######## mmio_uart_tx ########
===== config.mk =====
export PLATFORM = sky130hd
export DESIGN_NAME = mmio_uart_tx
export DESIGN_NICKNAME = d
export VERILOG_FILES = /design/src/rtl/mmio_uart_tx.sv
export SDC_FILE = /design/constraint.sdc
export NUM_CORES = 1
export LEC_CHECK = 0
export CAP_MARGIN = 0
export CORE_ASPECT_RATIO = 1.2
export CORE_MARGIN = 2
export CORE_UTILIZATION = 40
export DETAILED_ROUTE_END_ITERATION = 10
export PLACE_DENSITY_LB_ADDON = 0.12
export SETUP_SLACK_MARGIN = 0.4
export SYNTH_ARGS = -nofsm -noshare
export SYNTH_HDL_FRONTEND = slang
export SYNTH_SLANG_ARGS = --single-unit

===== constraint.sdc =====
create_clock -name sysclk -period 2.7 [get_ports sysclk]
set_clock_uncertainty 0.05 [all_clocks]
set_input_delay 0.27 -clock sysclk [delete_from_list [all_inputs] [get_ports sysclk]]
set_output_delay 0.27 -clock sysclk [all_outputs]
set_load 0.005 [all_outputs]

===== src/rtl/mmio_uart_tx.sv =====
// mmio_uart_tx: memory-mapped 8N1 UART transmitter with a byte FIFO and a polled status word.
// Optional even-parity bit between data and stop is enabled by defining UART_TX_PARITY_EN.
module mmio_uart_tx #(
    parameter int unsigned            ADDR_WIDTH   = 13,
    parameter int unsigned            DATA_WIDTH   = 32,
    parameter int unsigned            CLKS_PER_BIT = 868,
    parameter int unsigned            FIFO_DEPTH   = 16,
    parameter logic [ADDR_WIDTH-1:0]  TXDATA_ADDR  = 13'h1FFF,
    parameter logic [ADDR_WIDTH-1:0]  STATUS_ADDR  = 13'h1FFE
) (
    input  logic                  sysclk,
    input  logic                  rst,
    input  logic [ADDR_WIDTH-1:0] addr,
    input  logic [3:0]            wr_mode,
    input  logic [DATA_WIDTH-1:0] wdata,
    input  logic                  rd_en,
    output logic [DATA_WIDTH-1:0] rdata,
    output logic                  tx,
    output logic                  busy
);

    localparam int unsigned PTR_W = $clog2(FIFO_DEPTH) + 1;
    localparam int unsigned CNT_W = $clog2(CLKS_PER_BIT);
    localparam logic [CNT_W-1:0] BAUD_LAST = CNT_W'(CLKS_PER_BIT - 1);

    typedef enum logic [2:0] {
        ST_IDLE   = 3'd0,
        ST_START  = 3'd1,
        ST_DATA   = 3'd2,
`ifdef UART_TX_PARITY_EN
        ST_PARITY = 3'd4,
`endif
        ST_STOP   = 3'd3
    } state_t;

    state_t                  state_q, state_d;
    logic                    tx_q, tx_d;
    logic [7:0]              shift_q, shift_d;
    logic [2:0]              bit_idx_q, bit_idx_d;
    logic [CNT_W-1:0]        baud_q, baud_d;
    logic [PTR_W-1:0]        wr_ptr_q, wr_ptr_d;
    logic [PTR_W-1:0]        rd_ptr_q, rd_ptr_d;
    logic                    overflow_q, overflow_d;
    logic [DATA_WIDTH-1:0]   rdata_q, rdata_d;
    logic [7:0]              mem_q [FIFO_DEPTH];

    logic empty_s, full_s, push_req_s, pop_s, push_s, ovf_evt_s, stat_rd_s, baud_done_s;
    logic unused_bits_s;

    assign unused_bits_s = ^{wdata[DATA_WIDTH-1:8], wr_mode[3:1]};

    // Full when the pointers have lapped each other: MSBs differ, index bits equal.
    assign empty_s     = (wr_ptr_q == rd_ptr_q);
    assign full_s      = (wr_ptr_q[PTR_W-1] != rd_ptr_q[PTR_W-1]) &&
                         (wr_ptr_q[PTR_W-2:0] == rd_ptr_q[PTR_W-2:0]);
    assign push_req_s  = (addr == TXDATA_ADDR) && wr_mode[0];
    assign pop_s       = (state_q == ST_IDLE) && !empty_s;
    assign push_s      = push_req_s && (!full_s || pop_s);
    assign ovf_evt_s   = push_req_s && full_s && !pop_s;
    assign stat_rd_s   = rd_en && (addr == STATUS_ADDR);
    assign baud_done_s = (baud_q == BAUD_LAST);

    assign tx    = tx_q;
    assign rdata = rdata_q;
    assign busy  = (state_q != ST_IDLE) || !empty_s;

    // FIFO pointers, sticky overflow flag and status read-back.
    always_comb begin
        wr_ptr_d   = wr_ptr_q;
        rd_ptr_d   = rd_ptr_q;
        overflow_d = overflow_q;
        rdata_d    = {DATA_WIDTH{1'b0}};
        if (push_s) begin
            wr_ptr_d = wr_ptr_q + PTR_W'(1);
        end else begin
            wr_ptr_d = wr_ptr_q;
        end
        if (pop_s) begin
            rd_ptr_d = rd_ptr_q + PTR_W'(1);
        end else begin
            rd_ptr_d = rd_ptr_q;
        end
        if (ovf_evt_s) begin
            overflow_d = 1'b1;
        end else if (stat_rd_s) begin
            overflow_d = 1'b0;
        end else begin
            overflow_d = overflow_q;
        end
        if (stat_rd_s) begin
            rdata_d = {{(DATA_WIDTH-4){1'b0}}, overflow_q, (state_q != ST_IDLE), empty_s, full_s};
        end else begin
            rdata_d = {DATA_WIDTH{1'b0}};
        end
    end

    // Frame sequencer; tx_d is the line level for the state being entered.
    always_comb begin
        state_d   = state_q;
        tx_d      = tx_q;
        shift_d   = shift_q;
        bit_idx_d = bit_idx_q;
        baud_d    = baud_q;
        case (state_q)
            ST_IDLE: begin
                tx_d   = 1'b1;
                baud_d = {CNT_W{1'b0}};
                if (!empty_s) begin
                    shift_d = mem_q[rd_ptr_q[PTR_W-2:0]];
                    state_d = ST_START;
                    tx_d    = 1'b0;
                end else begin
                    state_d = ST_IDLE;
                end
            end
            ST_START: begin
                tx_d = 1'b0;
                if (baud_done_s) begin
                    baud_d    = {CNT_W{1'b0}};
                    bit_idx_d = 3'd0;
                    state_d   = ST_DATA;
                    tx_d      = shift_q[0];
                end else begin
                    baud_d = baud_q + CNT_W'(1);
                end
            end
            ST_DATA: begin
                tx_d = shift_q[bit_idx_q];
                if (baud_done_s) begin
                    baud_d = {CNT_W{1'b0}};
                    if (bit_idx_q == 3'd7) begin
`ifdef UART_TX_PARITY_EN
                        state_d = ST_PARITY;
                        tx_d    = ^shift_q;
`else
                        state_d = ST_STOP;
                        tx_d    = 1'b1;
`endif
                    end else begin
                        bit_idx_d = bit_idx_q + 3'd1;
                        tx_d      = shift_q[bit_idx_q + 3'd1];
                    end
                end else begin
                    baud_d = baud_q + CNT_W'(1);
                end
            end
`ifdef UART_TX_PARITY_EN
            ST_PARITY: begin
                tx_d = ^shift_q;
                if (baud_done_s) begin
                    baud_d  = {CNT_W{1'b0}};
                    state_d = ST_STOP;
                    tx_d    = 1'b1;
                end else begin
                    baud_d = baud_q + CNT_W'(1);
                end
            end
`endif
            ST_STOP: begin
                tx_d = 1'b1;
                if (baud_done_s) begin
                    baud_d  = {CNT_W{1'b0}};
                    state_d = ST_IDLE;
                end else begin
                    baud_d = baud_q + CNT_W'(1);
                end
            end
            default: begin
                state_d = ST_IDLE;
                tx_d    = 1'b1;
                baud_d  = {CNT_W{1'b0}};
            end
        endcase
    end

    // Control and datapath registers with synchronous reset.
    always_ff @(posedge sysclk) begin
        if (rst) begin
            state_q    <= ST_IDLE;
            tx_q       <= 1'b1;
            shift_q    <= 8'h00;
            bit_idx_q  <= 3'd0;
            baud_q     <= {CNT_W{1'b0}};
            wr_ptr_q   <= {PTR_W{1'b0}};
            rd_ptr_q   <= {PTR_W{1'b0}};
            overflow_q <= 1'b0;
            rdata_q    <= {DATA_WIDTH{1'b0}};
        end else begin
            state_q    <= state_d;
            tx_q       <= tx_d;
            shift_q    <= shift_d;
            bit_idx_q  <= bit_idx_d;
            baud_q     <= baud_d;
            wr_ptr_q   <= wr_ptr_d;
            rd_ptr_q   <= rd_ptr_d;
            overflow_q <= overflow_d;
            rdata_q    <= rdata_d;
        end
    end

    // FIFO storage; contents need no reset since the pointers gate every read.
    always_ff @(posedge sysclk) begin
        if (!rst && push_s) begin
            mem_q[wr_ptr_q[PTR_W-2:0]] <= wdata[7:0];
        end
    end

endmodule


######## multicycle_controller ########
===== src/rtl/mips_ctrl_pkg.sv =====
// Shared types and encodings for the multi-cycle MIPS control unit.
// MIPS_BNE_EN (when defined) enables the bne instruction path.
package mips_ctrl_pkg;

    typedef enum logic [3:0] {
        FETCH   = 4'd0,
        DECODE  = 4'd1,
        MEMADR  = 4'd2,
        MEMRD   = 4'd3,
        MEMWB   = 4'd4,
        MEMWR   = 4'd5,
        RTYPEEX = 4'd6,
        RTYPEWB = 4'd7,
        BEQEX   = 4'd8,
        ADDIEX  = 4'd9,
        ADDIWB  = 4'd10,
        JEX     = 4'd11,
        BNEEX   = 4'd12
    } statetype;

    typedef enum logic [1:0] {
        ALUOP_ADD   = 2'b00,
        ALUOP_SUB   = 2'b01,
        ALUOP_FUNCT = 2'b10
    } aluop_t;

    localparam logic [5:0] OP_RTYPE = 6'b000000;
    localparam logic [5:0] OP_LW    = 6'b100011;
    localparam logic [5:0] OP_SW    = 6'b101011;
    localparam logic [5:0] OP_BEQ   = 6'b000100;
    localparam logic [5:0] OP_BNE   = 6'b000101;
    localparam logic [5:0] OP_ADDI  = 6'b001000;
    localparam logic [5:0] OP_J     = 6'b000010;

    localparam logic [5:0] FN_ADD = 6'b100000;
    localparam logic [5:0] FN_SUB = 6'b100010;
    localparam logic [5:0] FN_AND = 6'b100100;
    localparam logic [5:0] FN_OR  = 6'b100101;
    localparam logic [5:0] FN_SLT = 6'b101010;

    localparam logic [2:0] F_AND = 3'b000;
    localparam logic [2:0] F_OR  = 3'b001;
    localparam logic [2:0] F_ADD = 3'b010;
    localparam logic [2:0] F_SUB = 3'b110;
    localparam logic [2:0] F_SLT = 3'b111;

endpackage


===== src/rtl/alu_decoder.sv =====
// Combinational ALU decoder: aluop plus R-type funct field to ALU F code.
module alu_decoder
    import mips_ctrl_pkg::*;
#(
    parameter logic [2:0] FUNCT_DEFAULT_F = 3'b010
) (
    input  aluop_t     aluop,
    input  logic [5:0] funct,
    output logic [2:0] alucontrol
);

    always_comb begin
        alucontrol = F_ADD;
        case (aluop)
            ALUOP_ADD: alucontrol = F_ADD;
            ALUOP_SUB: alucontrol = F_SUB;
            default: begin
                case (funct)
                    FN_ADD:  alucontrol = F_ADD;
                    FN_SUB:  alucontrol = F_SUB;
                    FN_AND:  alucontrol = F_AND;
                    FN_OR:   alucontrol = F_OR;
                    FN_SLT:  alucontrol = F_SLT;
                    default: alucontrol = FUNCT_DEFAULT_F;
                endcase
            end
        endcase
    end

endmodule


===== src/rtl/multicycle_controller.sv =====
// Multi-cycle MIPS control unit: Moore FSM sequencing the datapath plus ALU decoder.
// MIPS_BNE_EN (when defined) adds a BNEEX state for op 000101.
module multicycle_controller
    import mips_ctrl_pkg::*;
#(
    parameter logic [2:0] FUNCT_DEFAULT_F = 3'b010
) (
    input  logic       clk,
    input  logic       reset,
    input  logic [5:0] op,
    input  logic [5:0] funct,
    input  logic       zero,
    output logic [2:0] alucontrol,
    output logic       alusrca,
    output logic [1:0] alusrcb,
    output logic [1:0] pcsrc,
    output logic       pcen,
    output logic       iord,
    output logic       memwrite,
    output logic       irwrite,
    output logic       regdst,
    output logic       memtoreg,
    output logic       regwrite
);

    statetype state;
    aluop_t   aluop;
    logic     pcwrite, branch, bne;

    always_ff @(posedge clk) begin
        if (reset) begin
            state <= FETCH;
        end else begin
            case (state)
                FETCH:  state <= DECODE;
                DECODE: begin
                    case (op)
                        OP_LW, OP_SW: state <= MEMADR;
                        OP_RTYPE:     state <= RTYPEEX;
                        OP_BEQ:       state <= BEQEX;
                        OP_ADDI:      state <= ADDIEX;
                        OP_J:         state <= JEX;
`ifdef MIPS_BNE_EN
                        OP_BNE:       state <= BNEEX;
`endif
                        default:      state <= FETCH;
                    endcase
                end
                MEMADR:  state <= (op == OP_LW) ? MEMRD : MEMWR;
                MEMRD:   state <= MEMWB;
                RTYPEEX: state <= RTYPEWB;
                ADDIEX:  state <= ADDIWB;
                // Terminal states and any unused encoding fall back to FETCH.
                default: state <= FETCH;
            endcase
        end
    end

    always_comb begin
        aluop    = ALUOP_ADD;
        alusrca  = 1'b0;
        alusrcb  = 2'b00;
        pcsrc    = 2'b00;
        iord     = 1'b0;
        memwrite = 1'b0;
        irwrite  = 1'b0;
        regdst   = 1'b0;
        memtoreg = 1'b0;
        regwrite = 1'b0;
        pcwrite  = 1'b0;
        branch   = 1'b0;
        bne      = 1'b0;
        case (state)
            FETCH:   begin irwrite = 1'b1; pcwrite = 1'b1; alusrcb = 2'b01; end
            DECODE:  alusrcb = 2'b11;
            MEMADR:  begin alusrca = 1'b1; alusrcb = 2'b10; end
            MEMRD:   iord = 1'b1;
            MEMWB:   begin regwrite = 1'b1; memtoreg = 1'b1; end
            MEMWR:   begin iord = 1'b1; memwrite = 1'b1; end
            RTYPEEX: begin alusrca = 1'b1; aluop = ALUOP_FUNCT; end
            RTYPEWB: begin regwrite = 1'b1; regdst = 1'b1; end
            BEQEX:   begin alusrca = 1'b1; aluop = ALUOP_SUB; pcsrc = 2'b01; branch = 1'b1; end
            ADDIEX:  begin alusrca = 1'b1; alusrcb = 2'b10; end
            ADDIWB:  regwrite = 1'b1;
            JEX:     begin pcsrc = 2'b10; pcwrite = 1'b1; end
`ifdef MIPS_BNE_EN
            BNEEX:   begin alusrca = 1'b1; aluop = ALUOP_SUB; pcsrc = 2'b01; bne = 1'b1; end
`endif
            default: ;
        endcase
        // Reset is honoured combinationally so no write escapes on the reset edge itself.
        if (reset) begin
            aluop    = ALUOP_ADD;
            alusrca  = 1'b0;
            alusrcb  = 2'b01;
            pcsrc    = 2'b00;
            iord     = 1'b0;
            memwrite = 1'b0;
            irwrite  = 1'b0;
            regdst   = 1'b0;
            memtoreg = 1'b0;
            regwrite = 1'b0;
            pcwrite  = 1'b0;
            branch   = 1'b0;
            bne      = 1'b0;
        end
    end

`ifdef MIPS_BNE_EN
    assign pcen = pcwrite | (branch & zero) | (bne & ~zero);
`else
    assign pcen = pcwrite | (branch & zero) | (bne & 1'b0);
`endif

    alu_decoder #(.FUNCT_DEFAULT_F(FUNCT_DEFAULT_F)) u_alu_decoder (
        .aluop      (aluop),
        .funct      (funct),
        .alucontrol (alucontrol)
    );

endmodule


===== config.mk =====
export PLATFORM = sky130hd
export DESIGN_NAME = multicycle_controller
export DESIGN_NICKNAME = d
export VERILOG_FILES = /design/src/rtl/mips_ctrl_pkg.sv /design/src/rtl/alu_decoder.sv /design/src/rtl/multicycle_controller.sv
export SDC_FILE = /design/constraint.sdc
export NUM_CORES = 1
export LEC_CHECK = 0
export ABC_AREA = 1
export ABC_CLOCK_PERIOD_IN_PS = 1590
export CAP_MARGIN = 10
export CORE_MARGIN = 5
export CORE_UTILIZATION = 25
export DETAILED_ROUTE_END_ITERATION = 16
export GPL_ROUTABILITY_DRIVEN = 1
export SKIP_LAST_GASP = 1
export SYNTH_ARGS = -nofsm -noshare
export SYNTH_HDL_FRONTEND = slang
export SYNTH_SLANG_ARGS = --single-unit

===== constraint.sdc =====
create_clock -name clk -period 1.59 [get_ports clk]
set_input_delay 0.318 -clock clk [delete_from_list [all_inputs] [get_ports clk]]
set_output_delay 0.318 -clock clk [all_outputs]
set_load 0.005 [all_outputs]

######## mem_arbiter ########
### src/rtl/mem_arb_pkg.sv
// mem_arb_pkg: shared state encoding, requester IDs and latency limits for
// the system RAM arbiter.
package mem_arb_pkg;

    typedef enum logic [1:0] {
        IDLE,
        ISSUE,
        WAIT,
        RESP
    } state_t;

    localparam logic REQ_CPU     = 1'b0;
    localparam logic REQ_DMA     = 1'b1;
    localparam int   MAX_MEM_LAT = 7;

    // Terminal value of the WAIT counter: WAIT lasts MEM_LAT-1 cycles, and
    // the counter starts at 0. Unused (and clamped) when MEM_LAT is 1.
    function automatic logic [2:0] wait_last(input int lat);
        int l;
        l = (lat > MAX_MEM_LAT) ? MAX_MEM_LAT : lat;
        return (l < 2) ? 3'd0 : 3'(l - 2);
    endfunction

endpackage

### src/rtl/arb_pick.sv
// arb_pick: winner select between the CPU and DMA ports.
// With ARB_ROUND_ROBIN_EN defined, a one-bit last-winner pointer breaks ties
// in favour of the port not granted last; otherwise CPU has fixed priority.
module arb_pick
    import mem_arb_pkg::*;
(
    input  logic clk,
    input  logic reset_n,
    input  logic elig_cpu,
    input  logic elig_dma,
    input  logic take,      // a grant is being made this cycle
    output logic valid,
    output logic winner
);

    assign valid = elig_cpu | elig_dma;

`ifdef ARB_ROUND_ROBIN_EN
    logic last;

    // On a tie the port that did not win last time gets the grant
    always_comb begin
        winner = REQ_CPU;
        if (elig_cpu && elig_dma)
            winner = ~last;
        else if (elig_dma)
            winner = REQ_DMA;
    end

    // Track the last winner; reset to DMA-last so the first tie goes to CPU
    always_ff @(posedge clk) begin
        if (!reset_n)
            last <= REQ_DMA;
        else if (take)
            last <= winner;
    end
`else
    logic unused_rr;
    assign unused_rr = clk ^ reset_n ^ take;

    // Fixed priority, CPU over DMA
    always_comb begin
        winner = elig_cpu ? REQ_CPU : REQ_DMA;
    end
`endif

endmodule

### src/rtl/mem_arbiter.sv
// mem_arbiter: shares the single synchronous system RAM between the CPU
// memory interface and the DMA/program-loader port. One transaction at a
// time: IDLE -> ISSUE (one mem_en strobe) -> WAIT (MEM_LAT-1 cycles) -> RESP,
// then a one-cycle done pulse to the owner. Optional macro
// ARB_ROUND_ROBIN_EN switches arbitration from fixed CPU priority to
// round-robin.
module mem_arbiter
    import mem_arb_pkg::*;
#(
    parameter int ADDR_W  = 9,
    parameter int DATA_W  = 32,
    parameter int MEM_LAT = 1
) (
    input  logic              clk,
    input  logic              reset_n,
    input  logic              cpu_req,
    input  logic              cpu_we,
    input  logic [ADDR_W-1:0] cpu_addr,
    input  logic [DATA_W-1:0] cpu_wdata,
    output logic              cpu_gnt,
    output logic              cpu_done,
    output logic [DATA_W-1:0] cpu_rdata,
    input  logic              dma_req,
    input  logic              dma_we,
    input  logic [ADDR_W-1:0] dma_addr,
    input  logic [DATA_W-1:0] dma_wdata,
    output logic              dma_gnt,
    output logic              dma_done,
    output logic [DATA_W-1:0] dma_rdata,
    output logic              mem_en,
    output logic              mem_we,
    output logic [ADDR_W-1:0] mem_addr,
    output logic [DATA_W-1:0] mem_wdata,
    input  logic [DATA_W-1:0] mem_rdata
);

    localparam logic [2:0] WAIT_LAST = wait_last(MEM_LAT);

    state_t            state, state_nx;
    logic [2:0]        wait_cnt;
    logic              cmd_id, cmd_we;
    logic [ADDR_W-1:0] cmd_addr;
    logic [DATA_W-1:0] cmd_wdata;
    logic              elig_cpu, elig_dma, pick_vld, pick_id;
    logic              grant, finish;

    // A port is skipped in its own done cycle, giving it one turnaround cycle
    assign elig_cpu = cpu_req & ~cpu_done;
    assign elig_dma = dma_req & ~dma_done;

    arb_pick u_pick (
        .clk      (clk),
        .reset_n  (reset_n),
        .elig_cpu (elig_cpu),
        .elig_dma (elig_dma),
        .take     (grant),
        .valid    (pick_vld),
        .winner   (pick_id)
    );

    // Next-state and per-cycle control strobes
    always_comb begin
        state_nx = state;
        grant    = 1'b0;
        finish   = 1'b0;
        case (state)
            IDLE: begin
                if (pick_vld) begin
                    grant    = 1'b1;
                    state_nx = ISSUE;
                end
            end
            ISSUE:   state_nx = (MEM_LAT > 1) ? WAIT : RESP;
            WAIT:    if (wait_cnt == WAIT_LAST) state_nx = RESP;
            RESP: begin
                finish   = 1'b1;
                state_nx = IDLE;
            end
            default: state_nx = IDLE;
        endcase
    end

    // State register and WAIT cycle counter
    always_ff @(posedge clk) begin
        if (!reset_n) begin
            state    <= IDLE;
            wait_cnt <= 3'd0;
        end else begin
            state    <= state_nx;
            wait_cnt <= (state == WAIT) ? wait_cnt + 3'd1 : 3'd0;
        end
    end

    // Command latch, grant/done flags and per-port read-data hold registers
    always_ff @(posedge clk) begin
        if (!reset_n) begin
            cmd_id    <= REQ_CPU;
            cmd_we    <= 1'b0;
            cmd_addr  <= '0;
            cmd_wdata <= '0;
            cpu_gnt   <= 1'b0;
            dma_gnt   <= 1'b0;
            cpu_done  <= 1'b0;
            dma_done  <= 1'b0;
            cpu_rdata <= '0;
            dma_rdata <= '0;
        end else begin
            cpu_done <= 1'b0;
            dma_done <= 1'b0;
            if (grant) begin
                cmd_id    <= pick_id;
                cmd_we    <= (pick_id == REQ_DMA) ? dma_we    : cpu_we;
                cmd_addr  <= (pick_id == REQ_DMA) ? dma_addr  : cpu_addr;
                cmd_wdata <= (pick_id == REQ_DMA) ? dma_wdata : cpu_wdata;
                cpu_gnt   <= (pick_id == REQ_CPU);
                dma_gnt   <= (pick_id == REQ_DMA);
            end
            if (finish) begin
                cpu_gnt  <= 1'b0;
                dma_gnt  <= 1'b0;
                cpu_done <= (cmd_id == REQ_CPU);
                dma_done <= (cmd_id == REQ_DMA);
                if (!cmd_we) begin
                    if (cmd_id == REQ_CPU)
                        cpu_rdata <= mem_rdata;
                    else
                        dma_rdata <= mem_rdata;
                end
            end
        end
    end

    // RAM command: single strobe in ISSUE, address/data held from the latch
    assign mem_en    = (state == ISSUE);
    assign mem_we    = mem_en & cmd_we;
    assign mem_addr  = cmd_addr;
    assign mem_wdata = cmd_wdata;

endmodule

### config.mk
export PLATFORM = sky130hd
export DESIGN_NAME = mem_arbiter
export DESIGN_NICKNAME = d
export VERILOG_FILES = /design/src/rtl/mem_arb_pkg.sv /design/src/rtl/arb_pick.sv /design/src/rtl/mem_arbiter.sv
export SDC_FILE = /design/constraint.sdc
export NUM_CORES = 1
export LEC_CHECK = 0
export CORE_MARGIN = 5
export CORE_UTILIZATION = 44
export DETAILED_ROUTE_END_ITERATION = 8
export PLACE_DENSITY = 0.86
export SLEW_MARGIN = 20
export SYNTH_ARGS = -nofsm -noshare
export SYNTH_HDL_FRONTEND = slang
export SYNTH_SLANG_ARGS = --single-unit
### constraint.sdc
create_clock -name clk -period 4.5 [get_ports clk]
set_input_delay 0.9 -clock clk [delete_from_list [all_inputs] [get_ports clk]]
set_output_delay 0.9 -clock clk [all_outputs]
set_load 0.01 [all_outputs]
######## receptor_sumador ########
<file path="src/rtl/receptor_sumador.sv">
// receptor_sumador: receiving end of the pipelined 4-bit adder stream.
// Buffers (idx, sum) beats in a first-word-fall-through FIFO and hands them
// downstream with a valid/ready handshake. Drops beats when full, with a
// sticky overflow flag.
// Optional feature macro: SEQ_CHECK_EN. When it is defined, an IDLE/TRACK/ERROR
// FSM checks that the idx tags increment by one modulo 16 and records the
// first out-of-sequence tag. When it is undefined, seq_err and err_idx are
// tied to 0.
module receptor_sumador #(
  parameter int DEPTH = 4,
  parameter int WIDTH = 4
) (
  input  logic                     clk,
  input  logic                     reset,
  input  logic                     valid_in,
  input  logic [3:0]               idx_dd,
  input  logic [WIDTH-1:0]         sum30_dd,
  input  logic                     ready_in,
  output logic                     valid_out,
  output logic [3:0]               idx_out,
  output logic [WIDTH-1:0]         sum_out,
  output logic [$clog2(DEPTH):0]   count,
  output logic                     full,
  output logic                     overflow,
  output logic                     seq_err,
  output logic [3:0]               err_idx
);

  localparam int AW = $clog2(DEPTH);
  localparam int CW = AW + 1;

  logic [3:0]       r_mem_idx [DEPTH];
  logic [WIDTH-1:0] r_mem_sum [DEPTH];
  logic [AW-1:0]    r_wptr;
  logic [AW-1:0]    r_rptr;
  logic [CW-1:0]    r_count;
  logic             r_full;
  logic             r_overflow;

  logic             w_empty;
  logic             w_pop;
  logic             w_push;
  logic             w_drop;
  logic [CW-1:0]    w_count_nxt;

  // A pop needs a valid head; a push into a full FIFO is only legal when the
  // head leaves on the same edge, so occupancy then stays at DEPTH.
  assign w_empty = (r_count == {CW{1'b0}});
  assign w_pop   = (!w_empty) && ready_in;
  assign w_push  = valid_in && ((!r_full) || w_pop);
  assign w_drop  = valid_in && r_full && (!w_pop);

  // Next occupancy from the push/pop pair of this cycle.
  always_comb begin
    w_count_nxt = r_count;
    case ({w_push, w_pop})
      2'b10:   w_count_nxt = r_count + CW'(1);
      2'b01:   w_count_nxt = r_count - CW'(1);
      default: w_count_nxt = r_count;
    endcase
  end

  // Storage array write at the write pointer.
  always_ff @(posedge clk) begin
    if (reset) begin
      for (int i = 0; i < DEPTH; i++) begin
        r_mem_idx[i] <= 4'd0;
        r_mem_sum[i] <= {WIDTH{1'b0}};
      end
    end else if (w_push) begin
      r_mem_idx[r_wptr] <= idx_dd;
      r_mem_sum[r_wptr] <= sum30_dd;
    end
  end

  // Pointers, occupancy, full and the sticky overflow flag.
  always_ff @(posedge clk) begin
    if (reset) begin
      r_wptr     <= {AW{1'b0}};
      r_rptr     <= {AW{1'b0}};
      r_count    <= {CW{1'b0}};
      r_full     <= 1'b0;
      r_overflow <= 1'b0;
    end else begin
      if (w_push) begin
        r_wptr <= r_wptr + AW'(1);
      end
      if (w_pop) begin
        r_rptr <= r_rptr + AW'(1);
      end
      r_count <= w_count_nxt;
      r_full  <= (w_count_nxt == CW'(DEPTH));
      if (w_drop) begin
        r_overflow <= 1'b1;
      end
    end
  end

  // Head of the FIFO falls through from registered storage; masked when empty.
  assign valid_out = !w_empty;
  assign idx_out   = w_empty ? 4'd0 : r_mem_idx[r_rptr];
  assign sum_out   = w_empty ? {WIDTH{1'b0}} : r_mem_sum[r_rptr];
  assign count     = r_count;
  assign full      = r_full;
  assign overflow  = r_overflow;

`ifdef SEQ_CHECK_EN
  typedef enum logic [1:0] {
    S_IDLE  = 2'd0,
    S_TRACK = 2'd1,
    S_ERROR = 2'd2
  } seq_state_t;

  seq_state_t r_state;
  logic [3:0] r_exp;
  logic       r_seq_err;
  logic [3:0] r_err_idx;

  // Sequence checker: every input beat, dropped or not, is compared against
  // the expected tag; the first mismatch is latched and the FSM parks.
  always_ff @(posedge clk) begin
    if (reset) begin
      r_state   <= S_IDLE;
      r_exp     <= 4'd0;
      r_seq_err <= 1'b0;
      r_err_idx <= 4'd0;
    end else begin
      case (r_state)
        S_IDLE: begin
          if (valid_in) begin
            r_exp   <= idx_dd + 4'd1;
            r_state <= S_TRACK;
          end
        end
        S_TRACK: begin
          if (valid_in) begin
            r_exp <= idx_dd + 4'd1;
            if (idx_dd != r_exp) begin
              r_seq_err <= 1'b1;
              r_err_idx <= idx_dd;
              r_state   <= S_ERROR;
            end
          end
        end
        S_ERROR: begin
          r_state <= S_ERROR;
        end
        default: begin
          r_state <= S_IDLE;
        end
      endcase
    end
  end

  assign seq_err = r_seq_err;
  assign err_idx = r_err_idx;
`else
  assign seq_err = 1'b0;
  assign err_idx = 4'd0;
`endif

endmodule

</file>
<file path="config.mk">
export PLATFORM = sky130hd
export DESIGN_NAME = receptor_sumador
export DESIGN_NICKNAME = d
export VERILOG_FILES = /design/src/rtl/receptor_sumador.sv
export SDC_FILE = /design/constraint.sdc
export NUM_CORES = 1
export LEC_CHECK = 0
export ABC_AREA = 1
export CAP_MARGIN = 20
export CORE_ASPECT_RATIO = 0.6
export CORE_MARGIN = 4
export CORE_UTILIZATION = 40
export CTS_CLUSTER_SIZE = 40
export DETAILED_ROUTE_END_ITERATION = 10
export DONT_BUFFER_PORTS = 1
export HOLD_SLACK_MARGIN = 0.06
export PLACE_DENSITY_LB_ADDON = 0.1
export SYNTH_ARGS = -nofsm -noshare
export SYNTH_HDL_FRONTEND = slang
export SYNTH_SLANG_ARGS = --single-unit
</file>
<file path="constraint.sdc">
create_clock -name clk -period 1.78 [get_ports clk]
set_input_delay 0.534 -clock clk [delete_from_list [all_inputs] [get_ports clk]]
set_output_delay 0.534 -clock clk [all_outputs]
set_load 0.05 [all_outputs]
</file>
Fig. 1: multicycle_controller, routed metal, one color a layer
Scale: 6 px per micron.
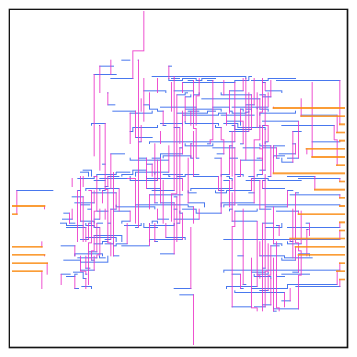
[orange] met3 | wire length: 116 microns
[magenta] met2 | wire length: 944 microns
[blue] met1 | wire length: 828 microns
GRT Total Usage: 0.111
Post-Route WL: 1890 microns

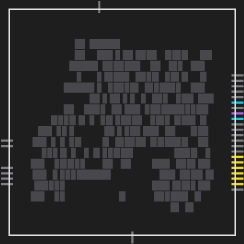
Fig. 2. Pin placement (multicycle_controller).
Scale: 4 px per micron. Pins as bars across the die edge, other pins in gray.
[yellow] funct | pins: 6 | direction: input | edge: east
[cyan] pcsrc | pins: 2 | direction: output | edge: east
[purple] zero | pins: 1 | direction: input | edge: east
all pins by edge: 22 east, 6 west, 1 south, 1 north
Die Wd: 56.1 microns
number of port buffers: 29
die span in y: 56.1 microns

==> flow_summary.yaml, multicycle_controller <==
# physical design summary
outcome:
  run_status: "finished, violations left"
  violations: "negative setup slack"
die:
  nWellTaps: 27
yosys:
  synthMuxAreaShare: 0
  ys_ff: 4
  synth-cells-yosys: 103
  flop_cell: "dfxtp_1"
pwr:
  vdd_drop_max_v: 0.000338
  finalPower_mw: 0.379
final_layout:
  comb_area_sq_um: 435
  stdcell_area_sq_mm: 0.00110
  clock_area_frac: 0.0204
  flops: 4
global_routing:
  grtUsageMet3: 0.0255
  grt_max_degree: 7
sta:
  setup_viol: 1
  tightestPinTransition_ns: 0.249
  fin_skew_ns: 0.00638
  layout_setup_ws_ns: -0.0255
  finalClockPeriodUsage: 1.02
min_path:
  hold_class: "in -> reg"
clock_network:
  cts.sink_count: 4
  path_clk_slew_ns: 0.04
routing:
  dr.max_layer_used: "met3"
critical_path:
  rr_worst_depth: 9
  slowest_delay_ns: 0.31
  reg2reg_slack_ns: 0.35
## multicycle_controller: cells in the final DEF, fill, tap and decap left out, drive strengths merged
cell type and n:
dlygate4sd2 6, nor3 1, dfxtp 4, o21ai 6, clkdlybuf4s15 3, nand3 6, a21boi 1, buf 33
clkdlybuf4s50 7, o221a 1, nor2 29, a21oi 4, nand2 26, clkbuf 8, inv 19, a31oi 1
dlymetal6s2s 3, nand4 4
## multicycle_controller: power by group
group | internal (mW) | switching, mW
clock network | 0.0842 | 0.0383
logic | 0.0800 | 0.0663
registers | 0.104 | 0.00652
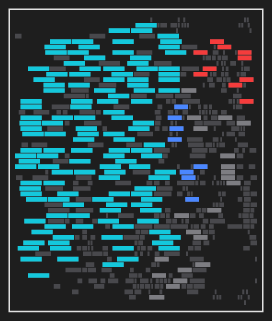
Fig. 3. Register map, names as in the netlist (mmio_uart_tx).
Scale: 2 px per micron. Other sequential cells in the stronger gray, the rest of the logic in the fainter gray.
[red] baud_q | flops: 10 | where: north-east
[blue] shift_q | flops: 8
[cyan] mem_q | flops: 128
Core Util, Final: 0.481
flop share of the area: 0.550
Flop area: 0.00463 sq mm

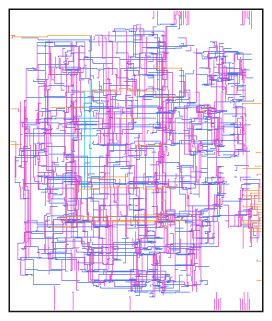
Fig. 4. Routed metal, one color a layer (mmio_uart_tx).
Scale: 2 px per micron.
[orange] met3 | wire length: 523 microns
[cyan] met4 | wire length: 141 microns
[blue] met1 | wire length: 5800 microns
[magenta] met2 | wire length: 7290 microns
DR WL/cell: 18.5 microns
via count: 3836

==> flow_summary.yaml, mmio_uart_tx <==
# physical design summary
outcome:
  run_status: "finished, final reports clean"
sta:
  setup_tns_ns: 0
  whs_ns: 0.386
yosys:
  edf_count: 128
  synthMuxAreaShare: 0.123
final_layout:
  comb_area_sq_mm: 0.00235
pwr:
  clockPowerShare: 0.384
  power.switching_mw: 1.61
clock_network:
  path_clk_slew_ns: 0.06
  cts.sink_count: 167
  post-cts-setup-buffer-count: 1
run:
  drv_cap: 0
critical_path:
  cp.required_ns: 2.93
  reg2reg_slack_ns: 0.49
die:
  fp.dieH_microns: 150
routing:
  drt-pass1-iter-count: 4
[mmio_uart_tx: metrics by stage]
step / cell area, sq um / setup WS, ns
floorplan: 7260 / 0.106
global placement: 7760 / 0.0903
detailed placement: 7760 / 0.0758
CTS: 8420 / 0.393
global route: 8420 / 0.399
finish: 8420 / 0.489
[mmio_uart_tx: registers in the layout, summed over array words and instances (netlist names)]
| signal | cells |
|---|---|
| overflow_q | 1 |
| rd_ptr_q | 5 |
| state_q | 2 |
| baud_q | 10 |
| bit_idx_q | 3 |
| tx | 1 |
| wr_ptr_q | 5 |
| rdata | 4 |
| mem_q | 128 |
| shift_q | 8 |
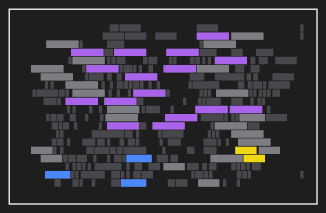
Fig. 5. Register map, names as in the netlist (receptor_sumador).
Scale: 3 px per micron. Other sequential cells in the stronger gray, the rest of the logic in the fainter gray.
[purple] r_mem_idx | flops: 16
[blue] count | flops: 3
[yellow] r_rptr | flops: 2
not colored: 22
flop share of the area: 0.435
Flop area: 0.00120 sq mm
Core Util, Final: 0.539

==> flow_summary.yaml, receptor_sumador <==
# physical design summary
sta:
  layout_setup_ws_ns: -0.143
  setup_viol: 9
  rsz0062_at_grt: "yes"
  relSlewSlack: 0.665
  fin_skew_ns: 0.00389
  whs_ns: 0.296
routing:
  num_vias: 1538
  wl_met2_microns: 2130
  ant_nets: 0
  via_per_inst: 4.90
outcome:
  violations: "negative setup slack"
  run_status: "finished, violations left"
final_layout:
  clock_area_frac: 0.0464
  syn2layout_area_growth_pct: 29.5
  nClkBuffers: 7
  area_dominant_class: "sequential cells"
  comb_area_sq_um: 865
pwr:
  clockPowerShare: 0.184
yosys:
  flop_cell: "edfxtp_1"
  synth-adder-area-share: 0.0153
  synthMuxAreaShare: 0
  ys_ff: 43
  yosys.area.top_type: "edfxtp_1"
  most_common_cell: "nor2_1"
die:
  fp.dieH_microns: 64.5
global_routing:
  grtUsageMet3: 0.0559
critical_path:
  crit_end: "idx_out[2]"
clock_network:
  cts_hold_buf: 0
==> receptor_sumador: sequential cells by signal, summed over array words and instances (netlist names), named ones only <==
signal,cells
overflow,1
r_mem_sum,16
full,1
r_mem_idx,16
count,3
r_rptr,2
r_wptr,2
==> receptor_sumador: timing repair <==
item | 4_1_cts | 5_1_grt
endpoints found under the setup margin | 10 | 11
gates resized | 31 | 11
buffers inserted | 1 | 1
pin swaps | 8 | 13
cloned | 1 | 0
hold endpoints to repair | 0 | 0
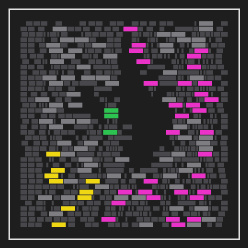
Fig. 6. Register map, names as in the netlist (mem_arbiter).
Scale: 2 px per micron. Other sequential cells in the stronger gray, the rest of the logic in the fainter gray.
[yellow] mem_addr | flops: 9 | where: south-west
[magenta] dma_rdata | flops: 32
[green] wait_cnt | flops: 3
not colored: 72
Flop area: 0.00232 sq mm
P_seq: 1.22 mW
flop share of the area: 0.302
Core Util, Final: 0.716

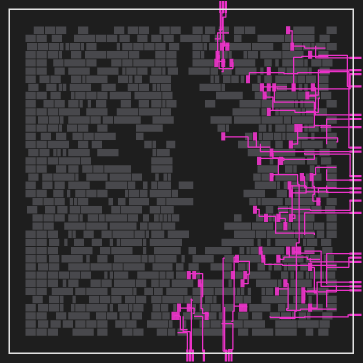
Fig. 7. I/O nets highlighted (mem_arbiter).
Scale: 3 px per micron.
[magenta] mem_rdata | bits: 32 | direction: input | edge: 22 east, 7 south, 3 north | end cells: 64 | buffers: 32 | wire: 1240 microns
number of port buffers: 230
IO Count: 231

==> flow_summary.yaml, mem_arbiter <==
# physical design summary
yosys:
  yosys.area.top_type: "dfxtp_1"
  topCellsByArea: "dfxtp_1, nand2_1, mux2i_1, o211a_1, a21boi_0"
  synth-cells-yosys: 514
place:
  dp_hpwl_microns: 10300
  dpl_cell_area_sq_mm: 0.00711
final_layout:
  stdcell_area_sq_mm: 0.00770
  sh_comb_area: 0.292
  syn2layout_area_growth_pct: 61.2
  antenna_cells: 0
  comb_area_sq_mm: 0.00225
sta:
  fin_skew_ns: 0.00423
  max_freq_ghz: 0.370
  tightestPinTransition_ns: 1.06
die:
  initial_utilization: 0.445
outcome:
  run_status: "finished, final reports clean"
global_routing:
  antenna_found_initial: 0
clock_network:
  cts_hold_buf: 0
  clock_latency_ns: 0.50
  cts_made_buffers: 17
pwr:
  p_sw_frac: 0.259
  share_comb_of_total_power: 0.225
  powerClk_mw: 1.32
routing:
  dr.max_layer_used: "met4"
  wl_met2_microns: 6860
  wl_per_cell_microns: 15.9
  num_vias: 4427
critical_path:
  crit_end: "mem_we"
min_path:
  worstHoldEndpoint: "wait_cnt[0]$_SDFF_PN0_"
-- mem_arbiter: cells by family after synthesis --
family	count (synthesis)	synth area share
xor gates and xnor gates	1	0.00183
buffers and inverters	44	0.0453
DFF	116	0.486
muxes	43	0.0901
AOI/OAI and AO/OA	111	0.199
and+or+nand+nor	193	0.162
adders and majority gates	6	0.0157
-- mem_arbiter: worst max-delay path: cells and delay by family (launching register included) --
family / cells / cell delay, ns
fa+ha+maj: 1 / 0.20
buf+inv: 2 / 0.56
flops: 1 / 0.37
simple gates: 1 / 0.17

######## flip_game_engine ########
Fig. 8: flip_game_engine, pin placement
Scale: 2 px per micron. Pins as bars across the die edge, other pins in gray.
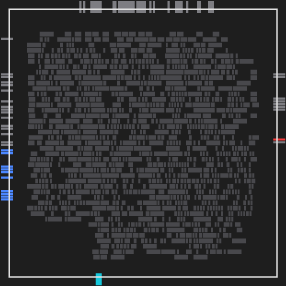

--- config.mk ---
export PLATFORM = sky130hd
export DESIGN_NAME = flip_game_engine
export DESIGN_NICKNAME = d
export VERILOG_FILES = /design/src/rtl/flip_game_pkg.sv /design/src/rtl/flip_column_slot.sv /design/src/rtl/flip_game_engine.sv
export SDC_FILE = /design/constraint.sdc
export NUM_CORES = 1
export LEC_CHECK = 0
export ABC_AREA = 1
export CAP_MARGIN = 20
export CORE_MARGIN = 8
export CORE_UTILIZATION = 53
export DETAILED_ROUTE_END_ITERATION = 8
export PLACE_DENSITY = 0.75
export SYNTH_ARGS = -nofsm -noshare
export SYNTH_HDL_FRONTEND = slang
export SYNTH_SLANG_ARGS = --single-unit
--- constraint.sdc ---
create_clock -name clock -period 7.1 [get_ports clock]
set_input_delay 1.42 -clock clock [delete_from_list [all_inputs] [get_ports clock]]
set_output_delay 1.42 -clock clock [all_outputs]
set_load 0.01 [all_outputs]
--- src/rtl/flip_game_pkg.sv ---
// Shared types and constants for the bit-flipping game core.
package flip_game_pkg;

  typedef enum logic [1:0] {
    ST_IDLE  = 2'd0,
    ST_PLAY  = 2'd1,
    ST_PAUSE = 2'd2,
    ST_OVER  = 2'd3
  } game_state_t;

  // Right-shifting Galois form of the x^16+x^14+x^13+x^11+1 polynomial
  localparam logic [15:0] LFSR_TAPS = 16'hB400;
  localparam int unsigned LIVES_W   = 3;
  localparam int unsigned LEVEL_W   = 3;

  function automatic logic [15:0] lfsr_step(input logic [15:0] v);
    return {1'b0, v[15:1]} ^ (v[0] ? LFSR_TAPS : 16'h0000);
  endfunction

endpackage

--- src/rtl/flip_column_slot.sv ---
// One falling column: holds its active flag, row and target value.
module flip_column_slot #(
  parameter int unsigned DATA_W   = 8,
  parameter int unsigned YPOS_W   = 5,
  parameter int unsigned ROW_LAST = 29
) (
  input  logic              clk,
  input  logic              rst,
  input  logic              spawn,
  input  logic [DATA_W-1:0] spawn_value,
  input  logic              drop_tick,
  input  logic              hit,
  input  logic              clear_all,
  output logic              miss,
  output logic              active,
  output logic [YPOS_W-1:0] ypos,
  output logic [DATA_W-1:0] letter
);

  localparam logic [YPOS_W-1:0] ROW_LAST_P = YPOS_W'(ROW_LAST);

  // A hit on the bottom row wins over the miss
  assign miss = active && drop_tick && !hit && (ypos == ROW_LAST_P);

  always_ff @(posedge clk) begin
    if (rst) begin
      active <= 1'b0;
      ypos   <= '0;
      letter <= '0;
    end else if (clear_all || hit || miss) begin
      active <= 1'b0;
      ypos   <= '0;
    end else if (active) begin
      if (drop_tick) ypos <= ypos + 1'b1;
    end else if (spawn) begin
      active <= 1'b1;
      ypos   <= '0;
      letter <= spawn_value;
    end
  end

endmodule

--- src/rtl/flip_game_engine.sv ---
// Game core: FSM, drop prescaler, LFSR spawner, score/level/lives, and column slots.
module flip_game_engine
  import flip_game_pkg::*;
#(
  parameter int unsigned NUM_COLS   = 3,
  parameter int unsigned DATA_W     = 8,
  parameter int unsigned YPOS_W     = 5,
  parameter int unsigned ROW_LAST   = 29,
  parameter int unsigned SCORE_W    = 10,
  parameter int unsigned TICK_DIV   = 5000000,
  parameter int unsigned TICK_STEP  = 500000,
  parameter int unsigned LEVEL_STEP = 10,
  parameter int unsigned MAX_LEVEL  = 7,
  parameter int unsigned LIVES      = 3,
  parameter int unsigned SPAWN_GAP  = 6,
  parameter logic [15:0] LFSR_SEED  = 16'hACE1
) (
  input  logic                       clock,
  input  logic                       reset_signal,
  input  logic                       start,
  input  logic                       pause,
  input  logic [DATA_W-1:0]          user_input,
  output logic [NUM_COLS*DATA_W-1:0] letters,
  output logic [NUM_COLS*YPOS_W-1:0] ypos,
  output logic [NUM_COLS-1:0]        active,
  output logic [NUM_COLS-1:0]        correct,
  output logic [SCORE_W-1:0]         score,
  output logic [2:0]                 level,
  output logic [2:0]                 lives_left,
  output logic [1:0]                 state
);

  localparam int unsigned PRESC_W = $clog2(TICK_DIV + 1);
  localparam int unsigned SUB_W   = $clog2(LEVEL_STEP + NUM_COLS + 1);
  localparam int unsigned GAP_W   = $clog2(SPAWN_GAP + 2);
  localparam int unsigned CNT_W   = $clog2(NUM_COLS + 1);

  localparam logic [PRESC_W-1:0] TICK_DIV_P  = PRESC_W'(TICK_DIV);
  localparam logic [PRESC_W-1:0] TICK_STEP_P = PRESC_W'(TICK_STEP);
  localparam logic [GAP_W-1:0]   GAP_P       = GAP_W'(SPAWN_GAP);
  localparam logic [SUB_W-1:0]   STEP_P      = SUB_W'(LEVEL_STEP);
  localparam logic [2:0]         MAX_LEVEL_P = 3'(MAX_LEVEL);
  localparam logic [2:0]         LIVES_P     = 3'(LIVES);
  localparam logic [SCORE_W-1:0] SCORE_ALL   = '1;

  game_state_t          st;
  logic [15:0]          lfsr;
  logic [PRESC_W-1:0]   presc, period;
  logic [GAP_W-1:0]     gap_cnt, gap_inc;
  logic [SUB_W-1:0]     hit_sub, sub_sum;
  logic [CNT_W-1:0]     hit_cnt, miss_cnt;
  logic [NUM_COLS-1:0]  hits, misses, spawn_vec;
  logic [DATA_W-1:0]    spawn_value;
  logic [2:0]           lives_after;
  logic [31:0]          score_sum;
  logic                 playing, drop_tick, spawn_fire, found;
  logic                 start_game, game_over_now, clear_all;

  assign state       = st;
  assign playing     = (st == ST_PLAY);
  assign drop_tick   = playing && (presc == period - 1'b1);
  assign start_game  = start && ((st == ST_IDLE) || (st == ST_OVER));
  assign spawn_value = (lfsr[DATA_W-1:0] == '0) ? DATA_W'(1) : lfsr[DATA_W-1:0];
  assign gap_inc     = (gap_cnt == GAP_P) ? GAP_P : gap_cnt + 1'b1;
  assign spawn_fire  = drop_tick && (gap_inc == GAP_P) && !(&active);

  always_comb begin
    hit_cnt   = '0;
    miss_cnt  = '0;
    spawn_vec = '0;
    found     = 1'b0;
    for (int unsigned i = 0; i < NUM_COLS; i++) begin
      hit_cnt  = hit_cnt + CNT_W'(hits[i]);
      miss_cnt = miss_cnt + CNT_W'(misses[i]);
      if (!active[i] && !found) begin
        spawn_vec[i] = spawn_fire;
        found        = 1'b1;
      end
    end
  end

  always_comb begin
    lives_after = '0;
    if (32'(lives_left) > 32'(miss_cnt)) lives_after = lives_left - 3'(miss_cnt);
    score_sum = 32'(score) + 32'(hit_cnt);
    sub_sum   = hit_sub + SUB_W'(hit_cnt);
  end

  // The column slots clear on game over so the missing column and its neighbours go together
  assign game_over_now = playing && (miss_cnt != '0) && (lives_after == '0);
  assign clear_all     = game_over_now || start_game;

  for (genvar i = 0; i < NUM_COLS; i++) begin : g_col
    assign hits[i] = playing && active[i] && (letters[i*DATA_W +: DATA_W] == user_input);

    flip_column_slot #(
      .DATA_W  (DATA_W),
      .YPOS_W  (YPOS_W),
      .ROW_LAST(ROW_LAST)
    ) u_slot (
      .clk        (clock),
      .rst        (reset_signal),
      .spawn      (spawn_vec[i]),
      .spawn_value(spawn_value),
      .drop_tick  (drop_tick),
      .hit        (hits[i]),
      .clear_all  (clear_all),
      .miss       (misses[i]),
      .active     (active[i]),
      .ypos       (ypos[i*YPOS_W +: YPOS_W]),
      .letter     (letters[i*DATA_W +: DATA_W])
    );
  end

  always_ff @(posedge clock) begin
    if (reset_signal) begin
      st         <= ST_IDLE;
      score      <= '0;
      level      <= '0;
      lives_left <= LIVES_P;
      correct    <= '0;
      lfsr       <= LFSR_SEED;
      presc      <= '0;
      period     <= TICK_DIV_P;
      gap_cnt    <= GAP_P;
      hit_sub    <= '0;
    end else begin
      lfsr    <= lfsr_step(lfsr);
      correct <= hits;
      case (st)
        ST_IDLE, ST_OVER: begin
          presc <= '0;
          if (start) begin
            st         <= ST_PLAY;
            score      <= '0;
            level      <= '0;
            lives_left <= LIVES_P;
            hit_sub    <= '0;
            gap_cnt    <= GAP_P;
            period     <= TICK_DIV_P;
          end
        end
        ST_PAUSE: begin
          if (pause) st <= ST_PLAY;
        end
        default: begin
          score      <= (score_sum > 32'(SCORE_ALL)) ? SCORE_ALL : SCORE_W'(score_sum);
          lives_left <= lives_after;
          if (sub_sum >= STEP_P) begin
            hit_sub <= sub_sum - STEP_P;
            if (level != MAX_LEVEL_P) level <= level + 1'b1;
          end else begin
            hit_sub <= sub_sum;
          end
          // Period is re-evaluated only at the wrap, so a level change never truncates a running count
          if (drop_tick) begin
            presc   <= '0;
            period  <= TICK_DIV_P - PRESC_W'(level) * TICK_STEP_P;
            gap_cnt <= spawn_fire ? '0 : gap_inc;
          end else begin
            presc <= presc + 1'b1;
          end
          if (game_over_now) st <= ST_OVER;
          else if (pause)    st <= ST_PAUSE;
        end
      endcase
    end
  end

endmodule

######## pipe_hazard_ctrl_flat ########
`src/rtl/pipe_hazard_ctrl_pkg.sv`:
```
// Shared types and constants for the pipeline hazard sequencer.
package pipe_ctrl_pkg;
  localparam int REG_W = 5;
  localparam logic [REG_W-1:0] REG_ZERO = 5'd0;

  typedef enum logic [1:0] {RUN, REDIRECT, MDU_WAIT} ctrl_state_t;
endpackage

```
`src/rtl/pipe_hazard_ctrl_if.sv`:
```
// Hazard-controller bus: ID/EX hazard inputs in, stage-register controls out.
interface pipe_hazard_ctrl_if #(parameter int CNT_W = 32);
  import pipe_ctrl_pkg::*;

  logic [REG_W-1:0] id_rs1, id_rs2, ex_rd;
  logic             id_use_rs1, id_use_rs2;
  logic             ex_mem_read, ex_branch_taken, ex_mdu_start, mdu_done;
  logic             pc_write, hold, IF_flush, id_ex_flush, ex_hold, mdu_timeout;
  logic [CNT_W-1:0] stall_cnt;

  modport master (
    output id_rs1, id_rs2, id_use_rs1, id_use_rs2, ex_rd, ex_mem_read,
           ex_branch_taken, ex_mdu_start, mdu_done,
    input  pc_write, hold, IF_flush, id_ex_flush, ex_hold, mdu_timeout, stall_cnt
  );
  modport slave (
    input  id_rs1, id_rs2, id_use_rs1, id_use_rs2, ex_rd, ex_mem_read,
           ex_branch_taken, ex_mdu_start, mdu_done,
    output pc_write, hold, IF_flush, id_ex_flush, ex_hold, mdu_timeout, stall_cnt
  );
endinterface

```
`src/rtl/pipe_hazard_ctrl_load_use_detect.sv`:
```
// Combinational load-use hazard detect; kept separate so a forwarding unit can reuse it.
module load_use_detect
  import pipe_ctrl_pkg::*;
(
  input  logic [REG_W-1:0] i_id_rs1,
  input  logic [REG_W-1:0] i_id_rs2,
  input  logic             i_id_use_rs1,
  input  logic             i_id_use_rs2,
  input  logic [REG_W-1:0] i_ex_rd,
  input  logic             i_ex_mem_read,
  output logic             o_lu
);
  logic w_hit1, w_hit2;

  assign w_hit1 = i_id_use_rs1 && (i_id_rs1 == i_ex_rd);
  assign w_hit2 = i_id_use_rs2 && (i_id_rs2 == i_ex_rd);
  // x0 is never a real producer, so a load to x0 cannot create a hazard
  assign o_lu   = i_ex_mem_read && (i_ex_rd != REG_ZERO) && (w_hit1 || w_hit2);
endmodule

```
`src/rtl/pipe_hazard_ctrl.sv`:
```
// IF/ID, ID/EX and EX/MEM sequencer: load-use bubbles, branch squash, MDU stall,
// plus a saturating stall counter and sticky MDU timeout flag.
module pipe_hazard_ctrl
  import pipe_ctrl_pkg::*;
#(
  parameter int REDIRECT_BUBBLES = 1,
  parameter int MDU_TIMEOUT      = 64,
  parameter int CNT_W            = 32
) (
  input  logic               clk,
  input  logic               rst,
  pipe_hazard_ctrl_if.slave  bus
);
  localparam int TO_W = $clog2(MDU_TIMEOUT + 1);
  localparam logic [TO_W-1:0] TO_MAX  = TO_W'(MDU_TIMEOUT);
  localparam logic [TO_W-1:0] TO_LAST = TO_W'(MDU_TIMEOUT - 1);

  ctrl_state_t      r_state, w_state_nxt;
  logic [2:0]       r_bub, w_bub_nxt;
  logic [TO_W-1:0]  r_to_cnt;
  logic             r_timeout;
  logic [CNT_W-1:0] r_stall_cnt;
  logic             w_lu;
  logic             w_pc_write, w_hold, w_if_flush, w_id_ex_flush, w_ex_hold;

  load_use_detect u_lu (
    .i_id_rs1      (bus.id_rs1),
    .i_id_rs2      (bus.id_rs2),
    .i_id_use_rs1  (bus.id_use_rs1),
    .i_id_use_rs2  (bus.id_use_rs2),
    .i_ex_rd       (bus.ex_rd),
    .i_ex_mem_read (bus.ex_mem_read),
    .o_lu          (w_lu)
  );

  // Mealy outputs so a hazard is answered in the same cycle it appears
  always_comb begin
    w_pc_write    = 1'b1;
    w_hold        = 1'b0;
    w_if_flush    = 1'b0;
    w_id_ex_flush = 1'b0;
    w_ex_hold     = 1'b0;
    w_state_nxt   = r_state;
    w_bub_nxt     = r_bub;
    if (rst) begin
      w_pc_write    = 1'b0;
      w_hold        = 1'b1;
      w_if_flush    = 1'b1;
      w_id_ex_flush = 1'b1;
    end else begin
      case (r_state)
        RUN: begin
          if (bus.ex_branch_taken) begin
            w_hold        = 1'b1;
            w_if_flush    = 1'b1;
            w_id_ex_flush = 1'b1;
            if (REDIRECT_BUBBLES > 0) begin
              w_state_nxt = REDIRECT;
              w_bub_nxt   = 3'(REDIRECT_BUBBLES - 1);
            end
          end else if (bus.ex_mdu_start) begin
            w_pc_write  = 1'b0;
            w_hold      = 1'b1;
            w_ex_hold   = 1'b1;
            w_state_nxt = MDU_WAIT;
          end else if (w_lu) begin
            w_pc_write    = 1'b0;
            w_hold        = 1'b1;
            w_id_ex_flush = 1'b1;
          end
        end
        REDIRECT: begin
          w_hold        = 1'b1;
          w_if_flush    = 1'b1;
          w_id_ex_flush = 1'b1;
          if (r_bub == 3'd0) w_state_nxt = RUN;
          else               w_bub_nxt   = r_bub - 3'd1;
        end
        MDU_WAIT: begin
          if (bus.mdu_done) begin
            w_state_nxt = RUN;
          end else begin
            w_pc_write = 1'b0;
            w_hold     = 1'b1;
            w_ex_hold  = 1'b1;
          end
        end
        default: w_state_nxt = RUN;
      endcase
    end
  end

  always_ff @(posedge clk) begin
    if (rst) begin
      r_state     <= RUN;
      r_bub       <= 3'd0;
      r_to_cnt    <= '0;
      r_timeout   <= 1'b0;
      r_stall_cnt <= '0;
    end else begin
      r_state <= w_state_nxt;
      r_bub   <= w_bub_nxt;
      if (r_state == RUN && w_state_nxt == MDU_WAIT) begin
        r_to_cnt <= '0;
      end else if (r_state == MDU_WAIT && !bus.mdu_done) begin
        if (r_to_cnt != TO_MAX) r_to_cnt <= r_to_cnt + TO_W'(1);
        if (r_to_cnt >= TO_LAST) r_timeout <= 1'b1;
      end
      if (!w_pc_write && r_stall_cnt != '1) r_stall_cnt <= r_stall_cnt + CNT_W'(1);
    end
  end

  assign bus.pc_write    = w_pc_write;
  assign bus.hold        = w_hold;
  assign bus.IF_flush    = w_if_flush;
  assign bus.id_ex_flush = w_id_ex_flush;
  assign bus.ex_hold     = w_ex_hold;
  assign bus.mdu_timeout = r_timeout;
  assign bus.stall_cnt   = r_stall_cnt;
endmodule

```
`src/flat_wrapper.sv`:
```
// flat-port wrapper written by rule: the top's interface ports become plain ports
module pipe_hazard_ctrl_flat import pipe_ctrl_pkg::*;
#(
  parameter int REDIRECT_BUBBLES = 1,
  parameter int MDU_TIMEOUT      = 64,
  parameter int CNT_W            = 32
)
  (clk, rst, bus_id_rs1, bus_id_rs2, bus_id_use_rs1, bus_id_use_rs2, bus_ex_rd, bus_ex_mem_read, bus_ex_branch_taken, bus_ex_mdu_start, bus_mdu_done, bus_pc_write, bus_hold, bus_IF_flush, bus_id_ex_flush, bus_ex_hold, bus_mdu_timeout, bus_stall_cnt);
  pipe_hazard_ctrl_if #(.CNT_W(CNT_W)) bus_i ();
  input  logic clk;
  input  logic rst;
  input wire logic [$bits(bus_i.id_rs1)-1:0] bus_id_rs1;
  input wire logic [$bits(bus_i.id_rs2)-1:0] bus_id_rs2;
  input wire logic [$bits(bus_i.id_use_rs1)-1:0] bus_id_use_rs1;
  input wire logic [$bits(bus_i.id_use_rs2)-1:0] bus_id_use_rs2;
  input wire logic [$bits(bus_i.ex_rd)-1:0] bus_ex_rd;
  input wire logic [$bits(bus_i.ex_mem_read)-1:0] bus_ex_mem_read;
  input wire logic [$bits(bus_i.ex_branch_taken)-1:0] bus_ex_branch_taken;
  input wire logic [$bits(bus_i.ex_mdu_start)-1:0] bus_ex_mdu_start;
  input wire logic [$bits(bus_i.mdu_done)-1:0] bus_mdu_done;
  output wire logic [$bits(bus_i.pc_write)-1:0] bus_pc_write;
  output wire logic [$bits(bus_i.hold)-1:0] bus_hold;
  output wire logic [$bits(bus_i.IF_flush)-1:0] bus_IF_flush;
  output wire logic [$bits(bus_i.id_ex_flush)-1:0] bus_id_ex_flush;
  output wire logic [$bits(bus_i.ex_hold)-1:0] bus_ex_hold;
  output wire logic [$bits(bus_i.mdu_timeout)-1:0] bus_mdu_timeout;
  output wire logic [$bits(bus_i.stall_cnt)-1:0] bus_stall_cnt;
  assign bus_i.id_rs1 = bus_id_rs1;
  assign bus_i.id_rs2 = bus_id_rs2;
  assign bus_i.id_use_rs1 = bus_id_use_rs1;
  assign bus_i.id_use_rs2 = bus_id_use_rs2;
  assign bus_i.ex_rd = bus_ex_rd;
  assign bus_i.ex_mem_read = bus_ex_mem_read;
  assign bus_i.ex_branch_taken = bus_ex_branch_taken;
  assign bus_i.ex_mdu_start = bus_ex_mdu_start;
  assign bus_i.mdu_done = bus_mdu_done;
  assign bus_pc_write = bus_i.pc_write;
  assign bus_hold = bus_i.hold;
  assign bus_IF_flush = bus_i.IF_flush;
  assign bus_id_ex_flush = bus_i.id_ex_flush;
  assign bus_ex_hold = bus_i.ex_hold;
  assign bus_mdu_timeout = bus_i.mdu_timeout;
  assign bus_stall_cnt = bus_i.stall_cnt;
  pipe_hazard_ctrl #(.REDIRECT_BUBBLES(REDIRECT_BUBBLES), .MDU_TIMEOUT(MDU_TIMEOUT), .CNT_W(CNT_W)) u_core (.clk(clk), .rst(rst), .bus(bus_i));
endmodule
```
`config.mk`:
```
export PLATFORM = sky130hd
export DESIGN_NAME = pipe_hazard_ctrl_flat
export DESIGN_NICKNAME = d
export VERILOG_FILES = /design/src/rtl/pipe_hazard_ctrl_pkg.sv /design/src/rtl/pipe_hazard_ctrl_if.sv /design/src/rtl/pipe_hazard_ctrl_load_use_detect.sv /design/src/rtl/pipe_hazard_ctrl.sv /design/src/flat_wrapper.sv
export SDC_FILE = /design/constraint.sdc
export NUM_CORES = 1
export LEC_CHECK = 0
export ABC_AREA = 1
export CAP_MARGIN = 0
export CORE_MARGIN = 2
export CORE_UTILIZATION = 56
export DETAILED_ROUTE_END_ITERATION = 8
export PLACE_DENSITY = 0.85
export SETUP_SLACK_MARGIN = 0.4
export SLEW_MARGIN = 0
export SYNTH_ARGS = -nofsm -noshare
export SYNTH_HDL_FRONTEND = slang
export SYNTH_HIERARCHICAL = 1
export SYNTH_SLANG_ARGS = --single-unit
```
`constraint.sdc`:
```
create_clock -name clk -period 5.2 [get_ports clk]
set_input_delay 1.04 -clock clk [delete_from_list [all_inputs] [get_ports clk]]
set_output_delay 1.04 -clock clk [all_outputs]
set_load 0.01 [all_outputs]
```
######## noise_check ########
File: src/rtl/noise_check.sv
// noise_check: self-synchronising checker for the 24-bit LFSR noise stream (taps 23,3,2,0; sample = state[23:8])
// clk_i, rst_i (async, active-high); valid_i/data_i: incoming samples; clear_i: clear statistics
// locked_o: model synchronised; sample_cnt_o/err_cnt_o/bit_err_cnt_o: saturating statistics while locked
module noise_check #(
  parameter int LOSS_THRESH = 4,
  parameter int CNT_W       = 32
) (
  input  logic             clk_i,
  input  logic             rst_i,
  input  logic             valid_i,
  input  logic [15:0]      data_i,
  input  logic             clear_i,
  output logic             locked_o,
  output logic [CNT_W-1:0] sample_cnt_o,
  output logic [CNT_W-1:0] err_cnt_o,
  output logic [CNT_W-1:0] bit_err_cnt_o
);
  typedef enum logic [1:0] {ACQ_HI, ACQ_LO, LOCK} state_t;
  localparam int MW = $clog2(LOSS_THRESH + 1);
  state_t st, st_d;
  logic [23:0] m, m_d, s0, s8, pred;
  logic [15:0] prev, prev_d, diff;
  logic [2:0] acq, acq_d;
  logic [MW-1:0] miss, miss_d;
  logic lock_d;
  logic [CNT_W-1:0] sc_d, ec_d, bc_d;
  logic [CNT_W:0] bsum;
  function automatic logic [23:0] step(input logic [23:0] s);
    return {s[22:0], s[23] ^ s[3] ^ s[2] ^ s[0]};
  endfunction
  function automatic logic [4:0] popcnt(input logic [15:0] v);
    logic [4:0] c;
    c = '0;
    for (int i = 0; i < 16; i++) c = c + {4'd0, v[i]};
    return c;
  endfunction
  always_comb begin
    st_d   = st;
    m_d    = m;
    prev_d = prev;
    acq_d  = acq;
    miss_d = miss;
    lock_d = locked_o;
    sc_d   = sample_cnt_o;
    ec_d   = err_cnt_o;
    bc_d   = bit_err_cnt_o;
    pred   = step(m);
    diff   = data_i ^ pred[23:8];
    bsum   = {1'b0, bit_err_cnt_o} + (CNT_W+1)'(popcnt(diff));
    // each ACQ_LO sample contributes the next unseen low bit of the first sample's state
    s0     = m;
    s0[3'd7 - acq] = data_i[0];
    s8     = s0;
    for (int i = 0; i < 8; i++) s8 = step(s8);
    if (valid_i) begin
      prev_d = data_i;
      case (st)
        ACQ_HI: begin
          m_d   = {data_i, 8'h00};
          acq_d = '0;
          st_d  = ACQ_LO;
        end
        ACQ_LO: begin
          if (data_i[15:1] != prev[14:0]) begin
            m_d   = {data_i, 8'h00};
            acq_d = '0;
          end else if (acq == 3'd7) begin
            // all-zero state is the LFSR lock-up point and never produces a valid stream
            st_d   = (s0 == '0) ? ACQ_HI : LOCK;
            m_d    = (s0 == '0) ? s0 : s8;
            lock_d = (s0 != '0);
            acq_d  = '0;
            miss_d = '0;
          end else begin
            m_d   = s0;
            acq_d = acq + 3'd1;
          end
        end
        LOCK: begin
          m_d  = pred;
          sc_d = &sample_cnt_o ? sample_cnt_o : sample_cnt_o + 1'b1;
          if (diff != '0) begin
            ec_d   = &err_cnt_o ? err_cnt_o : err_cnt_o + 1'b1;
            bc_d   = bsum[CNT_W] ? '1 : bsum[CNT_W-1:0];
            miss_d = miss + 1'b1;
            if (int'(miss_d) == LOSS_THRESH) begin
              st_d   = ACQ_HI;
              lock_d = 1'b0;
              miss_d = '0;
            end
          end else begin
            miss_d = '0;
          end
        end
        default: st_d = ACQ_HI;
      endcase
    end
    if (clear_i) begin
      sc_d = '0;
      ec_d = '0;
      bc_d = '0;
    end
  end
  always_ff @(posedge clk_i or posedge rst_i) begin
    if (rst_i) begin
      st            <= ACQ_HI;
      m             <= '0;
      prev          <= '0;
      acq           <= '0;
      miss          <= '0;
      locked_o      <= 1'b0;
      sample_cnt_o  <= '0;
      err_cnt_o     <= '0;
      bit_err_cnt_o <= '0;
    end else begin
      st            <= st_d;
      m             <= m_d;
      prev          <= prev_d;
      acq           <= acq_d;
      miss          <= miss_d;
      locked_o      <= lock_d;
      sample_cnt_o  <= sc_d;
      err_cnt_o     <= ec_d;
      bit_err_cnt_o <= bc_d;
    end
  end
endmodule

File: config.mk
export PLATFORM = sky130hd
export DESIGN_NAME = noise_check
export DESIGN_NICKNAME = d
export VERILOG_FILES = /design/src/rtl/noise_check.sv
export SDC_FILE = /design/constraint.sdc
export NUM_CORES = 1
export LEC_CHECK = 0
export CORE_MARGIN = 2
export CORE_UTILIZATION = 36
export CTS_BUF_LIST = sky130_fd_sc_hd__clkbuf_8
export CTS_CLUSTER_DIAMETER = 200
export DETAILED_ROUTE_END_ITERATION = 8
export GPL_ROUTABILITY_DRIVEN = 0
export PLACE_DENSITY = 0.61
export SYNTH_ARGS = -nofsm -noshare
export SYNTH_HDL_FRONTEND = slang
export SYNTH_SLANG_ARGS = --single-unit
export TNS_END_PERCENT = 10
File: constraint.sdc
create_clock -name clk_i -period 17.4 [get_ports clk_i]
set_clock_uncertainty 0.1 [all_clocks]
set_input_delay 5.22 -clock clk_i [delete_from_list [all_inputs] [get_ports clk_i]]
set_output_delay 5.22 -clock clk_i [all_outputs]
set_load 0.01 [all_outputs]
Fig. 9: pipe_hazard_ctrl_flat, congestion heat map
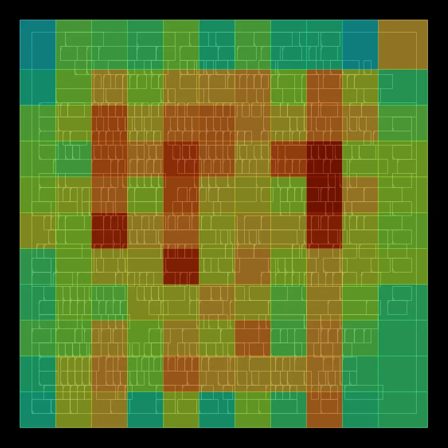
Core Util, Final: 0.705
DR WL/cell: 11.6 microns
GRT Total Usage: 0.246
met1 Track Usage GR: 0.314
met3 Resource Use GR: 0.0379

==> flow_summary.yaml, pipe_hazard_ctrl_flat <==
# physical design summary
outcome:
  run_status: "finished, final reports clean"
critical_path:
  critPathLaunch: "bus_ex_rd[2]"
  cp.required_ns: 4.16
  crit_path_frequent_cell: "nand2_1"
pwr:
  maxPowerGroup: "sequential cells"
  powerClk_mw: 0.278
final_layout:
  seq_share: 0.235
  antenna_cells: 0
  nNonClkBuffers: 61
  comb.multi_input.count: 382
die:
  nWellTaps: 72
sta:
  layout_setup_ws_ns: 1.07
  rsz0062_at_grt: "no"
clock_network:
  cts.sink_count: 45
  post_cts_resized: 0
yosys:
  top_area_frac: 0.290
min_path:
  min-delay-start: "u_core/bus.mdu_timeout$_SDFFE_PP0P_"
place:
  dpl_cell_area_sq_mm: 0.00372
run:
  warnings: 28
==> pipe_hazard_ctrl_flat: metal layers <==
metal	up-vias	GRT usage	wire length (microns)
li1	1661	-	-
met1	1430	0.314	3320
met2	109	0.419	3330
met3	17	0.0379	478
met4	0	0.0895	150
met5	-	0	0
==> pipe_hazard_ctrl_flat: registers in the layout, indices dropped and copies added (netlist names) <==
register and flops:
u_core/bus.stall_cnt 32, u_core/bus.mdu_timeout 1, u_core/r_state 2, u_core/r_to_cnt 7, u_core/r_bub 3
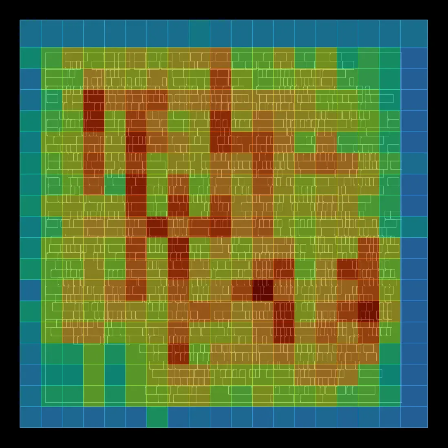
Fig. 10. Congestion heat map (flip_game_engine).
grt peak-use layer: met2
GRT Total Usage: 0.208

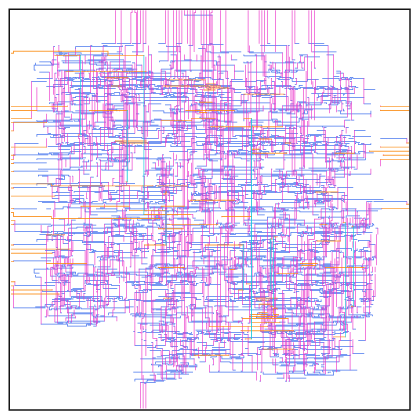
Fig. 11. Routed metal, one color a layer (flip_game_engine).
Scale: 3 px per micron.
[magenta] met2 | wire length: 8190 microns
[blue] met1 | wire length: 8670 microns
[cyan] met4 | wire length: 308 microns
[orange] met3 | wire length: 935 microns
DR WL/cell: 13.8 microns
via count: 6778

Notes on Fig. 8 above:
[cyan] level | pins: 3 | direction: output | edge: south
[blue] score | pins: 10 | direction: output | edge: west
[red] pause | pins: 1 | direction: input | edge: east
all pins by edge: 37 north, 26 west, 9 east, 3 south
number of port buffers: 74
die span in y: 133 microns

==> flow_summary.yaml, flip_game_engine <==
# physical design summary
clock_network:
  cts_tree: "yes"
  cts.sink_count: 124
  path_clk_slew_ns: 0.06
final_layout:
  comb_area_sq_mm: 0.00413
  seqCellArea_sq_mm: 0.00248
sta:
  tightestPinTransition_ns: 0.951
  hold_violations: 0
  setup_tns_ns: 0
  setup_viol: 0
outcome:
  run_status: "finished, final reports clean"
yosys:
  yosysUniqueCellTypes: 43
  ys_warn_count: 0
  most_common_cell: "nand2_1"
  common_cells: "nand2_1, inv_1, nor2_1"
  xor_area_frac: 0.0554
die:
  die_area_sq_mm: 0.0177
place:
  pre_cts_ws_ns: 1.46
min_path:
  holdPathStages: 2
  min-delay-start: "lfsr[9]$_SDFF_PP0_"
pwr:
  p_comb_mw: 0.743
global_routing:
  first_global_vias: 6301
critical_path:
  reg2reg_slack_ns: 2.10
[flip_game_engine: per-stage QoR]
step                instances  power (mW)
floorplan                1051        1.38
global placement         1281        1.56
detailed placement       1281        1.56
CTS                      1312        2.46
global route             1312        2.60
finish                   1312        2.45
[flip_game_engine: cell type report]
class / count / area share
multi-input cells: 764 / 0.473
flip-flops and latches: 124 / 0.284
repair buffers: 76 / 0.0865
inverters: 141 / 0.0606
clock buffers: 19 / 0.0518
well taps: 176 / 0.0252
clock inverters: 12 / 0.0189
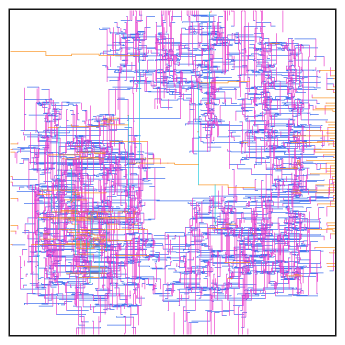
Fig. 12. Routed metal, one color a layer (noise_check).
Scale: 2 px per micron.
[blue] met1 | wire length: 11300 microns
[cyan] met4 | wire length: 438 microns
[magenta] met2 | wire length: 11200 microns
[orange] met3 | wire length: 1210 microns
via count: 7720
GRT Total Usage: 0.186
DR WL/cell: 17.2 microns
Post-Route WL: 24100 microns

==> flow_summary.yaml, noise_check <==
# physical design summary
yosys:
  synth-cells-yosys: 962
  synth-seq-area-share: 0.398
  ys_top_logic_family: "simple AND/OR/NAND/NOR gates"
  synth_area_sq_mm: 0.00905
critical_path:
  crit_path_frequent_cell: "fa_1"
routing:
  drc_errors: 0
sta:
  tightestPinTransition_ns: 0.951
  drv_slew: 0
final_layout:
  flops: 144
  num-fill-cells: 2416
  area_dominant_class: "multi-input combinational cells"
global_routing:
  busiest_layer: "met2"
clock_network:
  cts_hold_buf: 0
pwr:
  clockPowerShare: 0.182
outcome:
  run_status: "finished, final reports clean"
noise_check: worst paths after layout:
kind                                     start                             to
setup / recovery                     data_i[0]  bit_err_cnt_o[17]$_DFFE_PP0P_
min in group asynchronous                rst_i      err_cnt_o[11]$_DFFE_PP0P_
hold / removal             miss[2]$_DFFE_PP0P_            miss[2]$_DFFE_PP0P_
max in group asynchronous                rst_i              m[10]$_DFFE_PP0P_
setup reg to reg              m[7]$_DFFE_PP0P_  bit_err_cnt_o[17]$_DFFE_PP0P_
hold reg to reg            miss[2]$_DFFE_PP0P_            miss[2]$_DFFE_PP0P_

## Gallery

I/O nets highlighted.
Plate I
Scale: 3 px per micron.
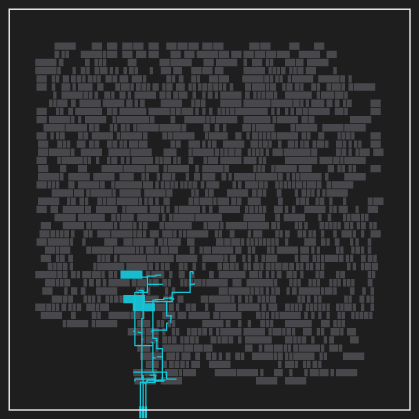
Plate II
Scale: 4 px per micron.
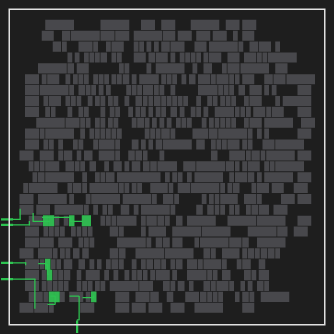
Plate III
Scale: 2 px per micron.
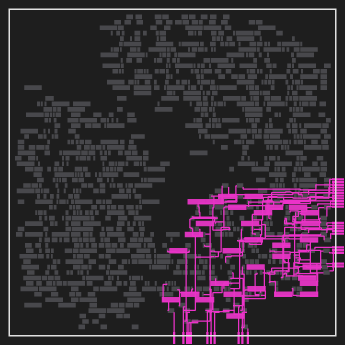
Plate II comes from pipe_hazard_ctrl_flat.
Plate III comes from noise_check.
Plate I comes from flip_game_engine.
The one with the smallest die is Plate II.



==> gallery <==
Routed metal, one color a layer.
panel A
Scale: 4 px per micron.
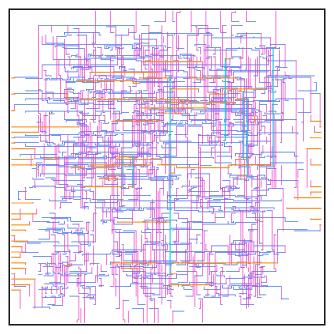
panel B
Scale: 3 px per micron.
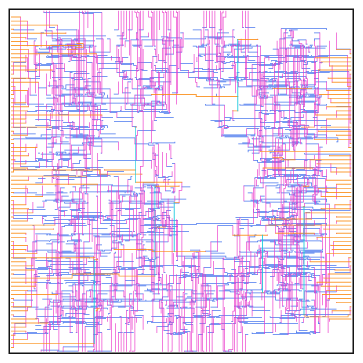
panel C
Scale: 4 px per micron.
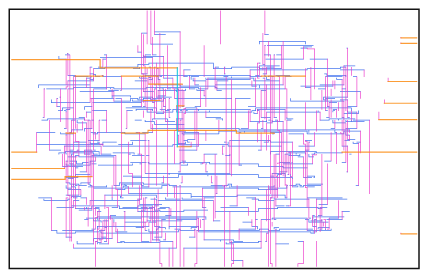
The one with the most wire is panel B.
The one with the least wire is panel C.
- receptor_sumador = panel C
- mem_arbiter = panel B
- pipe_hazard_ctrl_flat = panel A

Key to panel B:
[magenta] met2 | wire length: 6860 microns
[orange] met3 | wire length: 1400 microns
[cyan] met4 | wire length: 171 microns
[blue] met1 | wire length: 5600 microns


==> layout pictures side by side <==
I/O nets highlighted.
image #1
Scale: 4 px per micron.
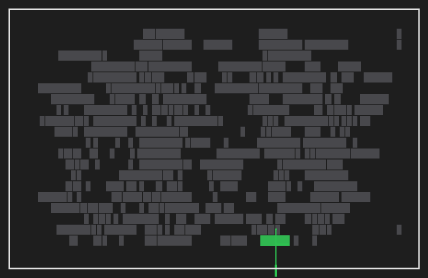
image #2
Scale: 6 px per micron.
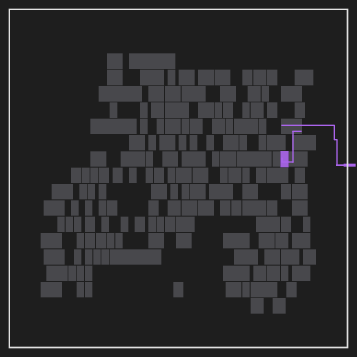
image #3
Scale: 2 px per micron.
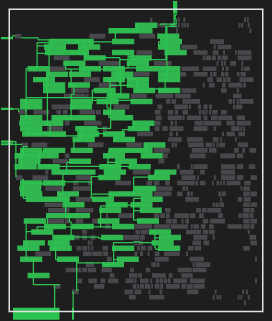
image #3: mmio_uart_tx
image #2: multicycle_controller
image #1: receptor_sumador

Key to image #2:
[purple] zero | bits: 1 | direction: input | edge: east | end cells: 1 | buffers: 1 | wire: 26.0 microns

No activity file was given, so power comes from the tool's default toggle rates.
